==================== design 1
Design 1, M1 wires:
The bar under the picture is 20 um long. Cells faint in the background.
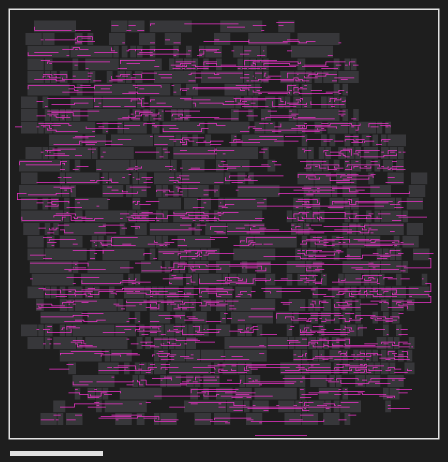

$ cat src/rtl/adpll_tdc_decoder.sv
// ADPLL TDC receiver: decodes ripple count plus delay-line taps into an absolute
// phase, differences consecutive samples into tdc_word and tracks channel lock.
module adpll_tdc_decoder #(
  parameter int LOCK_TOL = 2,
  parameter int LOCK_CNT = 16
) (
  input  logic        clk,
  input  logic        rst,
  input  logic        en,
  input  logic [6:0]  ripple_count,
  input  logic [15:0] phase,
  input  logic [11:0] fcw,
  output logic [11:0] tdc_word,
  output logic        tdc_valid,
  output logic        channel_lock
);

  typedef enum logic [1:0] {IDLE, FILL, PRIME, RUN} state_t;

  localparam logic [7:0] LOCK_SAT = 8'(LOCK_CNT);

  function automatic logic [4:0] popcount16(input logic [15:0] taps);
    logic [4:0] n;
    n = '0;
    for (int i = 0; i < 16; i++) n = n + {4'd0, taps[i]};
    return n;
  endfunction

  // Counting ones instead of locating the edge makes the decode immune to bubbles.
  function automatic logic [4:0] frac_sat(input logic [4:0] ones);
    logic [5:0] dbl;
    dbl = {ones, 1'b0};
    return (dbl > 6'd31) ? 5'd31 : dbl[4:0];
  endfunction

  function automatic logic in_tol(input logic [11:0] word, input logic [11:0] target);
    logic signed [11:0] err;
    logic [11:0]        mag;
    err = $signed(word - target);
    mag = err[11] ? 12'(-err) : 12'(err);
    return ({20'd0, mag} <= 32'(LOCK_TOL));
  endfunction

  state_t      state, state_next;
  logic        load_p, write_word, clear;
  logic [6:0]  s_ripple;
  logic [15:0] s_phase;
  logic [11:0] p_reg, p_new, word_next;
  logic [7:0]  lock_cnt, lock_cnt_next;
  logic        tol_ok, lock_hit;

  always_ff @(posedge clk or posedge rst) begin
    if (rst) state <= IDLE;
    else     state <= state_next;
  end

  always_comb begin
    state_next = state;
    if (!en) begin
      state_next = IDLE;
    end else begin
      case (state)
        IDLE:    state_next = FILL;
        FILL:    state_next = PRIME;
        PRIME:   state_next = RUN;
        default: state_next = RUN;
      endcase
    end
  end

  always_comb begin
    load_p     = en && (state != IDLE);
    write_word = en && ((state == PRIME) || (state == RUN));
    clear      = !en || (state == IDLE);
  end

  // Stage 0: raw TDC sample capture
  always_ff @(posedge clk or posedge rst) begin
    if (rst) begin
      s_ripple <= '0;
      s_phase  <= '0;
    end else if (en) begin
      s_ripple <= ripple_count;
      s_phase  <= phase;
    end
  end

  always_comb begin
    p_new     = {s_ripple, frac_sat(popcount16(s_phase))};
    word_next = p_new - p_reg;
    tol_ok    = in_tol(word_next, fcw);
    if (!tol_ok)                 lock_cnt_next = '0;
    else if (lock_cnt >= LOCK_SAT) lock_cnt_next = lock_cnt;
    else                         lock_cnt_next = lock_cnt + 8'd1;
    lock_hit  = tol_ok && (lock_cnt_next == LOCK_SAT);
  end

  // Stage 1: phase difference and lock tracking
  always_ff @(posedge clk or posedge rst) begin
    if (rst) begin
      p_reg        <= '0;
      tdc_word     <= '0;
      tdc_valid    <= 1'b0;
      lock_cnt     <= '0;
      channel_lock <= 1'b0;
    end else if (clear) begin
      p_reg        <= '0;
      tdc_word     <= '0;
      tdc_valid    <= 1'b0;
      lock_cnt     <= '0;
      channel_lock <= 1'b0;
    end else begin
      if (load_p) p_reg <= p_new;
      if (write_word) begin
        tdc_word  <= word_next;
        tdc_valid <= 1'b1;
        lock_cnt  <= lock_cnt_next;
        if (lock_hit) channel_lock <= 1'b1;
      end
    end
  end

endmodule

$ cat config.mk
export PLATFORM = sky130hd
export DESIGN_NAME = adpll_tdc_decoder
export DESIGN_NICKNAME = d
export VERILOG_FILES = /design/src/rtl/adpll_tdc_decoder.sv
export SDC_FILE = /design/constraint.sdc
export NUM_CORES = 1
export LEC_CHECK = 0
export ABC_AREA = 1
export CORE_MARGIN = 1.5
export CORE_UTILIZATION = 55
export CTS_CLUSTER_DIAMETER = 40
export DETAILED_ROUTE_END_ITERATION = 8
export PLACE_DENSITY = 0.77
export REMOVE_ABC_BUFFERS = 1
export SYNTH_ARGS = -nofsm -noshare
export SYNTH_HDL_FRONTEND = slang
export SYNTH_SLANG_ARGS = --single-unit
$ cat constraint.sdc
create_clock -name clk -period 9.39 [get_ports clk]
set_input_delay 2.3475 -clock clk [delete_from_list [all_inputs] [get_ports clk]]
set_output_delay 2.3475 -clock clk [all_outputs]
set_load 0.1 [all_outputs]
==================== design 2
## src/rtl/arb_pkg.sv

```systemverilog
// Shared types and helpers for the 8-way round-robin arbiter.
// Holds sizing constants, the FSM state enum and the rotate-priority pick.
package arb_pkg;

    localparam int NUM_REQ = 8;
    localparam int IDX_W   = 3;

    typedef enum logic {
        IDLE = 1'b0,
        BUSY = 1'b1
    } state_t;

    // One-hot winner: first set bit scanning ptr, ptr+1, ... wrapping mod 8.
    function automatic logic [NUM_REQ-1:0] rr_pick(
        input logic [NUM_REQ-1:0] req,
        input logic [IDX_W-1:0]   ptr
    );
        logic [NUM_REQ-1:0] win;
        logic [IDX_W-1:0]   k;
        logic               found;
        win   = '0;
        found = 1'b0;
        for (int i = 0; i < NUM_REQ; i++) begin
            k = ptr + IDX_W'(i);
            if (!found && req[k]) begin
                win[k] = 1'b1;
                found  = 1'b1;
            end
        end
        return win;
    endfunction

endpackage

```

## src/rtl/onehot8_to_bin3.sv

```systemverilog
// Combinational 8-to-3 one-hot to binary encoder.
// An all-zero input encodes to index 0.
module onehot8_to_bin3
    import arb_pkg::*;
(
    input  logic [NUM_REQ-1:0] onehot,
    output logic [IDX_W-1:0]   idx
);

    // OR together the indices of set bits; exact for one-hot or zero input.
    always_comb begin
        idx = '0;
        for (int i = 0; i < NUM_REQ; i++) begin
            if (onehot[i]) begin
                idx = idx | IDX_W'(i);
            end
        end
    end

endmodule

```

## src/rtl/rr_arbiter8.sv

```systemverilog
// Round-robin arbiter for 8 requesters with release and hold timeout.
// Grant, index, valid and timeout are all registered outputs.
module rr_arbiter8
    import arb_pkg::*;
#(
    parameter int MAX_HOLD = 16,
    parameter int CNT_W    = 5
) (
    input  logic       clk,
    input  logic       rst_n,
    input  logic [7:0] req,
    input  logic       rel,
    output logic [7:0] gnt,
    output logic [2:0] gnt_idx,
    output logic       gnt_vld,
    output logic       timeout
);

    localparam bit TO_EN = (MAX_HOLD != 0);
    localparam logic [CNT_W-1:0] LAST =
        CNT_W'((MAX_HOLD > 0) ? MAX_HOLD - 1 : 0);

    state_t             state;
    state_t             state_d;
    logic [IDX_W-1:0]   ptr;
    logic [CNT_W-1:0]   cnt;
    logic [CNT_W-1:0]   cnt_d;
    logic [NUM_REQ-1:0] gnt_d;
    logic [IDX_W-1:0]   idx_d;
    logic               to_d;
    logic               grant_now;
    logic               hold_last;
    logic               drop;

    onehot8_to_bin3 u_enc (
        .onehot (gnt_d),
        .idx    (idx_d)
    );

    assign hold_last = TO_EN && (cnt == LAST);
    assign drop      = !req[gnt_idx];
    assign grant_now = (state == IDLE) && (|req);

    // Next state, next grant, hold counter and timeout cause.
    always_comb begin
        state_d = state;
        cnt_d   = cnt;
        gnt_d   = gnt;
        to_d    = 1'b0;
        unique case (state)
            IDLE: begin
                if (|req) begin
                    gnt_d   = rr_pick(req, ptr);
                    cnt_d   = '0;
                    state_d = BUSY;
                end
            end
            BUSY: begin
                if (rel || drop || hold_last) begin
                    gnt_d   = '0;
                    state_d = IDLE;
                    to_d    = hold_last && !rel && !drop;
                end else begin
                    cnt_d = cnt + 1'b1;
                end
            end
        endcase
    end

    // State, pointer, counter and registered outputs.
    always_ff @(posedge clk or negedge rst_n) begin
        if (!rst_n) begin
            state   <= IDLE;
            ptr     <= '0;
            cnt     <= '0;
            gnt     <= '0;
            gnt_idx <= '0;
            gnt_vld <= 1'b0;
            timeout <= 1'b0;
        end else begin
            state   <= state_d;
            cnt     <= cnt_d;
            gnt     <= gnt_d;
            gnt_idx <= idx_d;
            gnt_vld <= |gnt_d;
            timeout <= to_d;
            if (grant_now) begin
                ptr <= idx_d + 1'b1;
            end
        end
    end

endmodule
```

## config.mk

```make
export PLATFORM = sky130hd
export DESIGN_NAME = rr_arbiter8
export DESIGN_NICKNAME = d
export VERILOG_FILES = /design/src/rtl/arb_pkg.sv /design/src/rtl/onehot8_to_bin3.sv /design/src/rtl/rr_arbiter8.sv
export SDC_FILE = /design/constraint.sdc
export NUM_CORES = 1
export LEC_CHECK = 0
export ABC_AREA = 1
export ABC_CLOCK_PERIOD_IN_PS = 3660
export CAP_MARGIN = 20
export CORE_AREA = 2 2 70 65
export CTS_CLUSTER_SIZE = 20
export DETAILED_ROUTE_END_ITERATION = 16
export DIE_AREA = 0 0 72 67
export GPL_TIMING_DRIVEN = 0
export PLACE_DENSITY = 0.8
export SLEW_MARGIN = 20
export SYNTH_ARGS = -nofsm -noshare
export SYNTH_HDL_FRONTEND = slang
export SYNTH_HIERARCHICAL = 1
export SYNTH_SLANG_ARGS = --single-unit
```

## constraint.sdc

```tcl
create_clock -name clk -period 3.66 [get_ports clk]
set_input_delay 0.549 -clock clk [delete_from_list [all_inputs] [get_ports clk]]
set_output_delay 0.549 -clock clk [all_outputs]
set_load 0.1 [all_outputs]
```

==================== design 3
## config.mk

```make
export PLATFORM = sky130hd
export DESIGN_NAME = best_1ofn_busy_pipe_flat
export DESIGN_NICKNAME = d
export VERILOG_FILES = /design/src/rtl/best_1ofn_busy_pipe_if.sv /design/src/rtl/best_1ofn_busy_pipe.sv /design/src/flat_wrapper.sv
export SDC_FILE = /design/constraint.sdc
export NUM_CORES = 1
export LEC_CHECK = 0
export ABC_AREA = 1
export CAP_MARGIN = 40
export CORE_ASPECT_RATIO = 1.4
export CORE_MARGIN = 1
export CORE_UTILIZATION = 45
export DETAILED_ROUTE_END_ITERATION = 8
export GPL_TIMING_DRIVEN = 1
export MAX_ROUTING_LAYER = met4
export PLACE_DENSITY = 0.86
export RECOVER_POWER = 25
export SLEW_MARGIN = 25
export SYNTH_ARGS = -nofsm -noshare
export SYNTH_HDL_FRONTEND = slang
export SYNTH_SLANG_ARGS = --single-unit
export TNS_END_PERCENT = 10
```

## constraint.sdc

```tcl
create_clock -name clk -period 17.1 [get_ports clk]
set_input_delay 3.42 -clock clk [delete_from_list [all_inputs] [get_ports clk]]
set_output_delay 3.42 -clock clk [all_outputs]
set_load 0.01 [all_outputs]
```

## src/rtl/best_1ofn_busy_pipe_if.sv

```systemverilog
// ---------------------------------------------------------------------------
// best_1ofn_busy_pipe_if
//   Bundles the input and result signals of best_1ofn_busy_pipe.
//   master : the block feeding candidates and consuming results
//   slave  : the selector itself
//
//   in_vld_i      strobe qualifying all channel inputs this cycle
//   pat_i         NCH packed patterns, channel c at [c*PATW +: PATW]
//   key_i         NCH packed keys
//   carry_i       NCH packed carries
//   offs_i        NCH packed offsets
//   bend_i        NCH packed bends
//   bsy_i         per-channel busy; a busy channel is never selected
//   cnt_clr_i     synchronous clear of the all-busy counter
//   out_vld_o     result valid
//   best_pat_o    winning pattern
//   best_key_o    adjusted global key
//   best_bend_o   winning bend
//   best_carry_o  winning carry
//   best_subkey_o sub-strip key
//   best_bsy_o    every channel was busy
//   bsy_cnt_o     count of valid all-busy results (saturating)
// ---------------------------------------------------------------------------
interface best_1ofn_busy_pipe_if #(
    parameter int NCH   = 7,
    parameter int PATW  = 11,
    parameter int KEYW  = 5,
    parameter int OFFSW = 4,
    parameter int BNDW  = 5,
    parameter int CARW  = 12
);
    localparam int KEYXW = KEYW + 3;

    logic                  in_vld_i;
    logic [NCH*PATW-1:0]   pat_i;
    logic [NCH*KEYW-1:0]   key_i;
    logic [NCH*CARW-1:0]   carry_i;
    logic [NCH*OFFSW-1:0]  offs_i;
    logic [NCH*BNDW-1:0]   bend_i;
    logic [NCH-1:0]        bsy_i;
    logic                  cnt_clr_i;

    logic                  out_vld_o;
    logic [PATW-1:0]       best_pat_o;
    logic [KEYXW-1:0]      best_key_o;
    logic [BNDW-1:0]       best_bend_o;
    logic [CARW-1:0]       best_carry_o;
    logic [KEYXW+1:0]      best_subkey_o;
    logic                  best_bsy_o;
    logic [15:0]           bsy_cnt_o;

    modport master (
        output in_vld_i, pat_i, key_i, carry_i, offs_i, bend_i, bsy_i, cnt_clr_i,
        input  out_vld_o, best_pat_o, best_key_o, best_bend_o, best_carry_o,
               best_subkey_o, best_bsy_o, bsy_cnt_o
    );

    modport slave (
        input  in_vld_i, pat_i, key_i, carry_i, offs_i, bend_i, bsy_i, cnt_clr_i,
        output out_vld_o, best_pat_o, best_key_o, best_bend_o, best_carry_o,
               best_subkey_o, best_bsy_o, bsy_cnt_o
    );
endinterface

```

## src/rtl/best_1ofn_busy_pipe.sv

```systemverilog
// ---------------------------------------------------------------------------
// best_1ofn_busy_pipe
//   Two-stage best-of-N selector. Among the non-busy channels the one with
//   the largest sort key pat[PATW-1:1] wins, ties going to the lowest index.
//   Stage 1 registers the four pairwise winners, stage 2 resolves the final
//   winner and registers every output. Latency 2 clocks, one input per clock.
//
//   clk  system clock
//   rst  asynchronous active-high reset
//   bus  best_1ofn_busy_pipe_if.slave (see interface header for signals)
//
//   Build option: define BEST_KEY_CLAMP_EN to saturate the adjusted key
//   (below 0 -> key/subkey all zeros, above max -> key/subkey all ones).
//   Default build wraps modulo 2^KEYXW.
// ---------------------------------------------------------------------------
module best_1ofn_busy_pipe #(
    parameter int NCH   = 7,
    parameter int PATW  = 11,
    parameter int KEYW  = 5,
    parameter int OFFSW = 4,
    parameter int BNDW  = 5,
    parameter int CARW  = 12
) (
    input  logic                  clk,
    input  logic                  rst,
    best_1ofn_busy_pipe_if.slave  bus
);
    localparam int KEYXW = KEYW + 3;
    // Two guard bits: one for the +4 overshoot, one for the sign of the -2.
    localparam int SUMW  = KEYXW + 2;

    typedef struct packed {
        logic             vld;
        logic [2:0]       idx;
        logic [PATW-1:0]  pat;
        logic [KEYW-1:0]  key;
        logic [OFFSW-1:0] offs;
        logic [BNDW-1:0]  bend;
        logic [CARW-1:0]  carry;
    } cand_t;

    // Left operand is always the lower channel index, so keeping it on an
    // equal key gives the lowest-index tie break at every tree level.
    function automatic cand_t pick(input cand_t a, input cand_t b);
        if (b.vld && (!a.vld || (b.pat[PATW-1:1] > a.pat[PATW-1:1])))
            pick = b;
        else
            pick = a;
    endfunction

    // ------------------------------------------------------------ stage 1
    // Channels are padded to eight; slots at or above NCH never win.
    cand_t ch [8];

    for (genvar g = 0; g < 8; g++) begin : g_ch
        if (g < NCH) begin : g_real
            assign ch[g] = '{
                vld:   !bus.bsy_i[g],
                idx:   3'(g),
                pat:   bus.pat_i[g*PATW +: PATW],
                key:   bus.key_i[g*KEYW +: KEYW],
                offs:  bus.offs_i[g*OFFSW +: OFFSW],
                bend:  bus.bend_i[g*BNDW +: BNDW],
                carry: bus.carry_i[g*CARW +: CARW]
            };
        end else begin : g_pad
            assign ch[g] = '0;
        end
    end

    cand_t s1_d [4];
    cand_t s1_q [4];
    logic  s1_vld_q;

    always_comb begin
        for (int i = 0; i < 4; i++)
            s1_d[i] = pick(ch[2*i], ch[2*i+1]);
    end

    // NOTE: sequential state uses non-blocking assignments so every register
    // samples pre-edge values regardless of block ordering.
    always_ff @(posedge clk or posedge rst) begin
        if (rst) begin
            s1_vld_q <= 1'b0;
            // NOTE: the pipeline array is reset too, so in-flight data is
            // flushed rather than left as stale contents.
            for (int i = 0; i < 4; i++)
                s1_q[i] <= '0;
        end else begin
            s1_vld_q <= bus.in_vld_i;
            s1_q     <= s1_d;
        end
    end

    // ------------------------------------------------------------ stage 2
    cand_t              win;
    logic [SUMW-1:0]    sum_w;
    logic [1:0]         lo2_w;
    logic [KEYXW-1:0]   key_w;
    logic [KEYXW+1:0]   sub_w;

    always_comb begin
        // NOTE: every combinational output gets a default first so no path
        // leaves it unassigned and no latch is inferred.
        win   = pick(pick(s1_q[0], s1_q[1]), pick(s1_q[2], s1_q[3]));
        sum_w = {2'b00, win.idx, win.key}
              + SUMW'(win.offs[3:2])
              + SUMW'(win.offs[1] & win.offs[0])
              - SUMW'(2);
        lo2_w = win.offs[1:0] + 2'd1;
        key_w = sum_w[KEYXW-1:0];
        sub_w = {key_w, lo2_w};
`ifdef BEST_KEY_CLAMP_EN
        // Sign bit set: result went below zero. Next bit set: above max.
        if (sum_w[SUMW-1]) begin
            key_w = '0;
            sub_w = '0;
        end else if (sum_w[SUMW-2]) begin
            key_w = '1;
            sub_w = '1;
        end
`else
`endif
    end

    logic               out_vld_d,     out_vld_q;
    logic [PATW-1:0]    best_pat_d,    best_pat_q;
    logic [KEYXW-1:0]   best_key_d,    best_key_q;
    logic [BNDW-1:0]    best_bend_d,   best_bend_q;
    logic [CARW-1:0]    best_carry_d,  best_carry_q;
    logic [KEYXW+1:0]   best_subkey_d, best_subkey_q;
    logic               best_bsy_d,    best_bsy_q;
    logic [15:0]        bsy_cnt_d,     bsy_cnt_q;

    always_comb begin
        out_vld_d     = s1_vld_q;
        best_pat_d    = '0;
        best_key_d    = '0;
        best_bend_d   = '0;
        best_carry_d  = '0;
        best_subkey_d = '0;
        best_bsy_d    = 1'b0;
        if (s1_vld_q) begin
            if (win.vld) begin
                best_pat_d    = win.pat;
                best_key_d    = key_w;
                best_bend_d   = win.bend;
                best_carry_d  = win.carry;
                best_subkey_d = sub_w;
            end else begin
                best_bsy_d    = 1'b1;
            end
        end

        // Counter moves on the same edge that registers the all-busy result;
        // a clear on that edge wins.
        bsy_cnt_d = bsy_cnt_q;
        if (bus.cnt_clr_i)
            bsy_cnt_d = '0;
        else if (s1_vld_q && !win.vld && (bsy_cnt_q != 16'hFFFF))
            bsy_cnt_d = bsy_cnt_q + 16'd1;
    end

    always_ff @(posedge clk or posedge rst) begin
        if (rst) begin
            out_vld_q     <= 1'b0;
            best_pat_q    <= '0;
            best_key_q    <= '0;
            best_bend_q   <= '0;
            best_carry_q  <= '0;
            best_subkey_q <= '0;
            best_bsy_q    <= 1'b0;
            bsy_cnt_q     <= '0;
        end else begin
            out_vld_q     <= out_vld_d;
            best_pat_q    <= best_pat_d;
            best_key_q    <= best_key_d;
            best_bend_q   <= best_bend_d;
            best_carry_q  <= best_carry_d;
            best_subkey_q <= best_subkey_d;
            best_bsy_q    <= best_bsy_d;
            bsy_cnt_q     <= bsy_cnt_d;
        end
    end

    assign bus.out_vld_o     = out_vld_q;
    assign bus.best_pat_o    = best_pat_q;
    assign bus.best_key_o    = best_key_q;
    assign bus.best_bend_o   = best_bend_q;
    assign bus.best_carry_o  = best_carry_q;
    assign bus.best_subkey_o = best_subkey_q;
    assign bus.best_bsy_o    = best_bsy_q;
    assign bus.bsy_cnt_o     = bsy_cnt_q;

endmodule
```

## src/flat_wrapper.sv

```systemverilog
// flat-port wrapper written by rule: the top's interface ports become plain ports
module best_1ofn_busy_pipe_flat 
#(
    parameter int NCH   = 7,
    parameter int PATW  = 11,
    parameter int KEYW  = 5,
    parameter int OFFSW = 4,
    parameter int BNDW  = 5,
    parameter int CARW  = 12
)
  (clk, rst, bus_in_vld_i, bus_pat_i, bus_key_i, bus_carry_i, bus_offs_i, bus_bend_i, bus_bsy_i, bus_cnt_clr_i, bus_out_vld_o, bus_best_pat_o, bus_best_key_o, bus_best_bend_o, bus_best_carry_o, bus_best_subkey_o, bus_best_bsy_o, bus_bsy_cnt_o);
  best_1ofn_busy_pipe_if #(.NCH(NCH), .PATW(PATW), .KEYW(KEYW), .OFFSW(OFFSW), .BNDW(BNDW), .CARW(CARW)) bus_i ();
  input  logic clk;
  input  logic rst;
  input wire logic [$bits(bus_i.in_vld_i)-1:0] bus_in_vld_i;
  input wire logic [$bits(bus_i.pat_i)-1:0] bus_pat_i;
  input wire logic [$bits(bus_i.key_i)-1:0] bus_key_i;
  input wire logic [$bits(bus_i.carry_i)-1:0] bus_carry_i;
  input wire logic [$bits(bus_i.offs_i)-1:0] bus_offs_i;
  input wire logic [$bits(bus_i.bend_i)-1:0] bus_bend_i;
  input wire logic [$bits(bus_i.bsy_i)-1:0] bus_bsy_i;
  input wire logic [$bits(bus_i.cnt_clr_i)-1:0] bus_cnt_clr_i;
  output wire logic [$bits(bus_i.out_vld_o)-1:0] bus_out_vld_o;
  output wire logic [$bits(bus_i.best_pat_o)-1:0] bus_best_pat_o;
  output wire logic [$bits(bus_i.best_key_o)-1:0] bus_best_key_o;
  output wire logic [$bits(bus_i.best_bend_o)-1:0] bus_best_bend_o;
  output wire logic [$bits(bus_i.best_carry_o)-1:0] bus_best_carry_o;
  output wire logic [$bits(bus_i.best_subkey_o)-1:0] bus_best_subkey_o;
  output wire logic [$bits(bus_i.best_bsy_o)-1:0] bus_best_bsy_o;
  output wire logic [$bits(bus_i.bsy_cnt_o)-1:0] bus_bsy_cnt_o;
  assign bus_i.in_vld_i = bus_in_vld_i;
  assign bus_i.pat_i = bus_pat_i;
  assign bus_i.key_i = bus_key_i;
  assign bus_i.carry_i = bus_carry_i;
  assign bus_i.offs_i = bus_offs_i;
  assign bus_i.bend_i = bus_bend_i;
  assign bus_i.bsy_i = bus_bsy_i;
  assign bus_i.cnt_clr_i = bus_cnt_clr_i;
  assign bus_out_vld_o = bus_i.out_vld_o;
  assign bus_best_pat_o = bus_i.best_pat_o;
  assign bus_best_key_o = bus_i.best_key_o;
  assign bus_best_bend_o = bus_i.best_bend_o;
  assign bus_best_carry_o = bus_i.best_carry_o;
  assign bus_best_subkey_o = bus_i.best_subkey_o;
  assign bus_best_bsy_o = bus_i.best_bsy_o;
  assign bus_bsy_cnt_o = bus_i.bsy_cnt_o;
  best_1ofn_busy_pipe #(.NCH(NCH), .PATW(PATW), .KEYW(KEYW), .OFFSW(OFFSW), .BNDW(BNDW), .CARW(CARW)) u_core (.clk(clk), .rst(rst), .bus(bus_i));
endmodule
```


==> layout pictures side by side <==
Routing congestion map.
shot_01.png
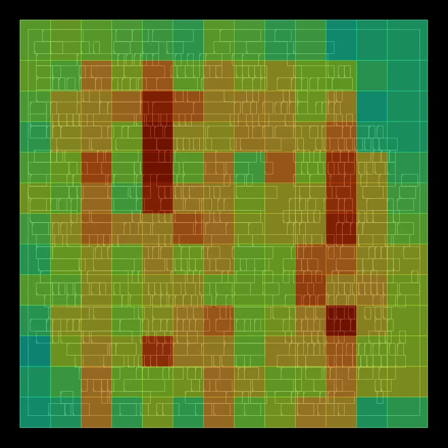
shot_02.png
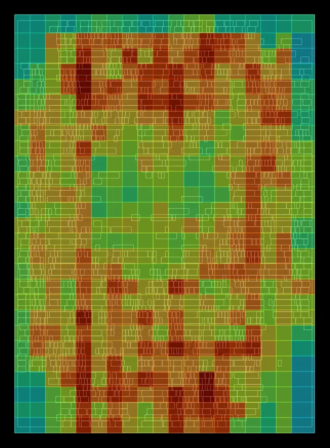
shot_03.png
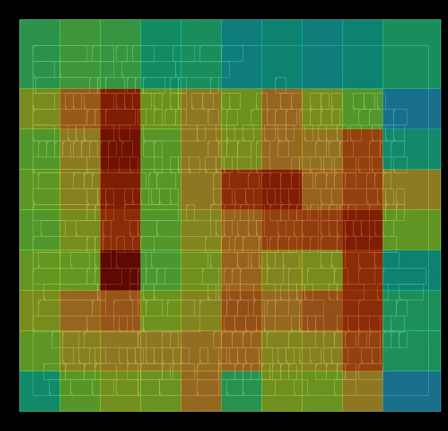
design 1: shot_01.png
design 2: shot_03.png
design 3: shot_02.png
Of these, lowest track usage: shot_01.png

Design 1, routed metal, one colour a layer:
The bar under the picture is 20 um long. Only two layers are drawn.
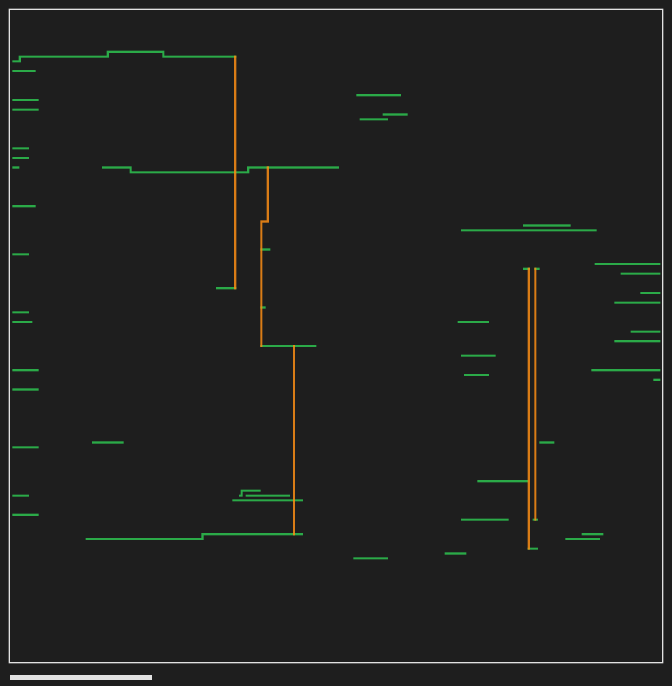
Orange is met4, wire length 160 um. Green is met3, wire length 299 um.
Routed WL: 9.00 mm
detailed-route wire length per cell: 12.3 um

## Picture notes: 'M1 wires' of design 1
The longest straight run is 39.1 um. The wires run mostly horizontal.
M1 GR Usage: 28.6%
vias after detailed routing: 3,663

==> notes.md, design 1 <==
The share of cell area taken by muxes after synthesis came out at 0%. For this block, the initial DRC count from the detailed router was 130. The number of top-level design ports is 52. The class occupying the most area after layout is reported as logic gates.

Once detailed placement completed, the half-perimeter wirelength came to 7.09 mm. With the synthesis-to-finish area growth at 17.8%, the DRC violations left is 0. In this run the worst setup path begins at s_phase[5].

Once placement completed, the tool counted placed cells totaling 720. The fraction of post-synthesis cell area in the top cell type by area was 34.0%. The synthesis stats list as the most numerous cell nand2_1. Length in cells of the worst reg-to-reg path: 41. Port buffering added 51 buffers.

The tools report the placement-stage cell area as 4950 sq um. The maximum clock rate was 0.132 GHz. By count the netlist is led by nand2_1, inv_1, dfrtp_1. For the count of yosys warnings during synthesis, the log shows 0. The worst hold path endpoint is state[0]. Per the layout report, the design carries 12 clock buffers.

The run gives 16 for the flip-flop count of the largest register, all copies and words added. dfrtp_1 takes more of the synthesized area than any other cell. The path class of the lowest-slack min-delay path is reg -> reg.

The floorplan has 32 rows. The number of different library cells in the post-synthesis netlist is 38.

The flow ran to the end, and the final reports show no timing, DRC or antenna violations. The data required time at the worst endpoint is 9620 ps. Before placement the cells fill 56.6% of the core. In the finished design the tool counted flip-flops and latches totalling 59.

The final non-filler cell area is 5120 sq um. For reference, compound AND-OR and OR-AND cells occupy 10.1% of the area reported after synthesis. With the post-synthesis sequential element count at 59, the routability-driven placement congestion ratio is 0.855. The worst setup path is launched from a flop. TritonCTS built the clock tree. Per the OpenROAD floorplan log, the width of the die is 91.9 um. The pin closest to its max-slew limit shows a slew of 983 ps. The finished layout holds 734 standard cells, fillers aside.

The placeable core area was 7690 sq um. A synthesized cell averages 7.57 sq um.

The vertical die dimension was 91.9 um.
## design 1: worst max-delay path, delay by kind of cell, from the launching register on
family / cells / cell delay [ps]
XOR/XNOR: 1 / 180
adder cells (fa/ha/maj): 9 / 3530
flip-flops: 1 / 330
AND/OR/NAND/NOR: 20 / 2040
buffers and inverters: 6 / 370
AND-OR/OR-AND: 5 / 1020
## design 1: metal layers
layer,wire [um],GRT usage [%],up-vias,share of wire [%]
li1,-,-,1886,-
met1,4060,28.6,1690,45
met2,4490,39.3,75,50
met3,299,4.64,12,3.3
met4,160,7.18,0,1.8
met5,0,0,-,0
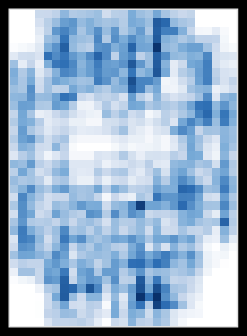
Design 3: wiring heat map
27 x 38 tiles, from white (low) to dark blue (high), scaled to the fullest tile. Values are wire area over tile area, all layers added.
The fullest tile reaches 0.60. The densest ninth of the die: top centre. 8.1% of the tiles are nearly empty. 24% of the tiles are over half the peak. The emptiest ninth of the die: lower right. The mean over all tiles is 0.21.
vias after detailed routing: 10,100
Total Routing Usage GR: 26.5%
Routed WL: 32.1 mm

==> notes.md, design 3 <==
The run finished, with violations left. The checks that failed: capacitance limit, slew limit. In the detailed route, the total length drawn on met2 is 16.3 mm.

With the max capacitance violation total at 1, the count of input and output buffers is 333. The tally of clock buffers in the finished layout is 32. Maximum fanout encountered on the critical timing path: 32. According to the timing report, the critical path is captured at u_core.bus.best_key_o[7]. The share of the core filled with cells is 63.9%. The non-clock inverter count in the final layout is 196, and the share of flip-flops with an asynchronous set or reset after synthesis is 100%.

After layout, the worst path uses 37.4% of the clock period. The logs give 67 for the max-slew violation count and 500 ps for the insertion delay to the later sink of the worst-skew pair. 901 cells are multi-input combinational gates.
==> design 3: kinds of logic (layout without fill, tap and decap cells) <==
group / Yosys count / count (layout) / share of synthesized area, %
flip-flops: 213 / 213 / 48.1
AND/OR/NAND/NOR: 692 / 692 / 26.4
adder cells (fa/ha/maj): 71 / 71 / 8.16
other: 1 / 10 / 0.0339
AND-OR/OR-AND: 134 / 134 / 7.10
XOR/XNOR: 3 / 3 / 0.237
buffers and inverters: 267 / 581 / 9.91
Design 2, zoomed window:
The bar under the picture is 5 um long. Window x 44 to 64, y 40 to 60 um. Cells in grey, sequential cells in the stronger grey; small squares are vias.
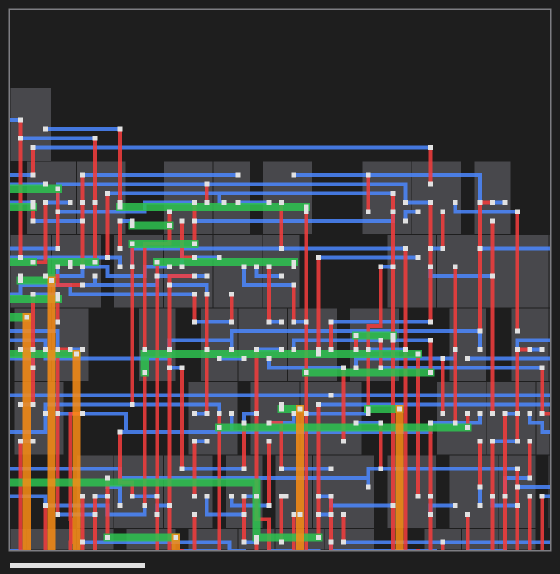
Green is met3. Red is met2. Blue is met1. Orange is met4.
Sequential cells in the window: 0. Most frequent: nand3_1 (17), nor3_1 (8), nor2_1 (6). 41 logic cells have their middle in the window.

==> notes.md, design 2 <==
Ranked by flip-flop count, first place goes to gnt. For this block, the routed nets add up to 6.38 mm of wire. The area reported by Yosys stat was 2310 sq um; the portion of the clock cycle consumed by the worst path in the final layout was 92.1%. After floorplanning, the die was sized to cover 4820 sq um. For the combined area of all synthesized cells, the log shows 2310 sq um.

In this run the count of I/O pins placed on the die edge is 24. The global-route wire length before repair was 10.2 mm; the depth of the worst hold-timing path was 2. Vertical die dimension: 67 um. The startpoint of the most critical register-to-register path was ptr[0]. After global routing the overflow that remains totals 0. The insertion delay to the later sink of the worst-skew pair is 260 ps, and the number of logic gates is 295. The number of detailed-routing iterations run before antenna repair was 5; the count of buffer and inverter cells on the critical path was 5. The run finished with clean final reports. Of the total synthesized cell area, the portion taken by AND-OR and OR-AND cells is 11.0%.

The number of nets produced by synthesis is 395. For this run, the top clock speed supported by timing is 0.297 GHz. Of all flip-flops after synthesis, the portion carrying an async set or reset was 100%. The biggest cell delay along the critical path came out at 440 ps. On the reported timing paths, the clock transition at the registers reads 80 ps. The run gives 23 as the maximum number of pins on one net before global-route repair.

In this run the deepest clock path goes through 2 buffers. Hold is met by 517 ps. Area taken by flip-flops and latches: 553 sq um.

With the placeable core area at 4050 sq um, the number of tap cells added at floorplan is 48. The synthesis report lists the most area-consuming cells as dfrtp_1, nand3_1, nand2_1. The count of library flops with an enable pin is 0, and the tally of clock buffers in the finished layout is 4.

The worst setup path is captured at a flop. Overall routing resource usage recorded by global route was 26.6%. With the setup slack after layout at 291 ps, the number of buffers outside the clock class in the layout is 42. CTS placed an instance of clkbuf_8 at the clock tree root.
## design 2: layer usage
metal	vias to the layer above	routed length, um	GRT usage (%)
met4	0	163	8.73
met1	1186	2820	36.8
met2	155	2830	42.8
met3	29	567	3.48
li1	1304	-	-
met5	-	0	0
## design 2: placed cells by master (no fill, tap or decap), drive strengths merged
master and count:
a211oi 1, a21oi 28, and3b 1, buf 14, clkbuf 9, clkdlybuf4s50 23
clkinvlp 1, dfrtp 22, ha 9, inv 45, nand2 81, nand3 68
nand3b 4, nand4 9, nor2 61, nor3 12, o21a 1, o21ai 13
o221ai 1, o22ai 2, o31ai 1, or2 1, xor2 2

==================== design 4
==> src/rtl/mac_array_q.sv <==
// -----------------------------------------------------------------------------
// mac_array_q
//
// Multi-lane signed fixed-point multiply-accumulate engine. Each lane
// accumulates either a*b or a bias term (sext(a) <<< FRAC). Beats are grouped
// into packets. The beat flagged in_last closes a packet: its sum is
// requantised to DATA_W with the selected rounding mode, clamped, and
// presented on dout with a per-lane saturation flag.
//
// Pipeline
//   S1  : registered per-lane term (sign-extended to ACC_W), valid, last, rnd.
//   S2  : accumulators. On the last beat the sum is quantised straight into the
//         output register and the accumulators clear on the same edge.
//   When a beat is accepted at edge t, its S1 entry exists after edge t. When
//   that beat is the last one, its result is on dout with out_valid=1 after
//   the following edge.
//
// Handshake (valid/ready, both sides):
//   A transfer happens on a rising edge where valid && ready are both high.
//   Producers must hold valid and payload stable until the transfer happens.
//   in_ready = en = !out_valid || out_ready. The entire pipeline advances only
//   when en is high, so backpressure freezes every stage together.
//   in_ready depends on out_ready combinationally.
//
// Ports
//   clk, rstn            clock (rising edge), asynchronous active-low reset
//   in_valid/in_ready    input beat handshake
//   in_last              beat closes the current packet
//   in_mode              0: term = a*b, 1: term = sext(a) <<< FRAC (b ignored)
//   rnd_mode             0: round toward zero, 1: round half-up (last beat)
//   din_a, din_b         signed operands, lane i at [i*DATA_W +: DATA_W]
//   out_valid/out_ready  result handshake
//   dout                 requantised results, same lane packing
//   sat_flag             per-lane flag: that lane's result was clamped
// -----------------------------------------------------------------------------
module mac_array_q #(
  parameter int LANES  = 4,
  parameter int DATA_W = 8,
  parameter int ACC_W  = 22,
  parameter int FRAC   = 8
) (
  input  logic                    clk,
  input  logic                    rstn,
  input  logic                    in_valid,
  output logic                    in_ready,
  input  logic                    in_last,
  input  logic                    in_mode,
  input  logic                    rnd_mode,
  input  logic [LANES*DATA_W-1:0] din_a,
  input  logic [LANES*DATA_W-1:0] din_b,
  output logic                    out_valid,
  input  logic                    out_ready,
  output logic [LANES*DATA_W-1:0] dout,
  output logic [LANES-1:0]        sat_flag
);

  // Width of the shifted-down sum, including one extra bit so that a
  // rounding increment cannot overflow.
  localparam int QW = ACC_W - FRAC + 1;
  // The clamp comparison uses a width that holds both QW-bit values and
  // DATA_W-bit bounds for any legal FRAC.
  localparam int CW = QW + DATA_W;
  localparam int PW = 2 * DATA_W;

  localparam logic signed [CW-1:0] Q_MAX = {{(QW+1){1'b0}}, {(DATA_W-1){1'b1}}};
  localparam logic signed [CW-1:0] Q_MIN = {{(QW+1){1'b1}}, {(DATA_W-1){1'b0}}};

  // ---------------------------------------------------------------------------
  // Per-lane term: product, or bias aligned to the accumulator's binary point.
  // ---------------------------------------------------------------------------
  function automatic logic [ACC_W-1:0] make_term(input logic [DATA_W-1:0] a,
                                                 input logic [DATA_W-1:0] b,
                                                 input logic              mode);
    logic signed [DATA_W-1:0] a_s;
    logic signed [DATA_W-1:0] b_s;
    logic signed [PW-1:0]     p;
    logic [ACC_W-1:0]         a_ext;
    a_s   = a;
    b_s   = b;
    p     = a_s * b_s;
    a_ext = {{(ACC_W-DATA_W){a[DATA_W-1]}}, a};
    if (mode) begin
      make_term = a_ext << FRAC;
    end else begin
      make_term = {{(ACC_W-PW){p[PW-1]}}, p};
    end
  endfunction

  // ---------------------------------------------------------------------------
  // Requantise one accumulator sum. Returns {sat, value[DATA_W-1:0]}.
  // The arithmetic shift floors the value. Round-toward-zero therefore
  // adds one back for negative sums that had discarded fraction bits.
  // ---------------------------------------------------------------------------
  function automatic logic [DATA_W:0] requant(input logic [ACC_W-1:0] s,
                                              input logic             rnd);
    logic signed [QW-1:0] q;
    logic signed [CW-1:0] qx;
    logic                 inc;
    logic                 sat;
    logic [DATA_W-1:0]    val;
    q = {s[ACC_W-1], s[ACC_W-1:FRAC]};
    if (rnd) begin
      inc = s[FRAC-1];
    end else begin
      inc = s[ACC_W-1] & (|s[FRAC-1:0]);
    end
    q  = q + QW'(inc);
    qx = {{DATA_W{q[QW-1]}}, q};
    if (qx > Q_MAX) begin
      sat = 1'b1;
      val = Q_MAX[DATA_W-1:0];
    end else if (qx < Q_MIN) begin
      sat = 1'b1;
      val = Q_MIN[DATA_W-1:0];
    end else begin
      sat = 1'b0;
      val = qx[DATA_W-1:0];
    end
    requant = {sat, val};
  endfunction

  // ---------------------------------------------------------------------------
  // State
  // ---------------------------------------------------------------------------
  logic                    s1_valid_q, s1_valid_d;
  logic                    s1_last_q,  s1_last_d;
  logic                    s1_rnd_q,   s1_rnd_d;
  logic [ACC_W-1:0]        s1_term_q [LANES];
  logic [ACC_W-1:0]        s1_term_d [LANES];
  logic [ACC_W-1:0]        acc_q     [LANES];
  logic [ACC_W-1:0]        acc_d     [LANES];
  logic                    out_valid_q, out_valid_d;
  logic [LANES*DATA_W-1:0] dout_q,      dout_d;
  logic [LANES-1:0]        sat_q,       sat_d;

  logic                    en;
  logic                    retire;
  logic [ACC_W-1:0]        sum [LANES];
  logic [DATA_W:0]         rq  [LANES];

  // Sum and requantised value per lane. Sums wrap modulo 2^ACC_W by design.
  always_comb begin
    for (int i = 0; i < LANES; i++) begin
      sum[i] = acc_q[i] + s1_term_q[i];
      rq[i]  = requant(sum[i], s1_rnd_q);
    end
  end

  // ---------------------------------------------------------------------------
  // Next state. Every register holds by default. It loads only when en is
  // high, so a stalled output freezes the whole pipeline without losing or
  // duplicating beats.
  // ---------------------------------------------------------------------------
  always_comb begin
    en          = !out_valid_q || out_ready;
    retire      = s1_valid_q && s1_last_q;

    s1_valid_d  = s1_valid_q;
    s1_last_d   = s1_last_q;
    s1_rnd_d    = s1_rnd_q;
    out_valid_d = out_valid_q;
    dout_d      = dout_q;
    sat_d       = sat_q;
    for (int i = 0; i < LANES; i++) begin
      s1_term_d[i] = s1_term_q[i];
      acc_d[i]     = acc_q[i];
    end

    if (en) begin
      // S1 capture
      s1_valid_d = in_valid;
      if (in_valid) begin
        s1_last_d = in_last;
        s1_rnd_d  = rnd_mode;
        for (int i = 0; i < LANES; i++) begin
          s1_term_d[i] = make_term(din_a[i*DATA_W +: DATA_W],
                                   din_b[i*DATA_W +: DATA_W], in_mode);
        end
      end

      // S2 accumulate/retire. While en is high, out_valid reflects only
      // whether a new result arrives on this edge. The previous result was
      // either never valid or is being consumed on this edge.
      out_valid_d = retire;
      for (int i = 0; i < LANES; i++) begin
        if (s1_valid_q) begin
          acc_d[i] = retire ? '0 : sum[i];
        end
        if (retire) begin
          dout_d[i*DATA_W +: DATA_W] = rq[i][DATA_W-1:0];
          sat_d[i]                   = rq[i][DATA_W];
        end
      end
    end
  end

  // ---------------------------------------------------------------------------
  // Registers. Reset discards any partial packet held in S1 and the
  // accumulators.
  // ---------------------------------------------------------------------------
  always_ff @(posedge clk or negedge rstn) begin
    if (!rstn) begin
      s1_valid_q  <= 1'b0;
      s1_last_q   <= 1'b0;
      s1_rnd_q    <= 1'b0;
      out_valid_q <= 1'b0;
      dout_q      <= '0;
      sat_q       <= '0;
      for (int i = 0; i < LANES; i++) begin
        s1_term_q[i] <= '0;
        acc_q[i]     <= '0;
      end
    end else begin
      s1_valid_q  <= s1_valid_d;
      s1_last_q   <= s1_last_d;
      s1_rnd_q    <= s1_rnd_d;
      out_valid_q <= out_valid_d;
      dout_q      <= dout_d;
      sat_q       <= sat_d;
      for (int i = 0; i < LANES; i++) begin
        s1_term_q[i] <= s1_term_d[i];
        acc_q[i]     <= acc_d[i];
      end
    end
  end

  assign in_ready  = en;
  assign out_valid = out_valid_q;
  assign dout      = dout_q;
  assign sat_flag  = sat_q;

endmodule
==> config.mk <==
export PLATFORM = sky130hd
export DESIGN_NAME = mac_array_q
export DESIGN_NICKNAME = d
export VERILOG_FILES = /design/src/rtl/mac_array_q.sv
export SDC_FILE = /design/constraint.sdc
export NUM_CORES = 1
export LEC_CHECK = 0
export ABC_CLOCK_PERIOD_IN_PS = 4700
export CAP_MARGIN = 20
export CORE_ASPECT_RATIO = 1.75
export CORE_MARGIN = 2
export CORE_UTILIZATION = 55
export DETAILED_ROUTE_END_ITERATION = 6
export PLACE_DENSITY = 0.77
export SETUP_SLACK_MARGIN = 0.1
export SLEW_MARGIN = 20
export SYNTH_ARGS = -nofsm -noshare
export SYNTH_HDL_FRONTEND = slang
export SYNTH_SLANG_ARGS = --single-unit
==> constraint.sdc <==
create_clock -name clk -period 4.7 [get_ports clk]
set_input_delay 0.94 -clock clk [delete_from_list [all_inputs] [get_ports clk]]
set_output_delay 0.94 -clock clk [all_outputs]
set_load 0.02 [all_outputs]
==================== design 5
`src/rtl/topk_pkg.sv`:
```
// Shared types and helpers for the streaming top-K tracker.
package topk_pkg;

  typedef enum logic {
    ST_ACCUM = 1'b0,
    ST_DRAIN = 1'b1
  } state_t;

  function automatic int CLOG2(input int v);
    int r;
    r = 0;
    while ((1 << r) < v) r++;
    return r;
  endfunction

endpackage

```
`src/rtl/topk_cell.sv`:
```
// One slot of the sorted top-K array: holds {valid,key,val}, reports whether the
// incoming key beats it, and loads either the new pair or its upper neighbour.
module topk_cell #(
  parameter int KEY_W = 32,
  parameter int VAL_W = 16,
  parameter int MODE  = 0
) (
  input  logic             clk,
  input  logic             rst,
  input  logic             clr,
  input  logic             take_new,
  input  logic             take_up,
  input  logic [KEY_W-1:0] new_key,
  input  logic [VAL_W-1:0] new_val,
  input  logic             up_valid,
  input  logic [KEY_W-1:0] up_key,
  input  logic [VAL_W-1:0] up_val,
  output logic             valid,
  output logic [KEY_W-1:0] key,
  output logic [VAL_W-1:0] val,
  output logic             better
);

  // Strict compare keeps earlier arrivals ahead of equal keys; an empty slot always loses.
  assign better = !valid || ((MODE != 0) ? (new_key > key) : (new_key < key));

  always_ff @(posedge clk) begin
    if (rst || clr) begin
      valid <= 1'b0;
      key   <= '0;
      val   <= '0;
    end else if (take_new) begin
      valid <= 1'b1;
      key   <= new_key;
      val   <= new_val;
    end else if (take_up) begin
      valid <= up_valid;
      key   <= up_key;
      val   <= up_val;
    end
  end

endmodule

```
`src/rtl/topk_tracker.sv`:
```
// Streaming top-K selector: sorted insertion during ACCUM, rank-ordered drain in DRAIN.
module topk_tracker
  import topk_pkg::*;
#(
  parameter int KEY_W = 32,
  parameter int VAL_W = 16,
  parameter int K     = 4,
  parameter int MODE  = 0
) (
  input  logic                clk,
  input  logic                rst,
  input  logic                i_clear,
  input  logic                i_valid,
  output logic                i_ready,
  input  logic [KEY_W-1:0]    i_key,
  input  logic [VAL_W-1:0]    i_val,
  input  logic                i_last,
  output logic                o_valid,
  input  logic                o_ready,
  output logic [KEY_W-1:0]    o_key,
  output logic [VAL_W-1:0]    o_val,
  output logic [CLOG2(K)-1:0] o_rank,
  output logic                o_last,
  output logic                o_overflow
);

  localparam int CW = CLOG2(K + 1);
  localparam int RW = CLOG2(K);

  state_t        state;
  logic [CW-1:0] count;
  logic [RW-1:0] rd_idx;
  logic          ovf;

  logic [K-1:0]            ent_valid, better, take_new, take_up, up_valid;
  logic [K-1:0][KEY_W-1:0] ent_key, up_key;
  logic [K-1:0][VAL_W-1:0] ent_val, up_val;

  logic accept, rearm;

  assign i_ready    = (state == ST_ACCUM);
  assign o_valid    = (state == ST_DRAIN);
  assign accept     = i_valid && i_ready && !i_clear;
  assign o_last     = o_valid && ((CW'(rd_idx) + CW'(1)) == count);
  assign rearm      = o_valid && o_ready && o_last;
  assign o_key      = ent_key[rd_idx];
  assign o_val      = ent_val[rd_idx];
  assign o_rank     = rd_idx;
  assign o_overflow = ovf;

  // better[] is a thermometer (0..0 1..1); the new pair lands at its first 1,
  // slots below that shift down, and an all-zero vector discards the beat.
  for (genvar i = 0; i < K; i++) begin : g_slot
    if (i == 0) begin : g_head
      assign take_new[i] = accept && better[i];
      assign take_up[i]  = 1'b0;
      assign up_valid[i] = 1'b0;
      assign up_key[i]   = '0;
      assign up_val[i]   = '0;
    end else begin : g_body
      assign take_new[i] = accept && better[i] && !better[i-1];
      assign take_up[i]  = accept && better[i] && better[i-1];
      assign up_valid[i] = ent_valid[i-1];
      assign up_key[i]   = ent_key[i-1];
      assign up_val[i]   = ent_val[i-1];
    end

    topk_cell #(.KEY_W(KEY_W), .VAL_W(VAL_W), .MODE(MODE)) u_cell (
      .clk      (clk),
      .rst      (rst),
      .clr      (i_clear || rearm),
      .take_new (take_new[i]),
      .take_up  (take_up[i]),
      .new_key  (i_key),
      .new_val  (i_val),
      .up_valid (up_valid[i]),
      .up_key   (up_key[i]),
      .up_val   (up_val[i]),
      .valid    (ent_valid[i]),
      .key      (ent_key[i]),
      .val      (ent_val[i]),
      .better   (better[i])
    );
  end

  always_ff @(posedge clk) begin
    if (rst || i_clear) begin
      state  <= ST_ACCUM;
      count  <= '0;
      rd_idx <= '0;
      ovf    <= 1'b0;
    end else begin
      case (state)
        ST_ACCUM: begin
          if (accept) begin
            if (count == CW'(K)) ovf <= 1'b1;
            else                 count <= count + CW'(1);
            if (i_last) state <= ST_DRAIN;
          end
        end
        ST_DRAIN: begin
          if (o_ready) begin
            if (o_last) begin
              state  <= ST_ACCUM;
              count  <= '0;
              rd_idx <= '0;
              ovf    <= 1'b0;
            end else begin
              rd_idx <= rd_idx + RW'(1);
            end
          end
        end
        default: state <= ST_ACCUM;
      endcase
    end
  end

endmodule
```
`config.mk`:
```
export PLATFORM = sky130hd
export DESIGN_NAME = topk_tracker
export DESIGN_NICKNAME = d
export VERILOG_FILES = /design/src/rtl/topk_pkg.sv /design/src/rtl/topk_cell.sv /design/src/rtl/topk_tracker.sv
export SDC_FILE = /design/constraint.sdc
export NUM_CORES = 1
export LEC_CHECK = 0
export CAP_MARGIN = 10
export CORE_ASPECT_RATIO = 1.5
export CORE_MARGIN = 10
export CORE_UTILIZATION = 35
export DETAILED_ROUTE_END_ITERATION = 7
export SLEW_MARGIN = 20
export SYNTH_ARGS = -nofsm -noshare
export SYNTH_HDL_FRONTEND = slang
export SYNTH_HIERARCHICAL = 1
export SYNTH_SLANG_ARGS = --single-unit
export TNS_END_PERCENT = 100
```
`constraint.sdc`:
```
create_clock -name clk -period 2.5 [get_ports clk]
set_input_delay 0.25 -clock clk [delete_from_list [all_inputs] [get_ports clk]]
set_output_delay 0.25 -clock clk [all_outputs]
set_load 0.02 [all_outputs]
```

==> screenshots <==
Routed metal, one colour a layer.
The bar under the picture is 50 um long. Only two layers are drawn.
(a)
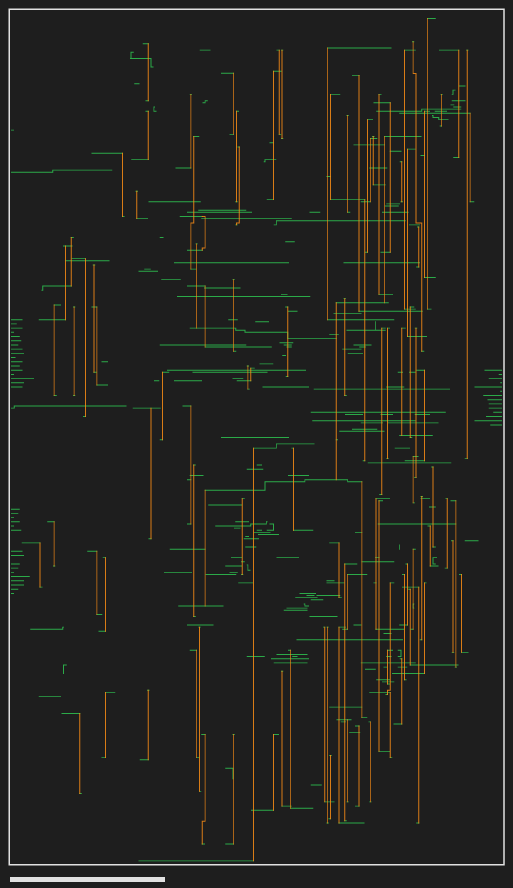
(b)
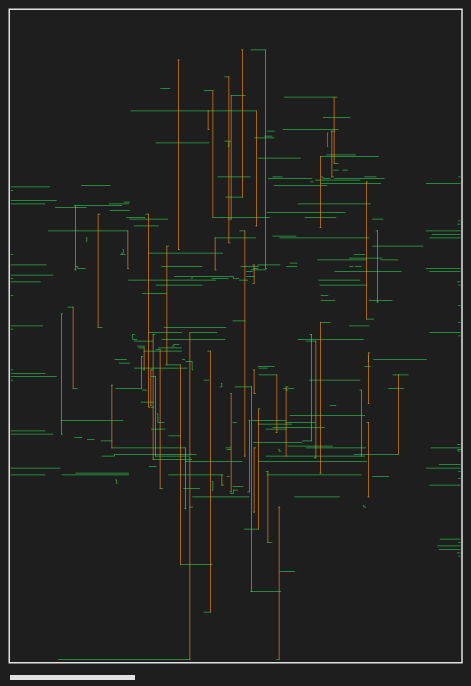
Of these, most wire: (a)
(a) comes from design 4.
(b) comes from design 5.

Design 5, routing congestion map:
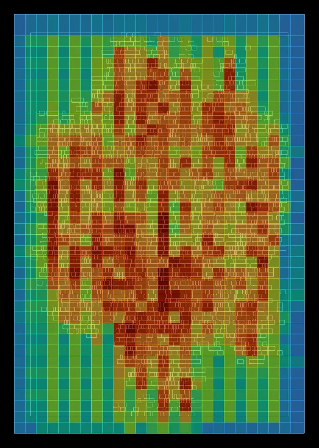
Total Routing Usage GR: 19.9%
share of the core filled with cells in the final layout: 53.8%
global routing met3 resource utilization: 1.97%
layer with the highest usage: met2
detailed-route wire length per cell: 20.9 um

==> notes.md, design 5 <==
The run gives 41.4% for the part of the total power dissipated in the clock network. With the worst slack after detailed placement at -1000 ps, the post-CTS setup buffer count is 30. Together, buffers and inverters on the worst path number 5.

The level count of the clock H-tree is 1, and the combinational share of power is 21.2%. The net count of the finished layout is 2,170. The non-clock inverter count in the final layout is 131, and the depth of the worst hold-timing path is 4. The cell count in the Yosys report came out at 1,628.

For this run, the final setup violation count is recorded as 189. The setup slack after layout is -426 ps, and the worst-case clock buffer depth is 3. The synthesis-to-finish area growth works out to 51.9%. The first global-routing pass estimated 75.7 mm of wire. 108 I/O pins were placed. Detailed routing placed a total of 28.0 mm of wire on met2. The count of input and output buffers came out at 107. The proportion of power drawn by flip-flops and latches is 37.4%, and the summed negative setup slack over all endpoints is -48,100 ps.

Combinational cells consume a total of 1.87 mW. Startpoint of the most critical register-to-register path: g_slot[2].u_cell/key[5]. The vias after detailed routing is 13,500. The checks that failed: setup timing. The flow ran to the end, but the final reports show violations.

Sequential power for this build is 3.31 mW. The most critical min-delay path falls under in -> reg.
==> design 5: logic make-up (layout without fill, tap and decap cells) <==
| kind of cell | after synthesis | after routing | synth area share (%) |
|---|---|---|---|
| XOR/XNOR | 3 | 3 | 0.193 |
| adder cells (fa/ha/maj) | 127 | 127 | 11.6 |
| AND/OR/NAND/NOR | 516 | 517 | 15.9 |
| other | 1 | 50 | 0.0275 |
| AND-OR/OR-AND | 302 | 302 | 13.0 |
| buffers and inverters | 236 | 564 | 7.43 |
| flip-flops | 203 | 203 | 29.8 |
| multiplexers | 240 | 240 | 22.0 |
Design 4, routing congestion map:
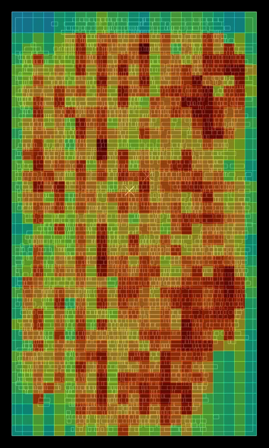
met2 track utilization from global routing: 55.8%
detailed-route wire length per cell: 18.4 um

Design 4, M1 wires:
The bar under the picture is 50 um long. Cells faint in the background.
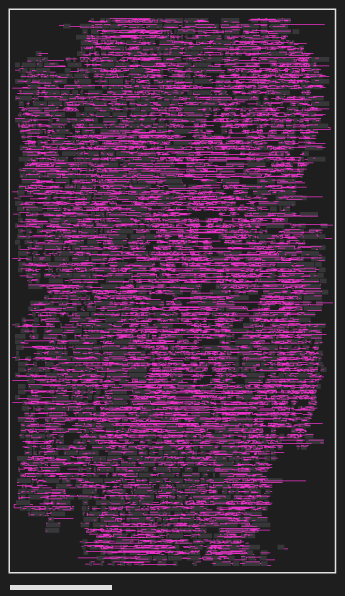
The layer carries 24.6 mm of wire. The longest straight run is 35.6 um. The wires run mostly horizontal. The layer holds 37% of the routed length.
Routed WL: 66.3 mm
M1 GR Usage: 32.4%
vias after detailed routing: 21,100

==> notes.md, design 4 <==
The flow ran to the end, but the final reports show violations. The checks that failed: DRC, setup timing. The first global-routing pass estimated 106 mm of wire.

The count of cell instances traversed by the critical path was 17; the level count of the clock H-tree was 4. Per the finish-stage timing summary, setup violations number 3. In the synthesized netlist the async set-or-reset flop fraction comes to 100%. The post-synthesis sequential element count is 192.

The final timing summary puts the cycle share of the worst path at 102%. With the count of filler cells inserted in the layout at 3,198, the adder-cell share of the synthesized area is 30.5%. The first detailed-routing pass took 7 iterations. The run gives 70.8% as the share of the core filled with cells. The run gives 0.388% for the share of cell area taken by muxes after synthesis. For the number of different library cells in the post-synthesis netlist, the log shows 87. The xor/xnor cell area share of the yosys netlist is 5.69%. Critical path startpoint category: an input pin. After layout, the setup clock skew is reported as 14.4 ps. The worst relative slew slack was 29.5%. The critical path ends at s1_term_q[64].

The synthesized design contains 0 enable-type register cells. The number of antenna violations at the first check in global routing is 0. There are 192 flip-flops and latches.

Each instance of the synthesized netlist takes up on average 8.91 sq um. Per STA, the startpoint of the critical path is din_a[14]. The most area-hungry cell type in the Yosys netlist is dfrtp_1. The setup slack after layout is -105 ps. With the non-clock buffer area fraction after layout at 13.6%, the combined area of all synthesized cells is 23,200 sq um. Combinational cells consume a total of 18.3 mW.

Setup repair after global routing could not meet its margin everywhere. Port buffering added 108 buffers. For the insertion delay to the later sink of the worst-skew pair, the log shows 470 ps. The post-synthesis sequential area ratio is 20.7%. The run gives 8 for the DRC violations left.

Pin placement for this block handled 109 I/O pins.
## design 4: routing by layer
layer,up-vias,track usage [%],routed length (um)
li1,9840,-,-
met1,10400,32.4,24600
met2,580,55.8,35400
met3,234,2.89,2190
met4,0,17.0,4080
met5,-,0,0
## design 4: worst reg2reg max path: stages, from the launching register on
cell       delay (ps)
dfrtp_1           410
ha_1              350
a21oi_1           210
o21a_1            220
a21boi_0          160
a2111oi_2         410
buf_4             180
o21bai_1           80
a21oi_2           180
xnor2_2           150
o22a_1            210
ha_2              200
and4_4            210
nand4_1           170
or4_4             480
o41ai_4           380
o211ai_1          180
nand3_1           130
buf_6             160
o22a_1            140

==================== design 6
### src/rtl/mem_arb_pkg.sv
// Shared types for the unified-memory arbiter.
// Imported by the arbiter top and its grant picker.
package mem_arb_pkg;

    typedef enum logic [1:0] {
        IDLE,
        WAIT,
        RESP
    } arb_state_t;

    typedef enum logic {
        OWN_IF,
        OWN_D
    } owner_t;

    // Sized for the largest legal MAX_STREAK (15).
    localparam int MAX_STREAK_LIM = 15;
    localparam int STREAK_W = $clog2(MAX_STREAK_LIM + 1);

endpackage

### src/rtl/arb_pick.sv
// Combinational grant picker: data first, fetch when the
// data streak has reached its limit. gnt_o[0]=fetch, [1]=data.
module arb_pick
    import mem_arb_pkg::*;
(
    input  logic       if_req_i,
    input  logic       d_req_i,
    input  logic       streak_max_i,
    output logic [1:0] gnt_o
);

    always_comb begin
        gnt_o = 2'b00;
        if (d_req_i && !(if_req_i && streak_max_i)) begin
            gnt_o = 2'b10;
        end else if (if_req_i) begin
            gnt_o = 2'b01;
        end
    end

endmodule

### src/rtl/mem_arbiter.sv
// Shares one single-port memory between fetch and data.
// One transaction in flight; data priority, bounded streak.
module mem_arbiter
    import mem_arb_pkg::*;
#(
    parameter int AW         = 32,
    parameter int DW         = 32,
    parameter int MAX_STREAK = 4
) (
    input  logic          clk,
    input  logic          rst,
    input  logic          if_req,
    input  logic [AW-1:0] if_addr,
    output logic          if_gnt,
    output logic          if_rvalid,
    output logic [DW-1:0] if_rdata,
    input  logic          d_req,
    input  logic          d_we,
    input  logic [AW-1:0] d_addr,
    input  logic [DW-1:0] d_wdata,
    output logic          d_gnt,
    output logic          d_rvalid,
    output logic [DW-1:0] d_rdata,
    output logic          m_req,
    output logic          m_we,
    output logic [AW-1:0] m_addr,
    output logic [DW-1:0] m_wdata,
    input  logic          m_ack,
    input  logic [DW-1:0] m_rdata,
    output logic          busy
);

    arb_state_t          state_q, state_d;
    owner_t              owner_q, owner_d;
    logic                we_q, we_d;
    logic [AW-1:0]       addr_q, addr_d;
    logic [DW-1:0]       wdata_q, wdata_d;
    logic [DW-1:0]       if_rdata_q, if_rdata_d;
    logic [DW-1:0]       d_rdata_q, d_rdata_d;
    logic [STREAK_W-1:0] streak_q, streak_d;

    logic       at_max;
    logic       gnt_en;
    logic [1:0] pick;

    assign at_max = (streak_q == STREAK_W'(MAX_STREAK));
    // Grants are masked during reset so every output reads 0.
    assign gnt_en = (state_q == IDLE) && !rst;

    arb_pick u_pick (
        .if_req_i     (if_req),
        .d_req_i      (d_req),
        .streak_max_i (at_max),
        .gnt_o        (pick)
    );

    assign if_gnt = gnt_en & pick[0];
    assign d_gnt  = gnt_en & pick[1];

    always_comb begin
        state_d    = state_q;
        owner_d    = owner_q;
        we_d       = we_q;
        addr_d     = addr_q;
        wdata_d    = wdata_q;
        if_rdata_d = if_rdata_q;
        d_rdata_d  = d_rdata_q;
        streak_d   = streak_q;
        unique case (state_q)
            IDLE: begin
                if (if_gnt) begin
                    state_d  = WAIT;
                    owner_d  = OWN_IF;
                    we_d     = 1'b0;
                    addr_d   = if_addr;
                    wdata_d  = '0;
                    streak_d = '0;
                end else if (d_gnt) begin
                    state_d  = WAIT;
                    owner_d  = OWN_D;
                    we_d     = d_we;
                    addr_d   = d_addr;
                    wdata_d  = d_wdata;
                    if (!if_req) begin
                        streak_d = '0;
                    end else if (!at_max) begin
                        streak_d = streak_q + 1'b1;
                    end
                end
            end
            WAIT: begin
                if (m_ack) begin
                    state_d = RESP;
                    if (owner_q == OWN_IF) begin
                        if_rdata_d = m_rdata;
                    end else begin
                        d_rdata_d = we_q ? '0 : m_rdata;
                    end
                end
            end
            RESP: state_d = IDLE;
            default: state_d = IDLE;
        endcase
    end

    always_ff @(posedge clk or posedge rst) begin
        if (rst) begin
            state_q    <= IDLE;
            owner_q    <= OWN_IF;
            we_q       <= 1'b0;
            addr_q     <= '0;
            wdata_q    <= '0;
            if_rdata_q <= '0;
            d_rdata_q  <= '0;
            streak_q   <= '0;
        end else begin
            state_q    <= state_d;
            owner_q    <= owner_d;
            we_q       <= we_d;
            addr_q     <= addr_d;
            wdata_q    <= wdata_d;
            if_rdata_q <= if_rdata_d;
            d_rdata_q  <= d_rdata_d;
            streak_q   <= streak_d;
        end
    end

    // Memory side is the captured command gated by the WAIT state.
    assign m_req   = (state_q == WAIT);
    assign m_we    = m_req & we_q;
    assign m_addr  = m_req ? addr_q : '0;
    assign m_wdata = m_req ? wdata_q : '0;

    assign if_rvalid = (state_q == RESP) && (owner_q == OWN_IF);
    assign d_rvalid  = (state_q == RESP) && (owner_q == OWN_D);
    assign if_rdata  = if_rdata_q;
    assign d_rdata   = d_rdata_q;
    assign busy      = (state_q != IDLE);

endmodule
### config.mk
export PLATFORM = sky130hd
export DESIGN_NAME = mem_arbiter
export DESIGN_NICKNAME = d
export VERILOG_FILES = /design/src/rtl/mem_arb_pkg.sv /design/src/rtl/arb_pick.sv /design/src/rtl/mem_arbiter.sv
export SDC_FILE = /design/constraint.sdc
export NUM_CORES = 1
export LEC_CHECK = 0
export ABC_AREA = 1
export CAP_MARGIN = 20
export CORE_MARGIN = 2
export CORE_UTILIZATION = 34
export DETAILED_ROUTE_END_ITERATION = 8
export GPL_TIMING_DRIVEN = 0
export PLACE_DENSITY_LB_ADDON = 0.05
export SYNTH_ARGS = -nofsm -noshare
export SYNTH_HDL_FRONTEND = slang
export SYNTH_SLANG_ARGS = --single-unit
### constraint.sdc
create_clock -name clk -period 14.35 [get_ports clk]
set_input_delay 2.87 -clock clk [delete_from_list [all_inputs] [get_ports clk]]
set_output_delay 2.87 -clock clk [all_outputs]
set_load 0.02 [all_outputs]
==================== design 7
$ cat src/rtl/fetch_stage_if.sv
// fetch_stage_if: imem bus, execute redirect and IF/ID outputs of the fetch stage.
// FETCH_PERF_EN adds the perf counter outputs.
interface fetch_stage_if;
    logic        imem_req;
    logic [31:0] imem_addr;
    logic [31:0] imem_rdata;
    logic        stall_d;
    logic        redirect_e;
    logic [31:0] redirect_pc_e;
    logic        valid_d;
    logic [31:0] instr_d;
    logic [31:0] pc_d;
    logic [31:0] pc_plus4_d;
    logic [6:0]  opcode_d;
    logic [2:0]  func3_d;
    logic [6:0]  func7_d;
`ifdef FETCH_PERF_EN
    logic [31:0] perf_instr_cnt;
    logic [31:0] perf_redirect_cnt;
    modport master(
        input  imem_rdata, stall_d, redirect_e, redirect_pc_e,
        output imem_req, imem_addr, valid_d, instr_d, pc_d, pc_plus4_d,
               opcode_d, func3_d, func7_d, perf_instr_cnt, perf_redirect_cnt
    );
    modport slave(
        output imem_rdata, stall_d, redirect_e, redirect_pc_e,
        input  imem_req, imem_addr, valid_d, instr_d, pc_d, pc_plus4_d,
               opcode_d, func3_d, func7_d, perf_instr_cnt, perf_redirect_cnt
    );
`else
    modport master(
        input  imem_rdata, stall_d, redirect_e, redirect_pc_e,
        output imem_req, imem_addr, valid_d, instr_d, pc_d, pc_plus4_d,
               opcode_d, func3_d, func7_d
    );
    modport slave(
        output imem_rdata, stall_d, redirect_e, redirect_pc_e,
        input  imem_req, imem_addr, valid_d, instr_d, pc_d, pc_plus4_d,
               opcode_d, func3_d, func7_d
    );
`endif
endinterface

$ cat src/rtl/fetch_stage.sv
// fetch_stage: RV32 PC generator, 1-cycle imem driver and stall-able IF/ID register with skid.
// FETCH_PERF_EN adds retired-instruction and redirect counters.
module fetch_stage #(
    parameter logic [31:0] RESET_PC  = 32'h0000_0000,
    parameter logic [31:0] NOP_INSTR = 32'h0000_0013
) (
    input logic           clk,
    input logic           rst,
    fetch_stage_if.master bus
);
    logic [31:0] pc_f, fetch_addr, inflight_pc, skid_instr, skid_pc, src_instr, src_pc;
    logic [31:0] instr_d, pc_d, pc_plus4_d;
    logic        inflight, skid_valid, valid_d;
    assign fetch_addr = bus.redirect_e ? (bus.redirect_pc_e & ~32'd3) : pc_f;
    assign bus.imem_req  = !rst & (bus.redirect_e | !bus.stall_d);
    assign bus.imem_addr = fetch_addr;
    // A held skid entry is always older than anything in flight
    assign src_instr = skid_valid ? skid_instr : bus.imem_rdata;
    assign src_pc    = skid_valid ? skid_pc : inflight_pc;
    always_ff @(posedge clk) begin
        if (rst) begin
            pc_f        <= RESET_PC;
            inflight    <= 1'b0;
            inflight_pc <= '0;
            skid_valid  <= 1'b0;
            skid_instr  <= NOP_INSTR;
            skid_pc     <= '0;
            valid_d     <= 1'b0;
            instr_d     <= NOP_INSTR;
            pc_d        <= '0;
            pc_plus4_d  <= '0;
        end else begin
            inflight    <= bus.imem_req;
            inflight_pc <= fetch_addr;
            if (bus.imem_req) pc_f <= fetch_addr + 32'd4;
            if (bus.redirect_e) begin
                valid_d    <= 1'b0;
                instr_d    <= NOP_INSTR;
                skid_valid <= 1'b0;
            end else if (bus.stall_d) begin
                if (inflight) begin
                    skid_valid <= 1'b1;
                    skid_instr <= bus.imem_rdata;
                    skid_pc    <= inflight_pc;
                end
            end else if (skid_valid | inflight) begin
                valid_d    <= 1'b1;
                instr_d    <= src_instr;
                pc_d       <= src_pc;
                pc_plus4_d <= src_pc + 32'd4;
                skid_valid <= 1'b0;
            end else begin
                valid_d <= 1'b0;
                instr_d <= NOP_INSTR;
            end
        end
    end
    assign bus.valid_d    = valid_d;
    assign bus.instr_d    = instr_d;
    assign bus.pc_d       = pc_d;
    assign bus.pc_plus4_d = pc_plus4_d;
    assign bus.opcode_d   = instr_d[6:0];
    assign bus.func3_d    = instr_d[14:12];
    assign bus.func7_d    = instr_d[31:25];
`ifdef FETCH_PERF_EN
    logic [31:0] instr_cnt, redirect_cnt;
    always_ff @(posedge clk) begin
        if (rst) begin
            instr_cnt    <= '0;
            redirect_cnt <= '0;
        end else begin
            if (valid_d & !bus.stall_d & !bus.redirect_e) instr_cnt <= instr_cnt + 32'd1;
            if (bus.redirect_e) redirect_cnt <= redirect_cnt + 32'd1;
        end
    end
    assign bus.perf_instr_cnt    = instr_cnt;
    assign bus.perf_redirect_cnt = redirect_cnt;
`endif
endmodule

$ cat src/flat_wrapper.sv
// flat-port wrapper written by rule: the top's interface ports become plain ports
module fetch_stage_flat 
#(
    parameter logic [31:0] RESET_PC  = 32'h0000_0000,
    parameter logic [31:0] NOP_INSTR = 32'h0000_0013
)
  (clk, rst, bus_imem_rdata, bus_stall_d, bus_redirect_e, bus_redirect_pc_e, bus_imem_req, bus_imem_addr, bus_valid_d, bus_instr_d, bus_pc_d, bus_pc_plus4_d, bus_opcode_d, bus_func3_d, bus_func7_d);
  fetch_stage_if bus_i ();
  input logic clk;
  input logic rst;
  input wire logic [$bits(bus_i.imem_rdata)-1:0] bus_imem_rdata;
  input wire logic [$bits(bus_i.stall_d)-1:0] bus_stall_d;
  input wire logic [$bits(bus_i.redirect_e)-1:0] bus_redirect_e;
  input wire logic [$bits(bus_i.redirect_pc_e)-1:0] bus_redirect_pc_e;
  output wire logic [$bits(bus_i.imem_req)-1:0] bus_imem_req;
  output wire logic [$bits(bus_i.imem_addr)-1:0] bus_imem_addr;
  output wire logic [$bits(bus_i.valid_d)-1:0] bus_valid_d;
  output wire logic [$bits(bus_i.instr_d)-1:0] bus_instr_d;
  output wire logic [$bits(bus_i.pc_d)-1:0] bus_pc_d;
  output wire logic [$bits(bus_i.pc_plus4_d)-1:0] bus_pc_plus4_d;
  output wire logic [$bits(bus_i.opcode_d)-1:0] bus_opcode_d;
  output wire logic [$bits(bus_i.func3_d)-1:0] bus_func3_d;
  output wire logic [$bits(bus_i.func7_d)-1:0] bus_func7_d;
  assign bus_i.imem_rdata = bus_imem_rdata;
  assign bus_i.stall_d = bus_stall_d;
  assign bus_i.redirect_e = bus_redirect_e;
  assign bus_i.redirect_pc_e = bus_redirect_pc_e;
  assign bus_imem_req = bus_i.imem_req;
  assign bus_imem_addr = bus_i.imem_addr;
  assign bus_valid_d = bus_i.valid_d;
  assign bus_instr_d = bus_i.instr_d;
  assign bus_pc_d = bus_i.pc_d;
  assign bus_pc_plus4_d = bus_i.pc_plus4_d;
  assign bus_opcode_d = bus_i.opcode_d;
  assign bus_func3_d = bus_i.func3_d;
  assign bus_func7_d = bus_i.func7_d;
  fetch_stage #(.RESET_PC(RESET_PC), .NOP_INSTR(NOP_INSTR)) u_core (.clk(clk), .rst(rst), .bus(bus_i));
endmodule
$ cat config.mk
export PLATFORM = sky130hd
export DESIGN_NAME = fetch_stage_flat
export DESIGN_NICKNAME = d
export VERILOG_FILES = /design/src/rtl/fetch_stage_if.sv /design/src/rtl/fetch_stage.sv /design/src/flat_wrapper.sv
export SDC_FILE = /design/constraint.sdc
export NUM_CORES = 1
export LEC_CHECK = 0
export CAP_MARGIN = 20
export CORE_MARGIN = 4
export CORE_UTILIZATION = 55
export CTS_CLUSTER_DIAMETER = 30
export DETAILED_ROUTE_END_ITERATION = 8
export GPL_TIMING_DRIVEN = 0
export PLACE_DENSITY = 0.85
export SLEW_MARGIN = 20
export SYNTH_ARGS = -nofsm -noshare
export SYNTH_HDL_FRONTEND = slang
export SYNTH_SLANG_ARGS = --single-unit
$ cat constraint.sdc
create_clock -name clk -period 5.8 [get_ports clk]
set_input_delay 0.58 -clock clk [delete_from_list [all_inputs] [get_ports clk]]
set_output_delay 0.58 -clock clk [all_outputs]
set_load 0.02 [all_outputs]
==================== design 8
### src/rtl/wash_sequencer.sv
// Washing-machine program sequencer: power on/off, start/pause, and a
// per-stage countdown through the wash -> rinse -> spin stages.
// Optional macro DOOR_LOCK_EN adds a door_open input that forces and holds pause.
module wash_sequencer #(
  parameter int WASH_T  = 5,
  parameter int RINSE_T = 3,
  parameter int SPIN_T  = 2,
  parameter int CNT_W   = 6
) (
  input  logic             clk_n,
  input  logic             rst,
  input  logic             power_key,
  input  logic             start_pause,
  input  logic [1:0]       mode,
`ifdef DOOR_LOCK_EN
  input  logic             door_open,
`endif
  output logic             power_led,
  output logic             pause,
  output logic             finish,
  output logic             busy,
  output logic [2:0]       stage,
  output logic [CNT_W-1:0] remaining
);

  typedef enum logic [2:0] {
    ST_OFF   = 3'd0,
    ST_IDLE  = 3'd1,
    ST_WASH  = 3'd2,
    ST_RINSE = 3'd3,
    ST_SPIN  = 3'd4
  } state_t;

  state_t           state_reg, state_next;
  logic [1:0]       mode_reg, mode_next;
  logic [CNT_W-1:0] rem_reg, rem_next;
  logic             pause_reg, pause_next;
  logic             finish_reg, finish_next;
  logic             power_led_reg, power_led_next;
  logic             busy_reg, busy_next;
  logic [2:0]       stage_reg, stage_next;
  logic             door_held;

`ifdef DOOR_LOCK_EN
  assign door_held = door_open;
`else
  assign door_held = 1'b0;
`endif

  // Length of a stage in ticks; non-running states have no countdown.
  function automatic logic [CNT_W-1:0] stage_len(input state_t s);
    case (s)
      ST_WASH:  stage_len = CNT_W'(WASH_T);
      ST_RINSE: stage_len = CNT_W'(RINSE_T);
      ST_SPIN:  stage_len = CNT_W'(SPIN_T);
      default:  stage_len = '0;
    endcase
  endfunction

  // First stage of each program.
  function automatic state_t first_stage(input logic [1:0] m);
    case (m)
      2'b00, 2'b01: first_stage = ST_WASH;
      2'b10:        first_stage = ST_RINSE;
      default:      first_stage = ST_SPIN;
    endcase
  endfunction

  // Stage following the current one for the latched program; IDLE means done.
  function automatic state_t next_stage(input state_t s, input logic [1:0] m);
    case (s)
      ST_WASH:  next_stage = ST_RINSE;
      ST_RINSE: next_stage = (m == 2'b00 || m == 2'b10) ? ST_SPIN : ST_IDLE;
      default:  next_stage = ST_IDLE;
    endcase
  endfunction

  // Next-state and next-output decode; all outputs are registered from these.
  always_comb begin
    state_next  = state_reg;
    mode_next   = mode_reg;
    rem_next    = rem_reg;
    pause_next  = pause_reg;
    finish_next = 1'b0;
    case (state_reg)
      ST_OFF: begin
        pause_next = 1'b0;
        rem_next   = '0;
        if (power_key) state_next = ST_IDLE;
      end
      ST_IDLE: begin
        pause_next = 1'b0;
        rem_next   = '0;
        if (power_key) begin
          state_next = ST_OFF;
        end else if (start_pause && !door_held) begin
          mode_next  = mode;
          state_next = first_stage(mode);
          rem_next   = stage_len(first_stage(mode));
        end
      end
      ST_WASH, ST_RINSE, ST_SPIN: begin
        if (power_key) begin
          state_next = ST_OFF;
          pause_next = 1'b0;
          rem_next   = '0;
        end else if (door_held && !pause_reg) begin
          // Opening the door freezes the run on this edge without counting.
          pause_next = 1'b1;
        end else if (start_pause) begin
          // Toggle edges never count; an open door keeps pause asserted.
          if (!(pause_reg && door_held)) pause_next = !pause_reg;
        end else if (!pause_reg) begin
          if (rem_reg > CNT_W'(1)) begin
            rem_next = rem_reg - CNT_W'(1);
          end else begin
            state_next = next_stage(state_reg, mode_reg);
            rem_next   = stage_len(next_stage(state_reg, mode_reg));
            if (next_stage(state_reg, mode_reg) == ST_IDLE) finish_next = 1'b1;
          end
        end
      end
      default: begin
        state_next = ST_OFF;
        pause_next = 1'b0;
        rem_next   = '0;
      end
    endcase

    power_led_next = (state_next != ST_OFF);
    case (state_next)
      ST_WASH:  stage_next = 3'b001;
      ST_RINSE: stage_next = 3'b010;
      ST_SPIN:  stage_next = 3'b100;
      default:  stage_next = 3'b000;
    endcase
    busy_next = (stage_next != 3'b000);
  end

  // State and output registers with synchronous reset.
  always_ff @(posedge clk_n) begin
    if (rst) begin
      state_reg     <= ST_OFF;
      mode_reg      <= 2'b00;
      rem_reg       <= '0;
      pause_reg     <= 1'b0;
      finish_reg    <= 1'b0;
      power_led_reg <= 1'b0;
      busy_reg      <= 1'b0;
      stage_reg     <= 3'b000;
    end else begin
      state_reg     <= state_next;
      mode_reg      <= mode_next;
      rem_reg       <= rem_next;
      pause_reg     <= pause_next;
      finish_reg    <= finish_next;
      power_led_reg <= power_led_next;
      busy_reg      <= busy_next;
      stage_reg     <= stage_next;
    end
  end

  assign power_led = power_led_reg;
  assign pause     = pause_reg;
  assign finish    = finish_reg;
  assign busy      = busy_reg;
  assign stage     = stage_reg;
  assign remaining = rem_reg;

endmodule

### config.mk
export PLATFORM = sky130hd
export DESIGN_NAME = wash_sequencer
export DESIGN_NICKNAME = d
export VERILOG_FILES = /design/src/rtl/wash_sequencer.sv
export SDC_FILE = /design/constraint.sdc
export NUM_CORES = 1
export LEC_CHECK = 0
export CAP_MARGIN = 30
export CORE_UTILIZATION = 49
export CTS_CLUSTER_SIZE = 10
export DETAILED_ROUTE_END_ITERATION = 10
export HOLD_SLACK_MARGIN = 0.02
export PLACE_DENSITY = 0.76
export SLEW_MARGIN = 20
export SYNTH_ARGS = -nofsm -noshare
export SYNTH_HDL_FRONTEND = slang
export SYNTH_SLANG_ARGS = --single-unit
### constraint.sdc
create_clock -name clk_n -period 2.05 [get_ports clk_n]
set_input_delay 0.205 -clock clk_n [delete_from_list [all_inputs] [get_ports clk_n]]
set_output_delay 0.205 -clock clk_n [all_outputs]
set_load 0.05 [all_outputs]
Design 6, M1 wires:
The bar under the picture is 50 um long. Cells faint in the background.
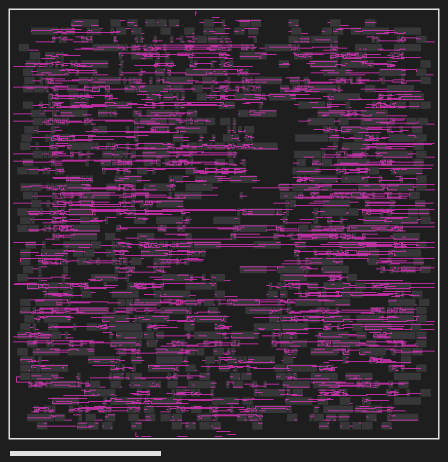
1,115 nets have wire on it. The wires run mostly horizontal. The layer holds 45% of the routed length.
M1 GR Usage: 26.2%
Routed WL: 20.1 mm
vias after detailed routing: 6,208

==> notes.md, design 6 <==
Of the post-synthesis cell area, the part taken by muxes is 0%. Yosys reports a chip area of 6440 sq um. The critical path endpoint is if_gnt.

In the final layout, clock buffers and inverters account for 6.00% of the cell area. Per the final report, max-transition violations number 0. The complex-gate fraction of the synthesized area was 5.77%; the routed length per instance was 14.5 um.

Yosys mapped a number of flops with a built-in enable equal to 0. Data arrives at the worst endpoint at 5750 ps. Dividing total power by cell area gives a power density of 176 nW/um^2. For reference, the post-synthesis area per instance comes to 7.62 sq um.

The remaining global-route overflow is 0, and the count of buffer and inverter cells on the critical path is 6. STA lists the startpoint of the worst hold path as if_rdata[22]. The run finished with clean final reports.

The run gives 0 for the count of yosys warnings during synthesis.
design 6: power by group:
| group | switching [mW] | internal (mW) | total [mW] |
|---|---|---|---|
| registers | 0.0716 | 0.529 | 0.601 |
| logic | 0.402 | 0.316 | 0.718 |
| clock network | 0.177 | 0.275 | 0.452 |
| total | 0.651 | 1.12 | 1.77 |
design 6: registers in the layout, summed over array words and instances, names as in the netlist:
signal / cells
d_rdata: 32
wdata_q: 32
we_q: 1
if_rdata: 32
state_q: 2
streak_q: 4
owner_q: 1
addr_q: 32
Design 8, wiring heat map:
9 x 9 tiles, from white (low) to dark blue (high), scaled to the fullest tile. Values are wire area over tile area, all layers added.
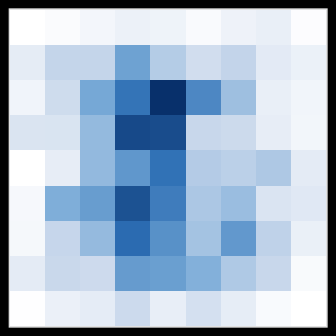
The fullest tile reaches 0.59. 6.2% of the tiles are nearly empty. The emptiest ninth of the die: upper right.
Total Routing Usage GR: 24.0%
vias after detailed routing: 925
detailed-route wire length per cell: 13.4 um
Routed WL: 2.14 mm

==> notes.md, design 8 <==
The tools report the global-route wire length before repair as 3.51 mm. The non-clock buffer area fraction after layout was 17.1%. The share of layout cells above drive strength 1 came out at 13.3%.

Worst-case vdd ir drop: 0.353 mV. Sequential cells burn 55.2% of the power. The tools report the number of CTS-inserted buffers as 3. Multi-input combinational cells in the finished layout were counted as 88. In the final layout, flip-flops and latches occupy 340 sq um. The synthesis-to-finish area growth works out to 27.9%.

The run finished with clean final reports. The complex-gate fraction of the synthesized area was 14.0%; the max-slew violation count was 0. The run gives 1 for the level count of the clock H-tree.

Share of cell area taken by muxes after synthesis: 5.39%. Looking at the reg2reg group, the worst path starts from pause. For the number of antenna violations at the first check in global routing, the log shows 0.

Synthesis produced a netlist whose cell count is 113. Of all the cell area in the finished design, the clock network holds 2.32%. The run gives 1900 ps for the minimum clock period after layout. TritonCTS built the clock tree. The power report lists the sequential group at 0.342 mW. The run gives 0% for the share of flip-flops with an asynchronous set or reset after synthesis.

Summed negative setup slack over all endpoints: 0 ps. The run gives 2.70% for the adder-cell share of the synthesized area. The setup check on the worst reg-to-reg path leaves a slack of 150 ps. Of the combinational cells, the family taking the most area is simple AND/OR/NAND/NOR gates. The largest total area in the synthesized netlist belongs to dfxtp_1. Number of nets produced by synthesis: 121.

The worst relative slew slack is 66.5%. In the layout the commonest cells are clkdlybuf4s50_1, dfxtp_1, nor2_1. The vertical die dimension was 45.5 um. The worst setup path is captured at a flop. The run gives 15.1% as the combinational share of power. STA lists the endpoint of the worst register-to-register path as stage[0].

The layout report gives the register share of total cell area as 28.7%. By startpoint and endpoint, the worst setup path is classified as reg -> reg. The register with the most flip-flops in the layout has 6 of them.

Leading cell type in the layout, fill and taps excluded: clkdlybuf4s50_1. The run gives 19 for the number of top-level design ports. By area, logic gates come first. The count of yosys warnings during synthesis came out at 0. The run gives 0 for the final count of hold timing violations.
design 8: through the flow:
stage	hold WS (ps)	utilization, %	instances	power, mW
floorplan	277	-	113	0.408
global placement	461	65.9	156	0.440
detailed placement	468	65.9	156	0.442
CTS	483	67.5	160	0.621
global route	509	68.0	160	0.652
finish	482	68.0	160	0.620
design 8: synth_stat cells (all sizes together), types with 3 or more instances:
library cell   n
dfxtp         17
nand2          5
a21oi          9
or3            4
inv            5
mux2i          5
nor2          17
or2            4
nand3          5
nor3           5
clkbuf         3
o21ai          3
nand2b         5
Design 7, wiring heat map:
29 x 29 tiles, from white (low) to dark blue (high), scaled to the fullest tile. Values are wire area over tile area, all layers added.
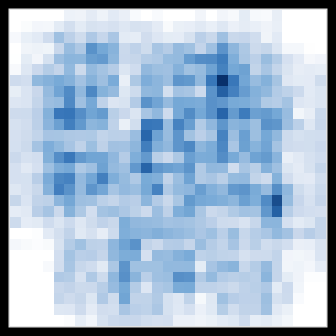
The mean over all tiles is 0.26. The densest ninth of the die: centre. The fullest tile reaches 0.87. 8.6% of the tiles are nearly empty. 14% of the tiles are over half the peak.
Total Routing Usage GR: 30.2%
Routed WL: 31.9 mm

==> notes.md, design 7 <==
The flow ran to the end, and the final reports show no timing, DRC or antenna violations. The tools report the number of antenna violations at the first check in global routing as 0. The share of cell area taken by muxes after synthesis is 9.32%.

The number of CTS-inserted buffers is 35, and the flop count is 225. The capture point of the critical path was reported as u_core.bus.pc_plus4_d[26]. The tools report the register-to-register path setup slack as 1800 ps. In this run the tools logged warnings totalling 28. In this run the post-CTS setup repair buffer count came out at 0. For reference, the top cells by count after synthesis are nand2_1, dfxtp_1, a21oi_1.

The startpoint identified for the worst register-to-register timing path is u_core.skid_valid. Gate family responsible for the most delay along the worst path: buffers and inverters. Per the placement log, port buffering inserted 211 buffers.

For the sum of internal, switching and leakage power, the log shows 4.29 mW. The final net count is 1,536, and the share of flip-flops with an asynchronous set or reset after synthesis is 0%. The post-synthesis simple-gate area fraction came out at 23.0%.

The vias after detailed routing is 10,100, and the maximum fanout encountered on the critical timing path is 10. The run gives 56.0% as the share of the core filled by cells before placement. Per the post-run analysis, buffers plus inverters along the critical path come to 5. The worst relative slew slack came out at 38.8%.

The adder-cell share of the synthesized area was 0.248%; the number of nets produced by synthesis was 1,288. Endpoints failing hold in the final report were tallied at 0.
==> design 7: power by group <==
| group | switching [mW] | internal [mW] |
|---|---|---|
| Sequential | 0.0490 | 1.60 |
| Combinational | 0.261 | 0.199 |
| Clock | 0.777 | 1.40 |
==> design 7: per-layer routing <==
layer	up-vias	global-route usage (%)	wire (um)
met5	-	0	0
met4	0	11.7	1190
met3	108	5.29	2860
met1	4713	40.7	13200
li1	4711	-	-
met2	528	48.6	14600

==================== design 9
Design 9, zoomed window:
The bar under the picture is 5 um long. Window x 88 to 108, y 88 to 108 um. Cells in grey, sequential cells in the stronger grey; small squares are vias.
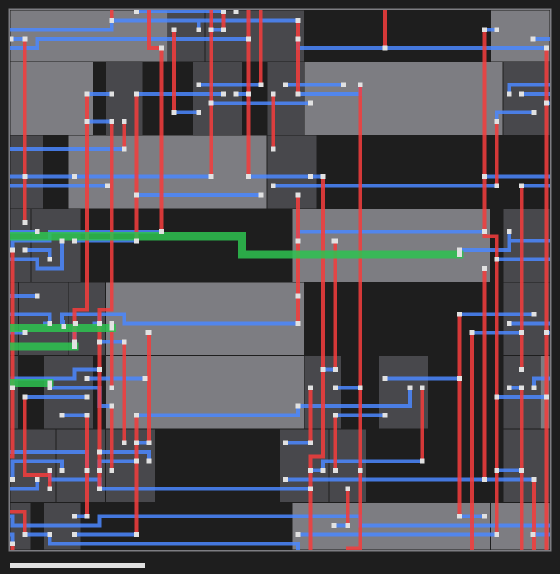

[src/rtl/jtag_master.sv]
// rtl/jtag_master.sv - JTAG initiator: TAP reset, IR/DR shift and idle clocks from a command port
module jtag_master #(
    parameter int MAX_LEN = 32,
    parameter int DIV     = 2
) (
    input  logic               clk,
    input  logic               rst,
    input  logic               cmd_valid,
    output logic               cmd_ready,
    input  logic [1:0]         cmd_op,
    input  logic [5:0]         cmd_len,
    input  logic [MAX_LEN-1:0] cmd_data,
    output logic               rsp_valid,
    output logic [MAX_LEN-1:0] rsp_data,
    output logic               busy,
    output logic               tck,
    output logic               tms,
    output logic               tdi,
    input  logic               tdo
);

    // Counter wide enough for the longest shift and for the 6-TCK reset prefix.
    localparam int CW = ($clog2(MAX_LEN + 1) < 3) ? 3 : $clog2(MAX_LEN + 1);

    localparam logic [1:0] OP_RESET = 2'b00;
    localparam logic [1:0] OP_IR    = 2'b01;
    localparam logic [1:0] OP_DR    = 2'b10;

    typedef enum logic [2:0] {
        IDLE,
        PRE,
        SHIFT,
        POST,
        RESP
    } state_t;

    state_t             state;
    logic [1:0]         op_q;
    logic [CW-1:0]      len_q;
    logic [MAX_LEN-1:0] data_q;
    logic [MAX_LEN-1:0] cap_q;
    logic [MAX_LEN-1:0] mask_q;
    logic [CW-1:0]      cnt;
    logic [7:0]         div_cnt;
    logic [CW-1:0]      eff_len;
    logic               is_shift;
    logic               last_tck;

    // Index of the final TCK of the PRE phase; reset and idle ops live entirely in PRE.
    function automatic logic [CW-1:0] pre_last(input logic [1:0] op, input logic [CW-1:0] len);
        case (op)
            OP_RESET: pre_last = CW'(5);
            OP_IR:    pre_last = CW'(3);
            OP_DR:    pre_last = CW'(2);
            default:  pre_last = len - 1'b1;
        endcase
    endfunction

    // TMS value for PRE bit idx: reset 11111 0, IR 1100, DR 100, idle all zeros.
    function automatic logic pre_tms(input logic [1:0] op, input logic [CW-1:0] idx);
        case (op)
            OP_RESET: pre_tms = (idx < CW'(5));
            OP_IR:    pre_tms = (idx < CW'(2));
            OP_DR:    pre_tms = (idx == '0);
            default:  pre_tms = 1'b0;
        endcase
    endfunction

    // Length 0 behaves as 1; anything beyond the data width is clamped.
    always_comb begin
        if (cmd_len == '0) begin
            eff_len = CW'(1);
        end else if (int'(cmd_len) > MAX_LEN) begin
            eff_len = CW'(MAX_LEN);
        end else begin
            eff_len = CW'(cmd_len);
        end
    end

    // Decode whether the TCK now finishing its high phase is the last of the operation.
    always_comb begin
        is_shift = (op_q == OP_IR) || (op_q == OP_DR);
        last_tck = ((state == PRE) && (cnt == pre_last(op_q, len_q)) && !is_shift) ||
                   ((state == POST) && (cnt == CW'(1)));
    end

    // Command FSM and TCK generator: tms/tdi change as tck falls, tdo captured as tck rises.
    always_ff @(posedge clk) begin
        if (rst) begin
            state     <= IDLE;
            cmd_ready <= 1'b1;
            rsp_valid <= 1'b0;
            rsp_data  <= '0;
            busy      <= 1'b0;
            tck       <= 1'b0;
            tms       <= 1'b1;
            tdi       <= 1'b0;
            op_q      <= OP_RESET;
            len_q     <= '0;
            data_q    <= '0;
            cap_q     <= '0;
            mask_q    <= '0;
            cnt       <= '0;
            div_cnt   <= '0;
        end else begin
            rsp_valid <= 1'b0;
            case (state)
                IDLE: begin
                    if (cmd_valid) begin
                        op_q      <= cmd_op;
                        len_q     <= eff_len;
                        data_q    <= cmd_data;
                        cap_q     <= '0;
                        mask_q    <= '0;
                        cnt       <= '0;
                        div_cnt   <= '0;
                        cmd_ready <= 1'b0;
                        busy      <= 1'b1;
                        tck       <= 1'b0;
                        tms       <= pre_tms(cmd_op, '0);
                        tdi       <= 1'b0;
                        state     <= PRE;
                    end
                end
                PRE, SHIFT, POST: begin
                    if (div_cnt != 8'(DIV - 1)) begin
                        div_cnt <= div_cnt + 8'd1;
                    end else begin
                        div_cnt <= '0;
                        if (!tck) begin
                            tck <= 1'b1;
                            if (state == SHIFT) begin
                                cap_q <= cap_q | (mask_q & {MAX_LEN{tdo}});
                            end
                        end else begin
                            tck <= 1'b0;
                            if (last_tck) begin
                                tms       <= 1'b0;
                                tdi       <= 1'b0;
                                busy      <= 1'b0;
                                rsp_valid <= 1'b1;
                                rsp_data  <= cap_q;
                                state     <= RESP;
                            end else begin
                                case (state)
                                    PRE: begin
                                        if (cnt == pre_last(op_q, len_q)) begin
                                            cnt    <= '0;
                                            tms    <= (len_q == CW'(1));
                                            tdi    <= data_q[0];
                                            data_q <= data_q >> 1;
                                            mask_q <= {{(MAX_LEN-1){1'b0}}, 1'b1};
                                            state  <= SHIFT;
                                        end else begin
                                            cnt <= cnt + 1'b1;
                                            tms <= pre_tms(op_q, cnt + 1'b1);
                                            tdi <= 1'b0;
                                        end
                                    end
                                    SHIFT: begin
                                        if (cnt == len_q - 1'b1) begin
                                            cnt   <= '0;
                                            tms   <= 1'b1;
                                            tdi   <= 1'b0;
                                            state <= POST;
                                        end else begin
                                            cnt    <= cnt + 1'b1;
                                            tms    <= (cnt + CW'(2) == len_q);
                                            tdi    <= data_q[0];
                                            data_q <= data_q >> 1;
                                            mask_q <= mask_q << 1;
                                        end
                                    end
                                    default: begin
                                        cnt <= CW'(1);
                                        tms <= 1'b0;
                                        tdi <= 1'b0;
                                    end
                                endcase
                            end
                        end
                    end
                end
                RESP: begin
                    cmd_ready <= 1'b1;
                    state     <= IDLE;
                end
                default: begin
                    state <= IDLE;
                end
            endcase
        end
    end

endmodule

[config.mk]
export PLATFORM = sky130hd
export DESIGN_NAME = jtag_master
export DESIGN_NICKNAME = d
export VERILOG_FILES = /design/src/rtl/jtag_master.sv
export SDC_FILE = /design/constraint.sdc
export NUM_CORES = 1
export LEC_CHECK = 0
export ABC_AREA = 0
export ABC_CLOCK_PERIOD_IN_PS = 3030
export CORE_MARGIN = 8
export CORE_UTILIZATION = 50
export CTS_BUF_LIST = sky130_fd_sc_hd__clkbuf_8 sky130_fd_sc_hd__clkbuf_16
export CTS_CLUSTER_DIAMETER = 50
export DETAILED_ROUTE_END_ITERATION = 10
export PLACE_DENSITY_LB_ADDON = 0.2
export SLEW_MARGIN = 20
export SYNTH_ARGS = -nofsm -noshare
export SYNTH_HDL_FRONTEND = slang
export SYNTH_SLANG_ARGS = --single-unit
[constraint.sdc]
create_clock -name clk -period 3.03 [get_ports clk]
set_input_delay 0.606 -clock clk [delete_from_list [all_inputs] [get_ports clk]]
set_output_delay 0.606 -clock clk [all_outputs]
set_load 0.02 [all_outputs]
==================== design 10
File: config.mk
export PLATFORM = sky130hd
export DESIGN_NAME = serial_adder_ctrl
export DESIGN_NICKNAME = d
export VERILOG_FILES = /design/src/rtl/serial_add_pkg.sv /design/src/rtl/serial_adder_ctrl_fa.sv /design/src/rtl/serial_adder_ctrl.sv
export SDC_FILE = /design/constraint.sdc
export NUM_CORES = 1
export LEC_CHECK = 0
export CORE_UTILIZATION = 40
export CTS_CLUSTER_DIAMETER = 40
export DETAILED_ROUTE_END_ITERATION = 16
export SLEW_MARGIN = 20
export SYNTH_ARGS = -nofsm -noshare
export SYNTH_HDL_FRONTEND = slang
export SYNTH_SLANG_ARGS = --single-unit
File: constraint.sdc
create_clock -name clk -period 3.1 [get_ports clk]
set_input_delay 0.775 -clock clk [delete_from_list [all_inputs] [get_ports clk]]
set_output_delay 0.775 -clock clk [all_outputs]
set_load 0.1 [all_outputs]
File: src/rtl/serial_add_pkg.sv
// Shared definitions for the bit-serial adder controller: default operand
// width, FSM state encoding and the bit-counter sizing helper.
package serial_add_pkg;

   // Default operand/result width; legal range is 1..32.
   localparam int DEFAULT_WIDTH = 8;

   // Controller states, fixed 2-bit encoding.
   typedef enum logic [1:0] {
      ST_IDLE = 2'd0,
      ST_ADD  = 2'd1,
      ST_DONE = 2'd2
   } state_t;

   // The bit counter must hold WIDTH-1. One bit wider than clog2 keeps
   // WIDTH=1 (clog2 = 0) at a legal 1-bit counter.
   function automatic int cnt_width(input int width);
      return $clog2(width) + 1;
   endfunction

endpackage

File: src/rtl/serial_adder_ctrl_fa.sv
// The team's 1-bit full-adder cell, consumed one bit pair per clock by the
// serial adder controller. Purely combinational.
module full_adder_cell (
   input  logic A1,
   input  logic B1,
   input  logic Cin,
   output logic Cout,
   output logic Sout
);

   logic w_prop;

   assign w_prop = A1 ^ B1;
   assign Sout   = w_prop ^ Cin;
   assign Cout   = (A1 & B1) | (Cin & w_prop);

endmodule

File: src/rtl/serial_adder_ctrl.sv
// Bit-serial adder controller. Latches two WIDTH-bit operands and a carry-in
// on a start request, feeds the full-adder cell one bit pair per clock (LSB
// first), recirculates the cell's carry-out, and assembles the sum bits into
// a parallel result. busy is high during ADD; done pulses for one cycle when
// sum/cout have just been updated.
module serial_adder_ctrl
   import serial_add_pkg::*;
#(
   parameter int WIDTH = DEFAULT_WIDTH
) (
   input  logic             clk,
   input  logic             rst,
   input  logic             start,
   input  logic [WIDTH-1:0] a,
   input  logic [WIDTH-1:0] b,
   input  logic             cin,
   output logic             busy,
   output logic             done,
   output logic [WIDTH-1:0] sum,
   output logic             cout
);

   localparam int            CW       = cnt_width(WIDTH);
   localparam logic [CW-1:0] LAST_CNT = CW'(WIDTH - 1);

   state_t           r_state;
   state_t           w_next_state;

   logic [WIDTH-1:0] r_a_sh;
   logic [WIDTH-1:0] r_b_sh;
   logic [WIDTH-1:0] r_s_sh;
   logic             r_carry;
   logic [CW-1:0]    r_cnt;

   logic             w_cell_cout;
   logic             w_cell_sout;
   logic             w_last;
   logic [WIDTH-1:0] w_sum_next;

   // Single instance of the full-adder cell; its inputs are the low bits of
   // the operand shift registers and the recirculated carry.
   full_adder_cell u_fa (
      .A1   (r_a_sh[0]),
      .B1   (r_b_sh[0]),
      .Cin  (r_carry),
      .Cout (w_cell_cout),
      .Sout (w_cell_sout)
   );

   // Final bit of the serial operation is being processed this cycle.
   assign w_last = (r_cnt == LAST_CNT);

   // Sum shift register input: new sum bit enters at the MSB so that after
   // WIDTH shifts the LSB-first stream lines up as a parallel word.
   // A 1-bit result has no older bits to keep, so it is just the cell output.
   if (WIDTH == 1) begin : g_sum_w1
      assign w_sum_next = w_cell_sout;
   end else begin : g_sum_wn
      assign w_sum_next = {w_cell_sout, r_s_sh[WIDTH-1:1]};
   end

   // State register with synchronous reset.
   always_ff @(posedge clk) begin
      // NOTE: sequential state uses non-blocking assignments so every flop
      // samples the pre-edge values, independent of process ordering.
      if (rst) begin
         r_state <= ST_IDLE;
      end else begin
         r_state <= w_next_state;
      end
   end

   // Next-state and handshake output decode.
   always_comb begin
      // NOTE: every signal gets a default before the case so no path can
      // leave it unassigned and infer a latch.
      w_next_state = r_state;
      busy         = 1'b0;
      done         = 1'b0;
      case (r_state)
         ST_IDLE: begin
            if (start) begin
               w_next_state = ST_ADD;
            end
         end
         ST_ADD: begin
            busy = 1'b1;
            if (w_last) begin
               w_next_state = ST_DONE;
            end
         end
         ST_DONE: begin
            done         = 1'b1;
            w_next_state = ST_IDLE;
         end
         default: begin
            w_next_state = ST_IDLE;
         end
      endcase
   end

   // Operand capture, serial shifting, carry recirculation and result
   // registration. sum/cout only change on the final ADD edge (or reset),
   // so they hold the previous result across a new start.
   always_ff @(posedge clk) begin
      if (rst) begin
         r_a_sh  <= '0;
         r_b_sh  <= '0;
         r_s_sh  <= '0;
         r_carry <= 1'b0;
         r_cnt   <= '0;
         sum     <= '0;
         cout    <= 1'b0;
      end else begin
         case (r_state)
            ST_IDLE: begin
               if (start) begin
                  r_a_sh  <= a;
                  r_b_sh  <= b;
                  r_carry <= cin;
                  r_cnt   <= '0;
               end
            end
            ST_ADD: begin
               r_s_sh  <= w_sum_next;
               r_carry <= w_cell_cout;
               r_a_sh  <= r_a_sh >> 1;
               r_b_sh  <= r_b_sh >> 1;
               r_cnt   <= r_cnt + CW'(1);
               if (w_last) begin
                  sum  <= w_sum_next;
                  cout <= w_cell_cout;
               end
            end
            default: begin
            end
         endcase
      end
   end

endmodule


==> notes/layouts.md <==
Pictures saved along the way, in no particular order.

M1 wires.
image #1
The bar under the picture is 50 um long. Cells faint in the background.
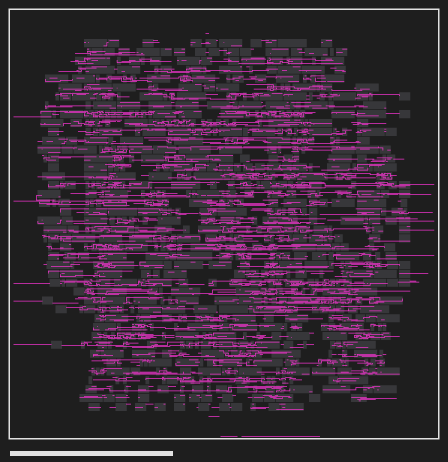
image #2
The bar under the picture is 20 um long. Cells faint in the background.
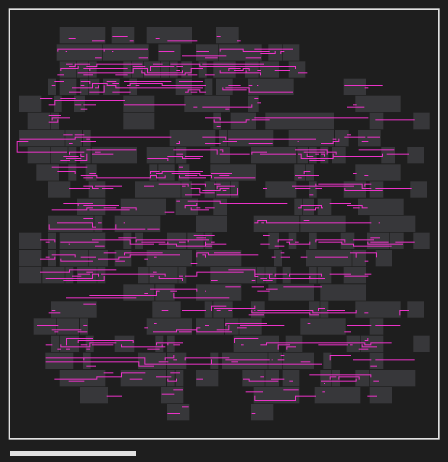
design 9: image #1
design 10: image #2

Design 10, routing congestion map:
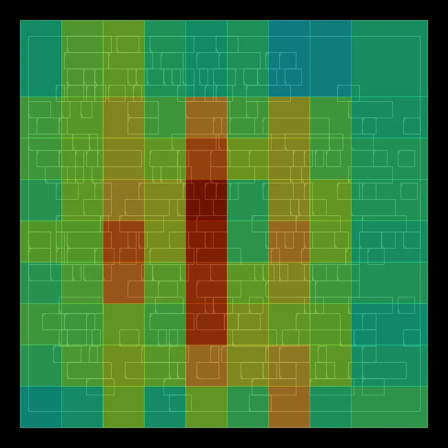
layer with the highest usage: met2
share of the core filled with cells in the final layout: 52.6%
M1 GR Usage: 18.7%
Total Routing Usage GR: 16.5%
detailed-route wire length per cell: 12.1 um

Design 10, zoomed window:
The bar under the picture is 5 um long. Window x 41 to 61, y 41 to 61 um. Cells in grey, sequential cells in the stronger grey; small squares are vias.
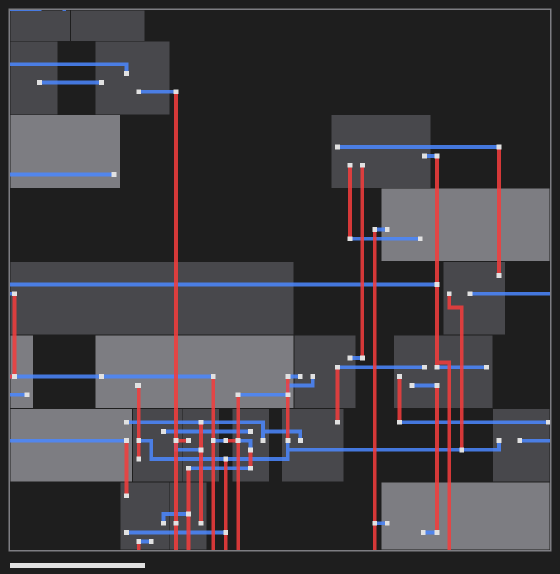
Blue is met1. Red is met2.
Most frequent: dfxtp_1 (5), nand2b_1 (4), nand2_1 (3). 19 logic cells have their middle in the window. Sequential cells in the window: 5. Netlist names of flops here include r_s_sh (2), sum (2).

==> notes.md, design 10 <==
The clock transition at the register clock pins on the worst setup and hold paths after CTS was 80 ps. The registers reported with the highest flop counts are r_a_sh: 8 flops, r_b_sh: 8 flops, sum: 8 flops. Net switching component of the power: 0.268 mW. After floorplanning, the core was sized to cover 4090 sq um. Net switching is 24.0% of the power. The count of buffer and inverter cells on the critical path was 2; the number of cells upsized or downsized after cts was 0. After routing, the total negative slack on setup checks comes to 0 ps. Measured along the x axis, the die boundary spans 67.9 um. The report shows a maximum critical-path fanout of 27. The layout report gives the multi-input gate share of total cell area as 40.3%. For the count of filler cells inserted in the layout, the log shows 397. For the number of logic gates, the log shows 136.

The count of input and output buffers came out at 30. The flow ran to the end, and the final reports show no timing, DRC or antenna violations. The routed wirelength on the met1 layer is recorded as 1.49 mm. By instance count after routing, the leading logic cell types are dfxtp_1, nand2_1, nor2_1.

Yosys stat counts 190 cells in the synthesized netlist. The highest metal layer carrying signal wires in the routed design is met4. Number of tap cells added at floorplan: 50. The run gives 2 for the depth of the worst hold-timing path. Compared with the post-synthesis result, the final layout area differs by 23.5%.

Slew of the pin with the lowest slew margin: 752 ps. The combined area of all synthesized cells is 1740 sq um. In this run, distinct cell masters in the synthesized netlist total 28.

The synthesized design contains 0 enable-type register cells. TritonCTS built the clock tree. In this run, power in combinational logic comes to 0.139 mW.

The run gives 6 as the tally of clock buffers in the finished layout. The run gives 2 for the worst-case clock buffer depth. On the critical path the data arrives at 1410 ps. The vertical die dimension was 67.9 um; the minimum clock period after layout was 2180 ps.

For the global-route wire length before repair, the log shows 5.50 mm. The top cell type by instance count after synthesis is dfxtp_1. Once layout is complete, the cells apart from fillers number 266.

The post-synth register bit count is 39. For this run, the register share of the synthesized area comes to 44.9%. The portion of the clock cycle consumed by the worst path in the final layout works out to 70.4%. The tools report the number of antenna violations at the first check in global routing as 0.

With the number of buffers outside the clock class in the layout at 32, the post-synthesis average cell area is 9.15 sq um. The number of detailed-routing iterations run before antenna repair was 4.
## design 10: logic make-up (layout without fill, tap and decap cells)
| group | after synthesis | in the layout | share of synthesized area (%) |
|---|---|---|---|
| flops | 39 | 39 | 44.9 |
| buf+inv | 15 | 41 | 5.32 |
| mux | 9 | 9 | 5.18 |
| fa+ha+maj | 2 | 2 | 1.87 |
| simple gates | 79 | 79 | 21.3 |
| compound gates | 46 | 46 | 21.4 |
## design 10: worst reg2reg max path: stages, from the launching register on
cell      delay, ps
dfxtp_1         470
o21ba_1         610
nor2_1          140
a211oi_2        210
Design 9, wiring heat map:
26 x 26 tiles, from white (low) to dark blue (high), scaled to the fullest tile. Values are wire area over tile area, all layers added.
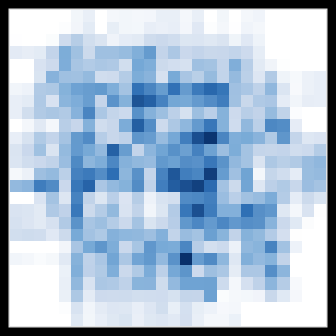
18% of the tiles are over half the peak. The densest ninth of the die: centre. The emptiest ninth of the die: upper right. 17% of the tiles are nearly empty. The mean over all tiles is 0.15. The fullest tile reaches 0.54.
detailed-route wire length per cell: 15.9 um
Total Routing Usage GR: 18.4%
Routed WL: 16.5 mm
vias after detailed routing: 5,720

About 'zoomed window' of design 9:
Red is met2. Green is met3. Blue is met1.
Sequential cells in the window: 7. 27 logic cells have their middle in the window. Most frequent: dfxtp_1 (7), nor2_1 (5). Netlist names of flops here include mask_q (4), cap_q (3).

==> notes.md, design 9 <==
The flow ran to the end, but the final reports show violations. The checks that failed: setup timing. The chip footprint came out at 17,200 sq um. Final non-filler cell area: 8400 sq um. The tools report the setup violation total in the final timing report as 1.

The OpenROAD report gives the critical path a required time of 3340 ps. STA classifies the critical path endpoint as a flop. Routability-driven placement finished with a final weighted congestion of 0.879. For this run the top cell type by instance count after synthesis was dfxtp_1.

According to the timing report, the critical path is launched from div_cnt[1]. The depth of the worst hold-timing path was 2. The run gives 131 um for the die boundary width.

The number of nets handed over by synthesis was 833. The setup slack after layout came out at -0.851 ps. For hold timing, the worst endpoint is tdi. The synthesized instance count is 777. The run gives 0.398 mV for the worst-case vdd ir drop.

Global routing consumed, on the met1 layer, 22.2% of the routing resources.
==> design 9: power breakdown <==
part | switching (mW) | internal, mW | total [mW]
clock network | 0.884 | 1.14 | 2.02
logic | 1.41 | 0.990 | 2.40
registers | 0.191 | 2.34 | 2.53
total | 2.48 | 4.47 | 6.95
==> design 9: cell type report <==
| type | count | share of cell area [%] |
|---|---|---|
| multi-input cells | 554 | 38.7 |
| clock buffers | 17 | 5.06 |
| inverters | 13 | 0.581 |
| repair buffers | 103 | 13.5 |
| flip-flops and latches | 159 | 37.9 |
| clock inverters | 14 | 1.55 |
| well taps | 176 | 2.62 |

==================== design 11
Design 11, routed metal, one colour a layer:
The bar under the picture is 20 um long. Only two layers are drawn.
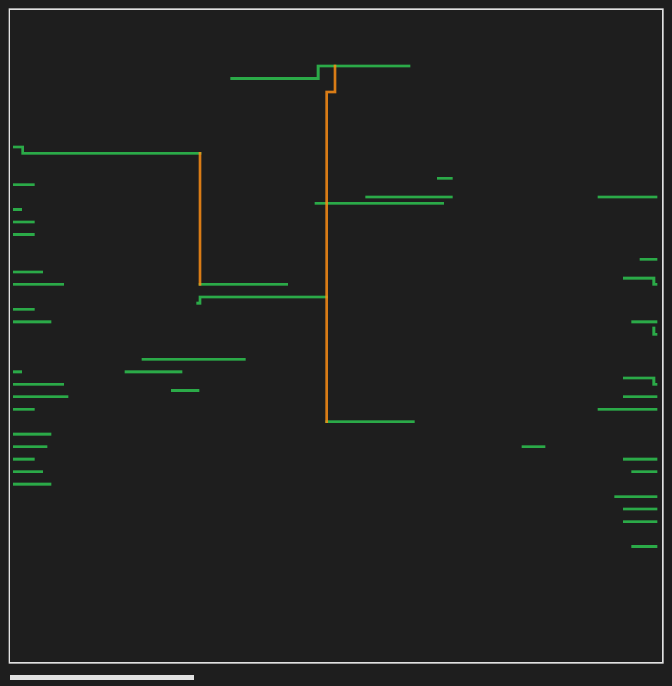
Design 11, M1 wires:
The bar under the picture is 20 um long. Cells faint in the background.
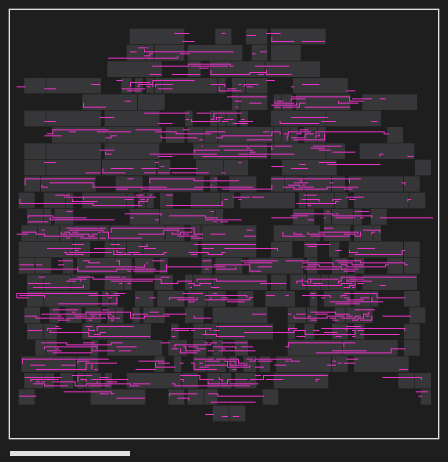
Design 11, zoomed window:
The bar under the picture is 5 um long. Window x 43 to 63, y 43 to 63 um. Cells in grey, sequential cells in the stronger grey; small squares are vias.
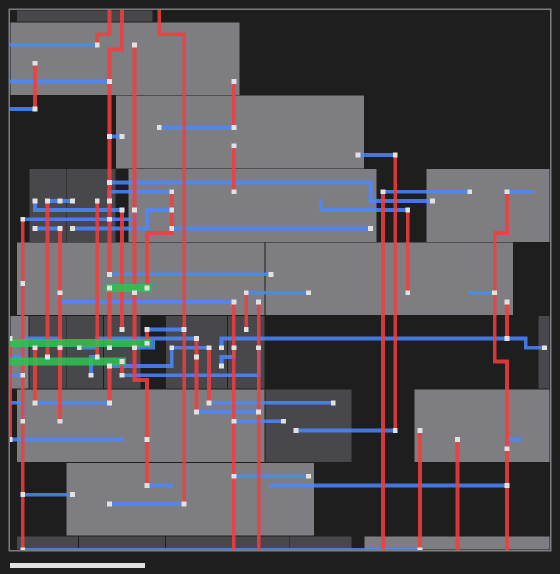
File: config.mk
export PLATFORM = sky130hd
export DESIGN_NAME = latch_monitor
export DESIGN_NICKNAME = d
export VERILOG_FILES = /design/src/rtl/latch_mon_pkg.sv /design/src/rtl/latch_mon_chan.sv /design/src/rtl/latch_monitor.sv
export SDC_FILE = /design/constraint.sdc
export NUM_CORES = 1
export LEC_CHECK = 0
export ABC_AREA = 0
export CAP_MARGIN = 20
export CORE_UTILIZATION = 52
export CTS_CLUSTER_DIAMETER = 120
export CTS_CLUSTER_SIZE = 28
export DETAILED_ROUTE_END_ITERATION = 10
export GPL_TIMING_DRIVEN = 1
export PLACE_DENSITY = 0.89
export SLEW_MARGIN = 20
export SYNTH_ARGS = -nofsm -noshare
export SYNTH_HDL_FRONTEND = slang
export SYNTH_SLANG_ARGS = --single-unit
File: constraint.sdc
create_clock -name clk -period 2.3 [get_ports clk]
set_input_delay 0.46 -clock clk [delete_from_list [all_inputs] [get_ports clk]]
set_output_delay 0.46 -clock clk [all_outputs]
set_load 0.1 [all_outputs]
File: src/rtl/latch_mon_pkg.sv
// Shared constants for latch_monitor: channel indices, default widths, mask length.
// Build option: define LATCH_MON_GLITCH_FILTER_EN to enable the per-bit glitch filter.
package latch_mon_pkg;

  localparam int CH_SR         = 0;
  localparam int CH_JK         = 1;
  localparam int CH_D          = 2;
  localparam int NUM_CH        = 3;
  localparam int DEFAULT_CNT_W = 8;

`ifdef LATCH_MON_GLITCH_FILTER_EN
  localparam bit FILTER_EN = 1'b1;
`else
  localparam bit FILTER_EN = 1'b0;
`endif

  // Cycles after reset release until synced (and filtered) values reflect the real inputs.
  function automatic int mask_len(input int sync_stages, input int filt_cycles);
    return sync_stages + 1 + (FILTER_EN ? filt_cycles : 0);
  endfunction

endpackage

File: src/rtl/latch_mon_chan.sv
// One latch channel: q/qn synchronizers, optional glitch filter, edge detect,
// saturating transition counter and sticky q==qn violation flag (LATCH_MON_GLITCH_FILTER_EN).
module latch_mon_chan #(
  parameter int SYNC_STAGES = 2,
  parameter int CNT_W       = 8,
  parameter int INV_CYCLES  = 3
`ifdef LATCH_MON_GLITCH_FILTER_EN
  ,
  parameter int FILT_CYCLES = 4
`endif
) (
  input  logic             clk,
  input  logic             rst_n,
  input  logic             i_q,
  input  logic             i_qn,
  input  logic             i_clr,
  input  logic             i_en,
  output logic             o_rise,
  output logic             o_fall,
  output logic             o_inv_flag,
  output logic [CNT_W-1:0] o_cnt
);

  localparam int               RUN_W   = $clog2(INV_CYCLES + 1);
  localparam logic [CNT_W-1:0] CNT_MAX = '1;
  localparam logic [RUN_W-1:0] RUN_MAX = RUN_W'(INV_CYCLES);

  logic [SYNC_STAGES-1:0] r_sync_q;
  logic [SYNC_STAGES-1:0] r_sync_qn;
  logic                   w_s_q;
  logic                   w_s_qn;
  logic                   w_f_q;
  logic                   w_f_qn;
  logic                   r_prev_q;
  logic                   r_rise;
  logic                   r_fall;
  logic                   r_inv_flag;
  logic [CNT_W-1:0]       r_cnt;
  logic [RUN_W-1:0]       r_run;
  logic [RUN_W-1:0]       w_run_nxt;
  logic                   w_rise;
  logic                   w_fall;
  logic                   w_equal;

  // NOTE: sequential state uses non-blocking (<=) so every flop samples pre-edge values.
  always_ff @(posedge clk or negedge rst_n) begin
    if (!rst_n) begin
      r_sync_q  <= '0;
      r_sync_qn <= '0;
    end else begin
      r_sync_q  <= {r_sync_q[SYNC_STAGES-2:0], i_q};
      r_sync_qn <= {r_sync_qn[SYNC_STAGES-2:0], i_qn};
    end
  end

  assign w_s_q  = r_sync_q[SYNC_STAGES-1];
  assign w_s_qn = r_sync_qn[SYNC_STAGES-1];

`ifdef LATCH_MON_GLITCH_FILTER_EN
  localparam int STAB_W = $clog2(FILT_CYCLES + 1);

  logic [1:0] w_raw;
  logic [1:0] w_filt;

  assign w_raw = {w_s_qn, w_s_q};

  for (genvar b = 0; b < 2; b++) begin : g_filt
    logic              r_val;
    logic [STAB_W-1:0] r_stab;

    // r_stab counts consecutive cycles the synced bit has differed from the accepted value.
    always_ff @(posedge clk or negedge rst_n) begin
      if (!rst_n) begin
        r_val  <= 1'b0;
        r_stab <= '0;
      end else if (w_raw[b] == r_val) begin
        r_stab <= '0;
      end else if (r_stab == STAB_W'(FILT_CYCLES - 1)) begin
        r_val  <= w_raw[b];
        r_stab <= '0;
      end else begin
        r_stab <= r_stab + 1'b1;
      end
    end

    assign w_filt[b] = r_val;
  end

  assign w_f_q  = w_filt[0];
  assign w_f_qn = w_filt[1];
`else
  assign w_f_q  = w_s_q;
  assign w_f_qn = w_s_qn;
`endif

  assign w_rise  = w_f_q & ~r_prev_q;
  assign w_fall  = ~w_f_q & r_prev_q;
  assign w_equal = (w_f_q == w_f_qn);

  // NOTE: default assignment first keeps this purely combinational (no inferred latch).
  always_comb begin
    w_run_nxt = '0;
    if (i_en && w_equal) begin
      w_run_nxt = (r_run == RUN_MAX) ? RUN_MAX : r_run + 1'b1;
    end
  end

  // clr wins over a coincident edge or completing violation; pulses ignore clr.
  always_ff @(posedge clk or negedge rst_n) begin
    if (!rst_n) begin
      r_prev_q   <= 1'b0;
      r_rise     <= 1'b0;
      r_fall     <= 1'b0;
      r_cnt      <= '0;
      r_run      <= '0;
      r_inv_flag <= 1'b0;
    end else begin
      r_prev_q <= w_f_q;
      r_rise   <= w_rise & i_en;
      r_fall   <= w_fall & i_en;
      if (i_clr) begin
        r_cnt      <= '0;
        r_run      <= '0;
        r_inv_flag <= 1'b0;
      end else begin
        if (i_en && (w_rise || w_fall) && (r_cnt != CNT_MAX)) begin
          r_cnt <= r_cnt + 1'b1;
        end
        r_run <= w_run_nxt;
        if (w_run_nxt == RUN_MAX) begin
          r_inv_flag <= 1'b1;
        end
      end
    end
  end

  assign o_rise     = r_rise;
  assign o_fall     = r_fall;
  assign o_inv_flag = r_inv_flag;
  assign o_cnt      = r_cnt;

endmodule

File: src/rtl/latch_monitor.sv
// Brings SR/JK/D latch outputs into the clk domain and reports edges, counts, q==qn violations.
// Build option: LATCH_MON_GLITCH_FILTER_EN adds a FILT_CYCLES stability filter per input bit.
module latch_monitor
  import latch_mon_pkg::*;
#(
  parameter int SYNC_STAGES = 2,
  parameter int CNT_W       = DEFAULT_CNT_W,
  parameter int INV_CYCLES  = 3,
  parameter int FILT_CYCLES = 4
) (
  input  logic              clk,
  input  logic              rst_n,
  input  logic              sr_q,
  input  logic              sr_qn,
  input  logic              jk_q,
  input  logic              jk_qn,
  input  logic              d_q,
  input  logic              d_qn,
  input  logic              clr,
  output logic [NUM_CH-1:0] rise,
  output logic [NUM_CH-1:0] fall,
  output logic [NUM_CH-1:0] inv_flag,
  output logic [CNT_W-1:0]  sr_cnt,
  output logic [CNT_W-1:0]  jk_cnt,
  output logic [CNT_W-1:0]  d_cnt
);

  localparam int MASK_CYCLES = mask_len(SYNC_STAGES, FILT_CYCLES);
  localparam int MASK_W      = $clog2(MASK_CYCLES + 1);

  logic [MASK_W-1:0] r_mask_cnt;
  logic              w_en;
  logic [NUM_CH-1:0] w_q;
  logic [NUM_CH-1:0] w_qn;
  logic [NUM_CH-1:0] w_rise;
  logic [NUM_CH-1:0] w_fall;
  logic [NUM_CH-1:0] w_inv;
  logic [CNT_W-1:0]  w_cnt [NUM_CH];

  // Reset values in the synchronizers are not real latch states; hold detection off until flushed.
  always_ff @(posedge clk or negedge rst_n) begin
    if (!rst_n) begin
      r_mask_cnt <= '0;
    end else if (!w_en) begin
      r_mask_cnt <= r_mask_cnt + 1'b1;
    end
  end

  assign w_en = (r_mask_cnt == MASK_W'(MASK_CYCLES));

  assign w_q[CH_SR]  = sr_q;
  assign w_q[CH_JK]  = jk_q;
  assign w_q[CH_D]   = d_q;
  assign w_qn[CH_SR] = sr_qn;
  assign w_qn[CH_JK] = jk_qn;
  assign w_qn[CH_D]  = d_qn;

  for (genvar c = 0; c < NUM_CH; c++) begin : g_ch
    latch_mon_chan #(
      .SYNC_STAGES (SYNC_STAGES),
      .CNT_W       (CNT_W),
      .INV_CYCLES  (INV_CYCLES)
`ifdef LATCH_MON_GLITCH_FILTER_EN
      ,
      .FILT_CYCLES (FILT_CYCLES)
`endif
    ) u_chan (
      .clk        (clk),
      .rst_n      (rst_n),
      .i_q        (w_q[c]),
      .i_qn       (w_qn[c]),
      .i_clr      (clr),
      .i_en       (w_en),
      .o_rise     (w_rise[c]),
      .o_fall     (w_fall[c]),
      .o_inv_flag (w_inv[c]),
      .o_cnt      (w_cnt[c])
    );
  end

  assign rise     = w_rise;
  assign fall     = w_fall;
  assign inv_flag = w_inv;
  assign sr_cnt   = w_cnt[CH_SR];
  assign jk_cnt   = w_cnt[CH_JK];
  assign d_cnt    = w_cnt[CH_D];

endmodule

==> notes.md <==
The flow ran to the end, but the final reports show violations. The final reports fail on DRC. With the total number of placement rows at 24, the net switching component of the power is 0.616 mW. Setup slack after layout: 461 ps.

The critical path endpoint category was a flop. In the layout the commonest cells are dfrtp_1, buf_4, nor2_1. The DRC violations left was 3. The tools report the internal power contribution as 1.34 mW. With the number of top-level design ports at 42, the antenna diode count is 0. Measured on the finished design, the core utilization comes to 64.4%. For this design the static power due to leakage is 1.36 nW. The part of the total power dissipated in the clock network came out at 27.4%.

After floorplanning, the die was sized to cover 5050 sq um. Per the gpl log, the routability congestion estimate is 0.829. No sink is reached through more buffers than the 2 on the longest clock path.

After synthesis, the most frequently instantiated cells are dfrtp_1, nor2_1, inv_1. VDD sags by at most 0.547 mV. With the setup violation total in the final timing report at 0, the wire length the detailed router placed on met1 is 1.95 mm. For this run, the post-layout net count is 274. The net count after synthesis is 239.

The first global-routing pass estimated 7.51 mm of wire. The run gives 44 for the number of different library cells in the post-synthesis netlist. STA on the placed design reports a worst setup slack of 507 ps. The share of the Yosys chip area taken by registers is 56.5%. Nets still carrying antenna violations after routing amount to 0. Routed via count divided by cell count: 5.60. The power report shows net switching accounting for 31.5% of the total. Synthesis inferred 56 register bits. The placement report lists the number of port buffers as 41. The met2 usage came out at 30.9%.

The run gives 0 for the remaining global-route overflow. The most frequently used library cell after synthesis is dfrtp_1. Startpoint of the most critical register-to-register path: r_mask_cnt[0]. The logs give 0 for the number of antenna violations at the first check in global routing and 0 for the number of cells upsized or downsized after cts. In this run, the synthesized area fraction spent on adder and majority cells is recorded as 5.55%. For the pin with the worst max-slew slack, the measured transition is 686 ps. After synthesis, the share of flip-flops with an asynchronous set or reset is 100%. For reference, the top cells by area after synthesis are dfrtp_1, ha_1, nor2_1. The register with the most flip-flops in the layout has 24 of them. Relative to the synthesized area, the layout overhead comes to 16.3%. With the maximum fanout encountered on the critical timing path at 12, the maximum clock rate is 0.544 GHz.
Notes on 'routed metal, one colour a layer' of design 11 above:
Orange is met4, wire length 54.0 um. Green is met3, wire length 222 um.
vias after detailed routing: 1,719
detailed-route wire length per cell: 14.2 um
Routed WL: 4.37 mm
Total Routing Usage GR: 19.3%

Notes on 'M1 wires' of design 11 above:
The longest straight run is 15.2 um. The layer carries 1,950 um of wire. 224 nets have wire on it.
M1 GR Usage: 26.2%

Notes on 'zoomed window' of design 11 above:
Red is met2. Green is met3. Blue is met1.
Sequential cells in the window: 8. Most frequent: dfrtp_1 (8), nor2_1 (3). 16 logic cells have their middle in the window. Netlist names of flops here include g_ch.u_chan.r_run (2), g_ch.u_chan.r_sync_qn (2).

==> critical path: stages (launching register included) <==
cell,delay (ps)
dfrtp_1,400
ha_1,360
and2b_4,230
o31ai_4,130
or4_1,480
a21oi_1,150
==> layout make-up <==
| class | count | area (sq um) |
|---|---|---|
| inverters | 13 | 50.0 |
| fillers | 332 | 1590 |
| well taps | 52 | 65.1 |
| clock inverters | 2 | 16.3 |
| multi-input cells | 135 | 927 |
| flip-flops and latches | 56 | 1400 |
| repair buffers | 43 | 350 |
| clock buffers | 6 | 72.6 |


==> notes/layouts.md <==
Pictures saved along the way, in no particular order.

M1 wires.
Plate I
The bar under the picture is 50 um long. Cells faint in the background.
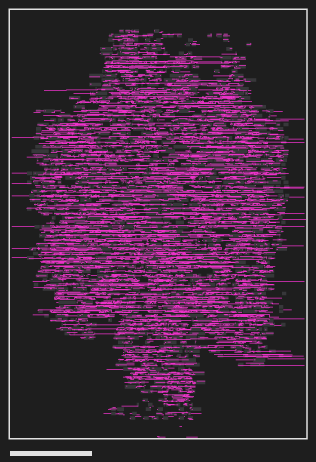
Plate II
The bar under the picture is 50 um long. Cells faint in the background.
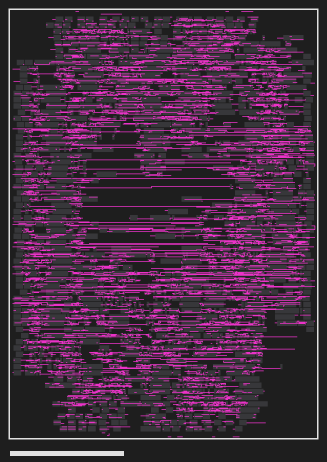
Plate III
The bar under the picture is 20 um long. Cells faint in the background.
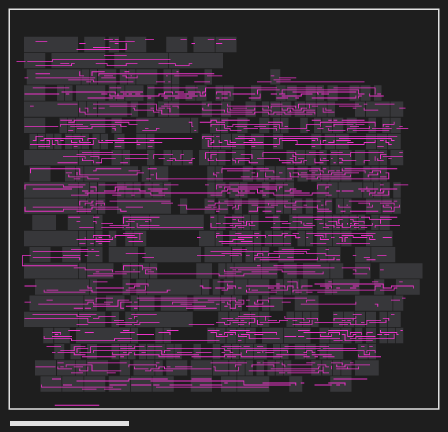
Plate IV
The bar under the picture is 10 um long. Cells faint in the background.
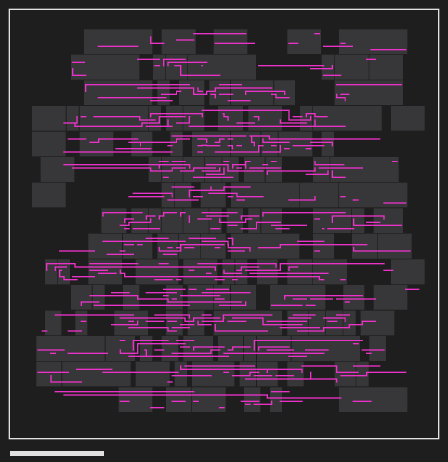
Plate V
The bar under the picture is 50 um long. Cells faint in the background.
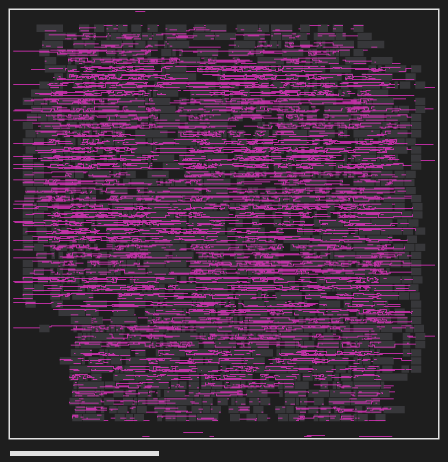
The one with the largest die is Plate I.
Plate I comes from design 5.
Plate IV comes from design 8.
Plate III comes from design 2.
Plate V comes from design 7.
Plate II comes from design 3.

Key to Plate III:
The layer carries 2,820 um of wire. The longest straight run is 26.7 um. The layer holds 44% of the routed length. The wires run mostly horizontal. 403 nets have wire on it.


==> layout pictures side by side <==
Routed metal, one colour a layer.
panel A
The bar under the picture is 10 um long. Only two layers are drawn.
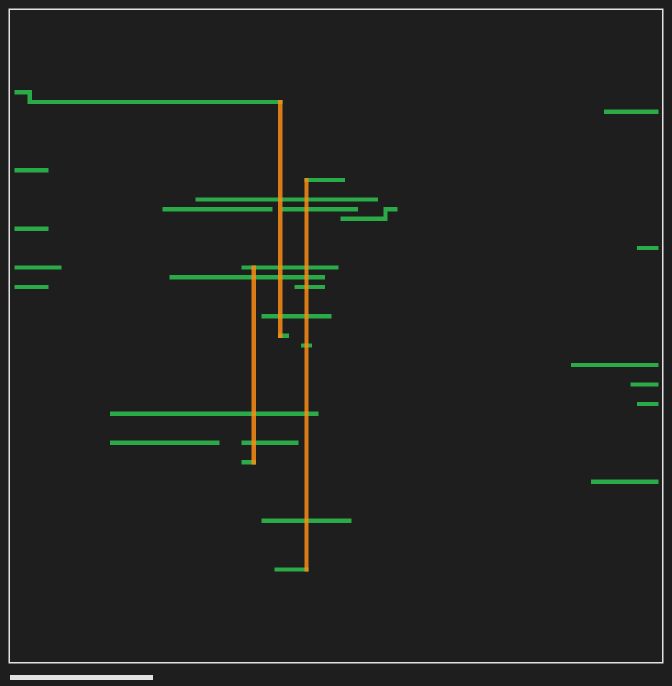
panel B
The bar under the picture is 20 um long. Only two layers are drawn.
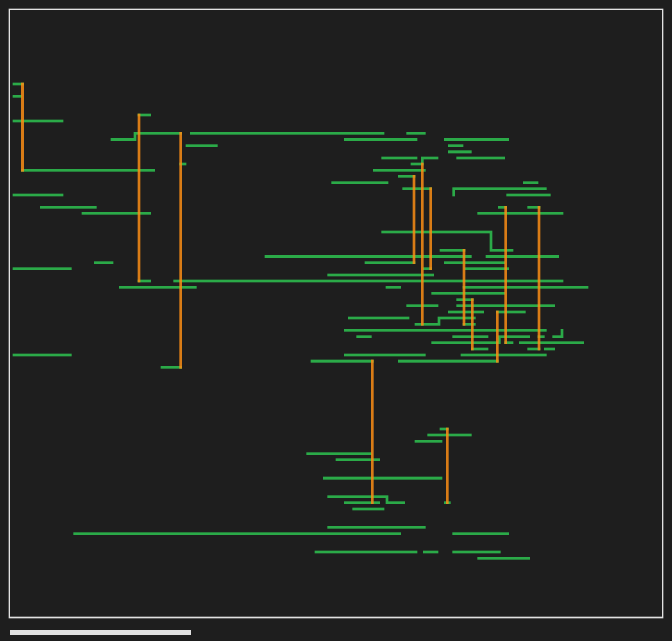
panel C
The bar under the picture is 50 um long. Only two layers are drawn.
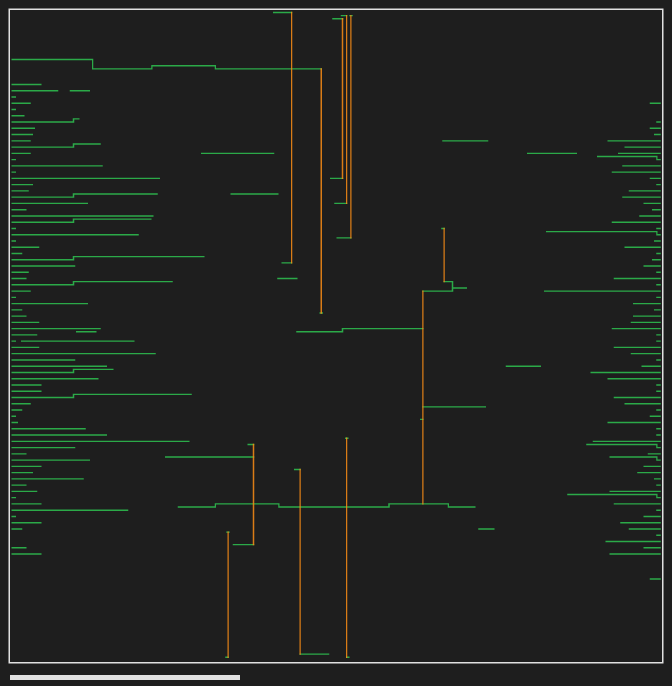
panel D
The bar under the picture is 50 um long. Only two layers are drawn.
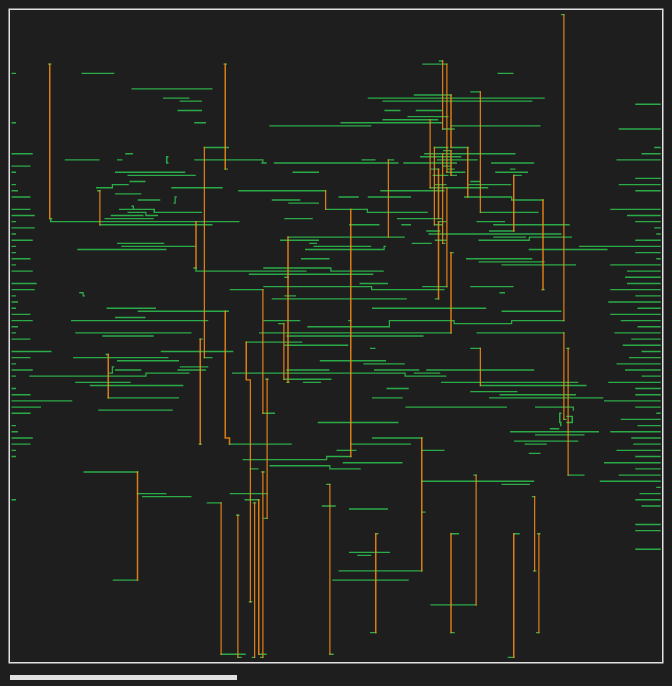
panel E
The bar under the picture is 20 um long. Only two layers are drawn.
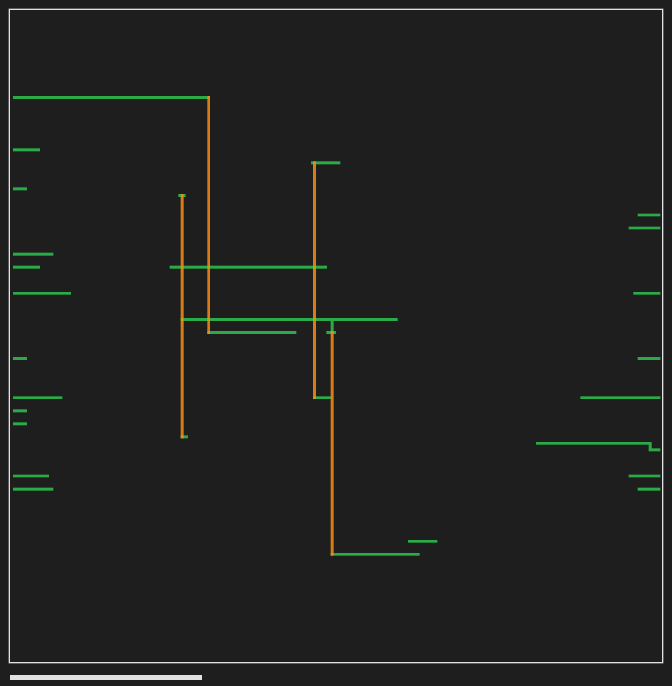
panel F
The bar under the picture is 50 um long. Only two layers are drawn.
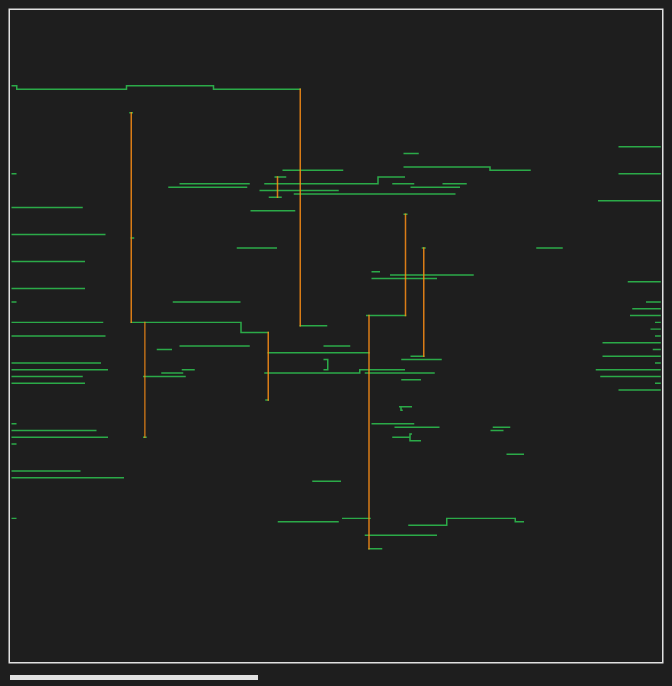
The one with the least wire is panel A.
The one with the smallest die is panel A.
Panel C comes from design 6.
Panel D comes from design 7.
Panel E comes from design 10.
Panel F comes from design 9.
Panel A comes from design 8.
Panel B comes from design 2.

Key to panel F:
Green is met3, wire length 907 um. Orange is met4, wire length 220 um.

No activity file was given, so power comes from the tool's default toggle rates.
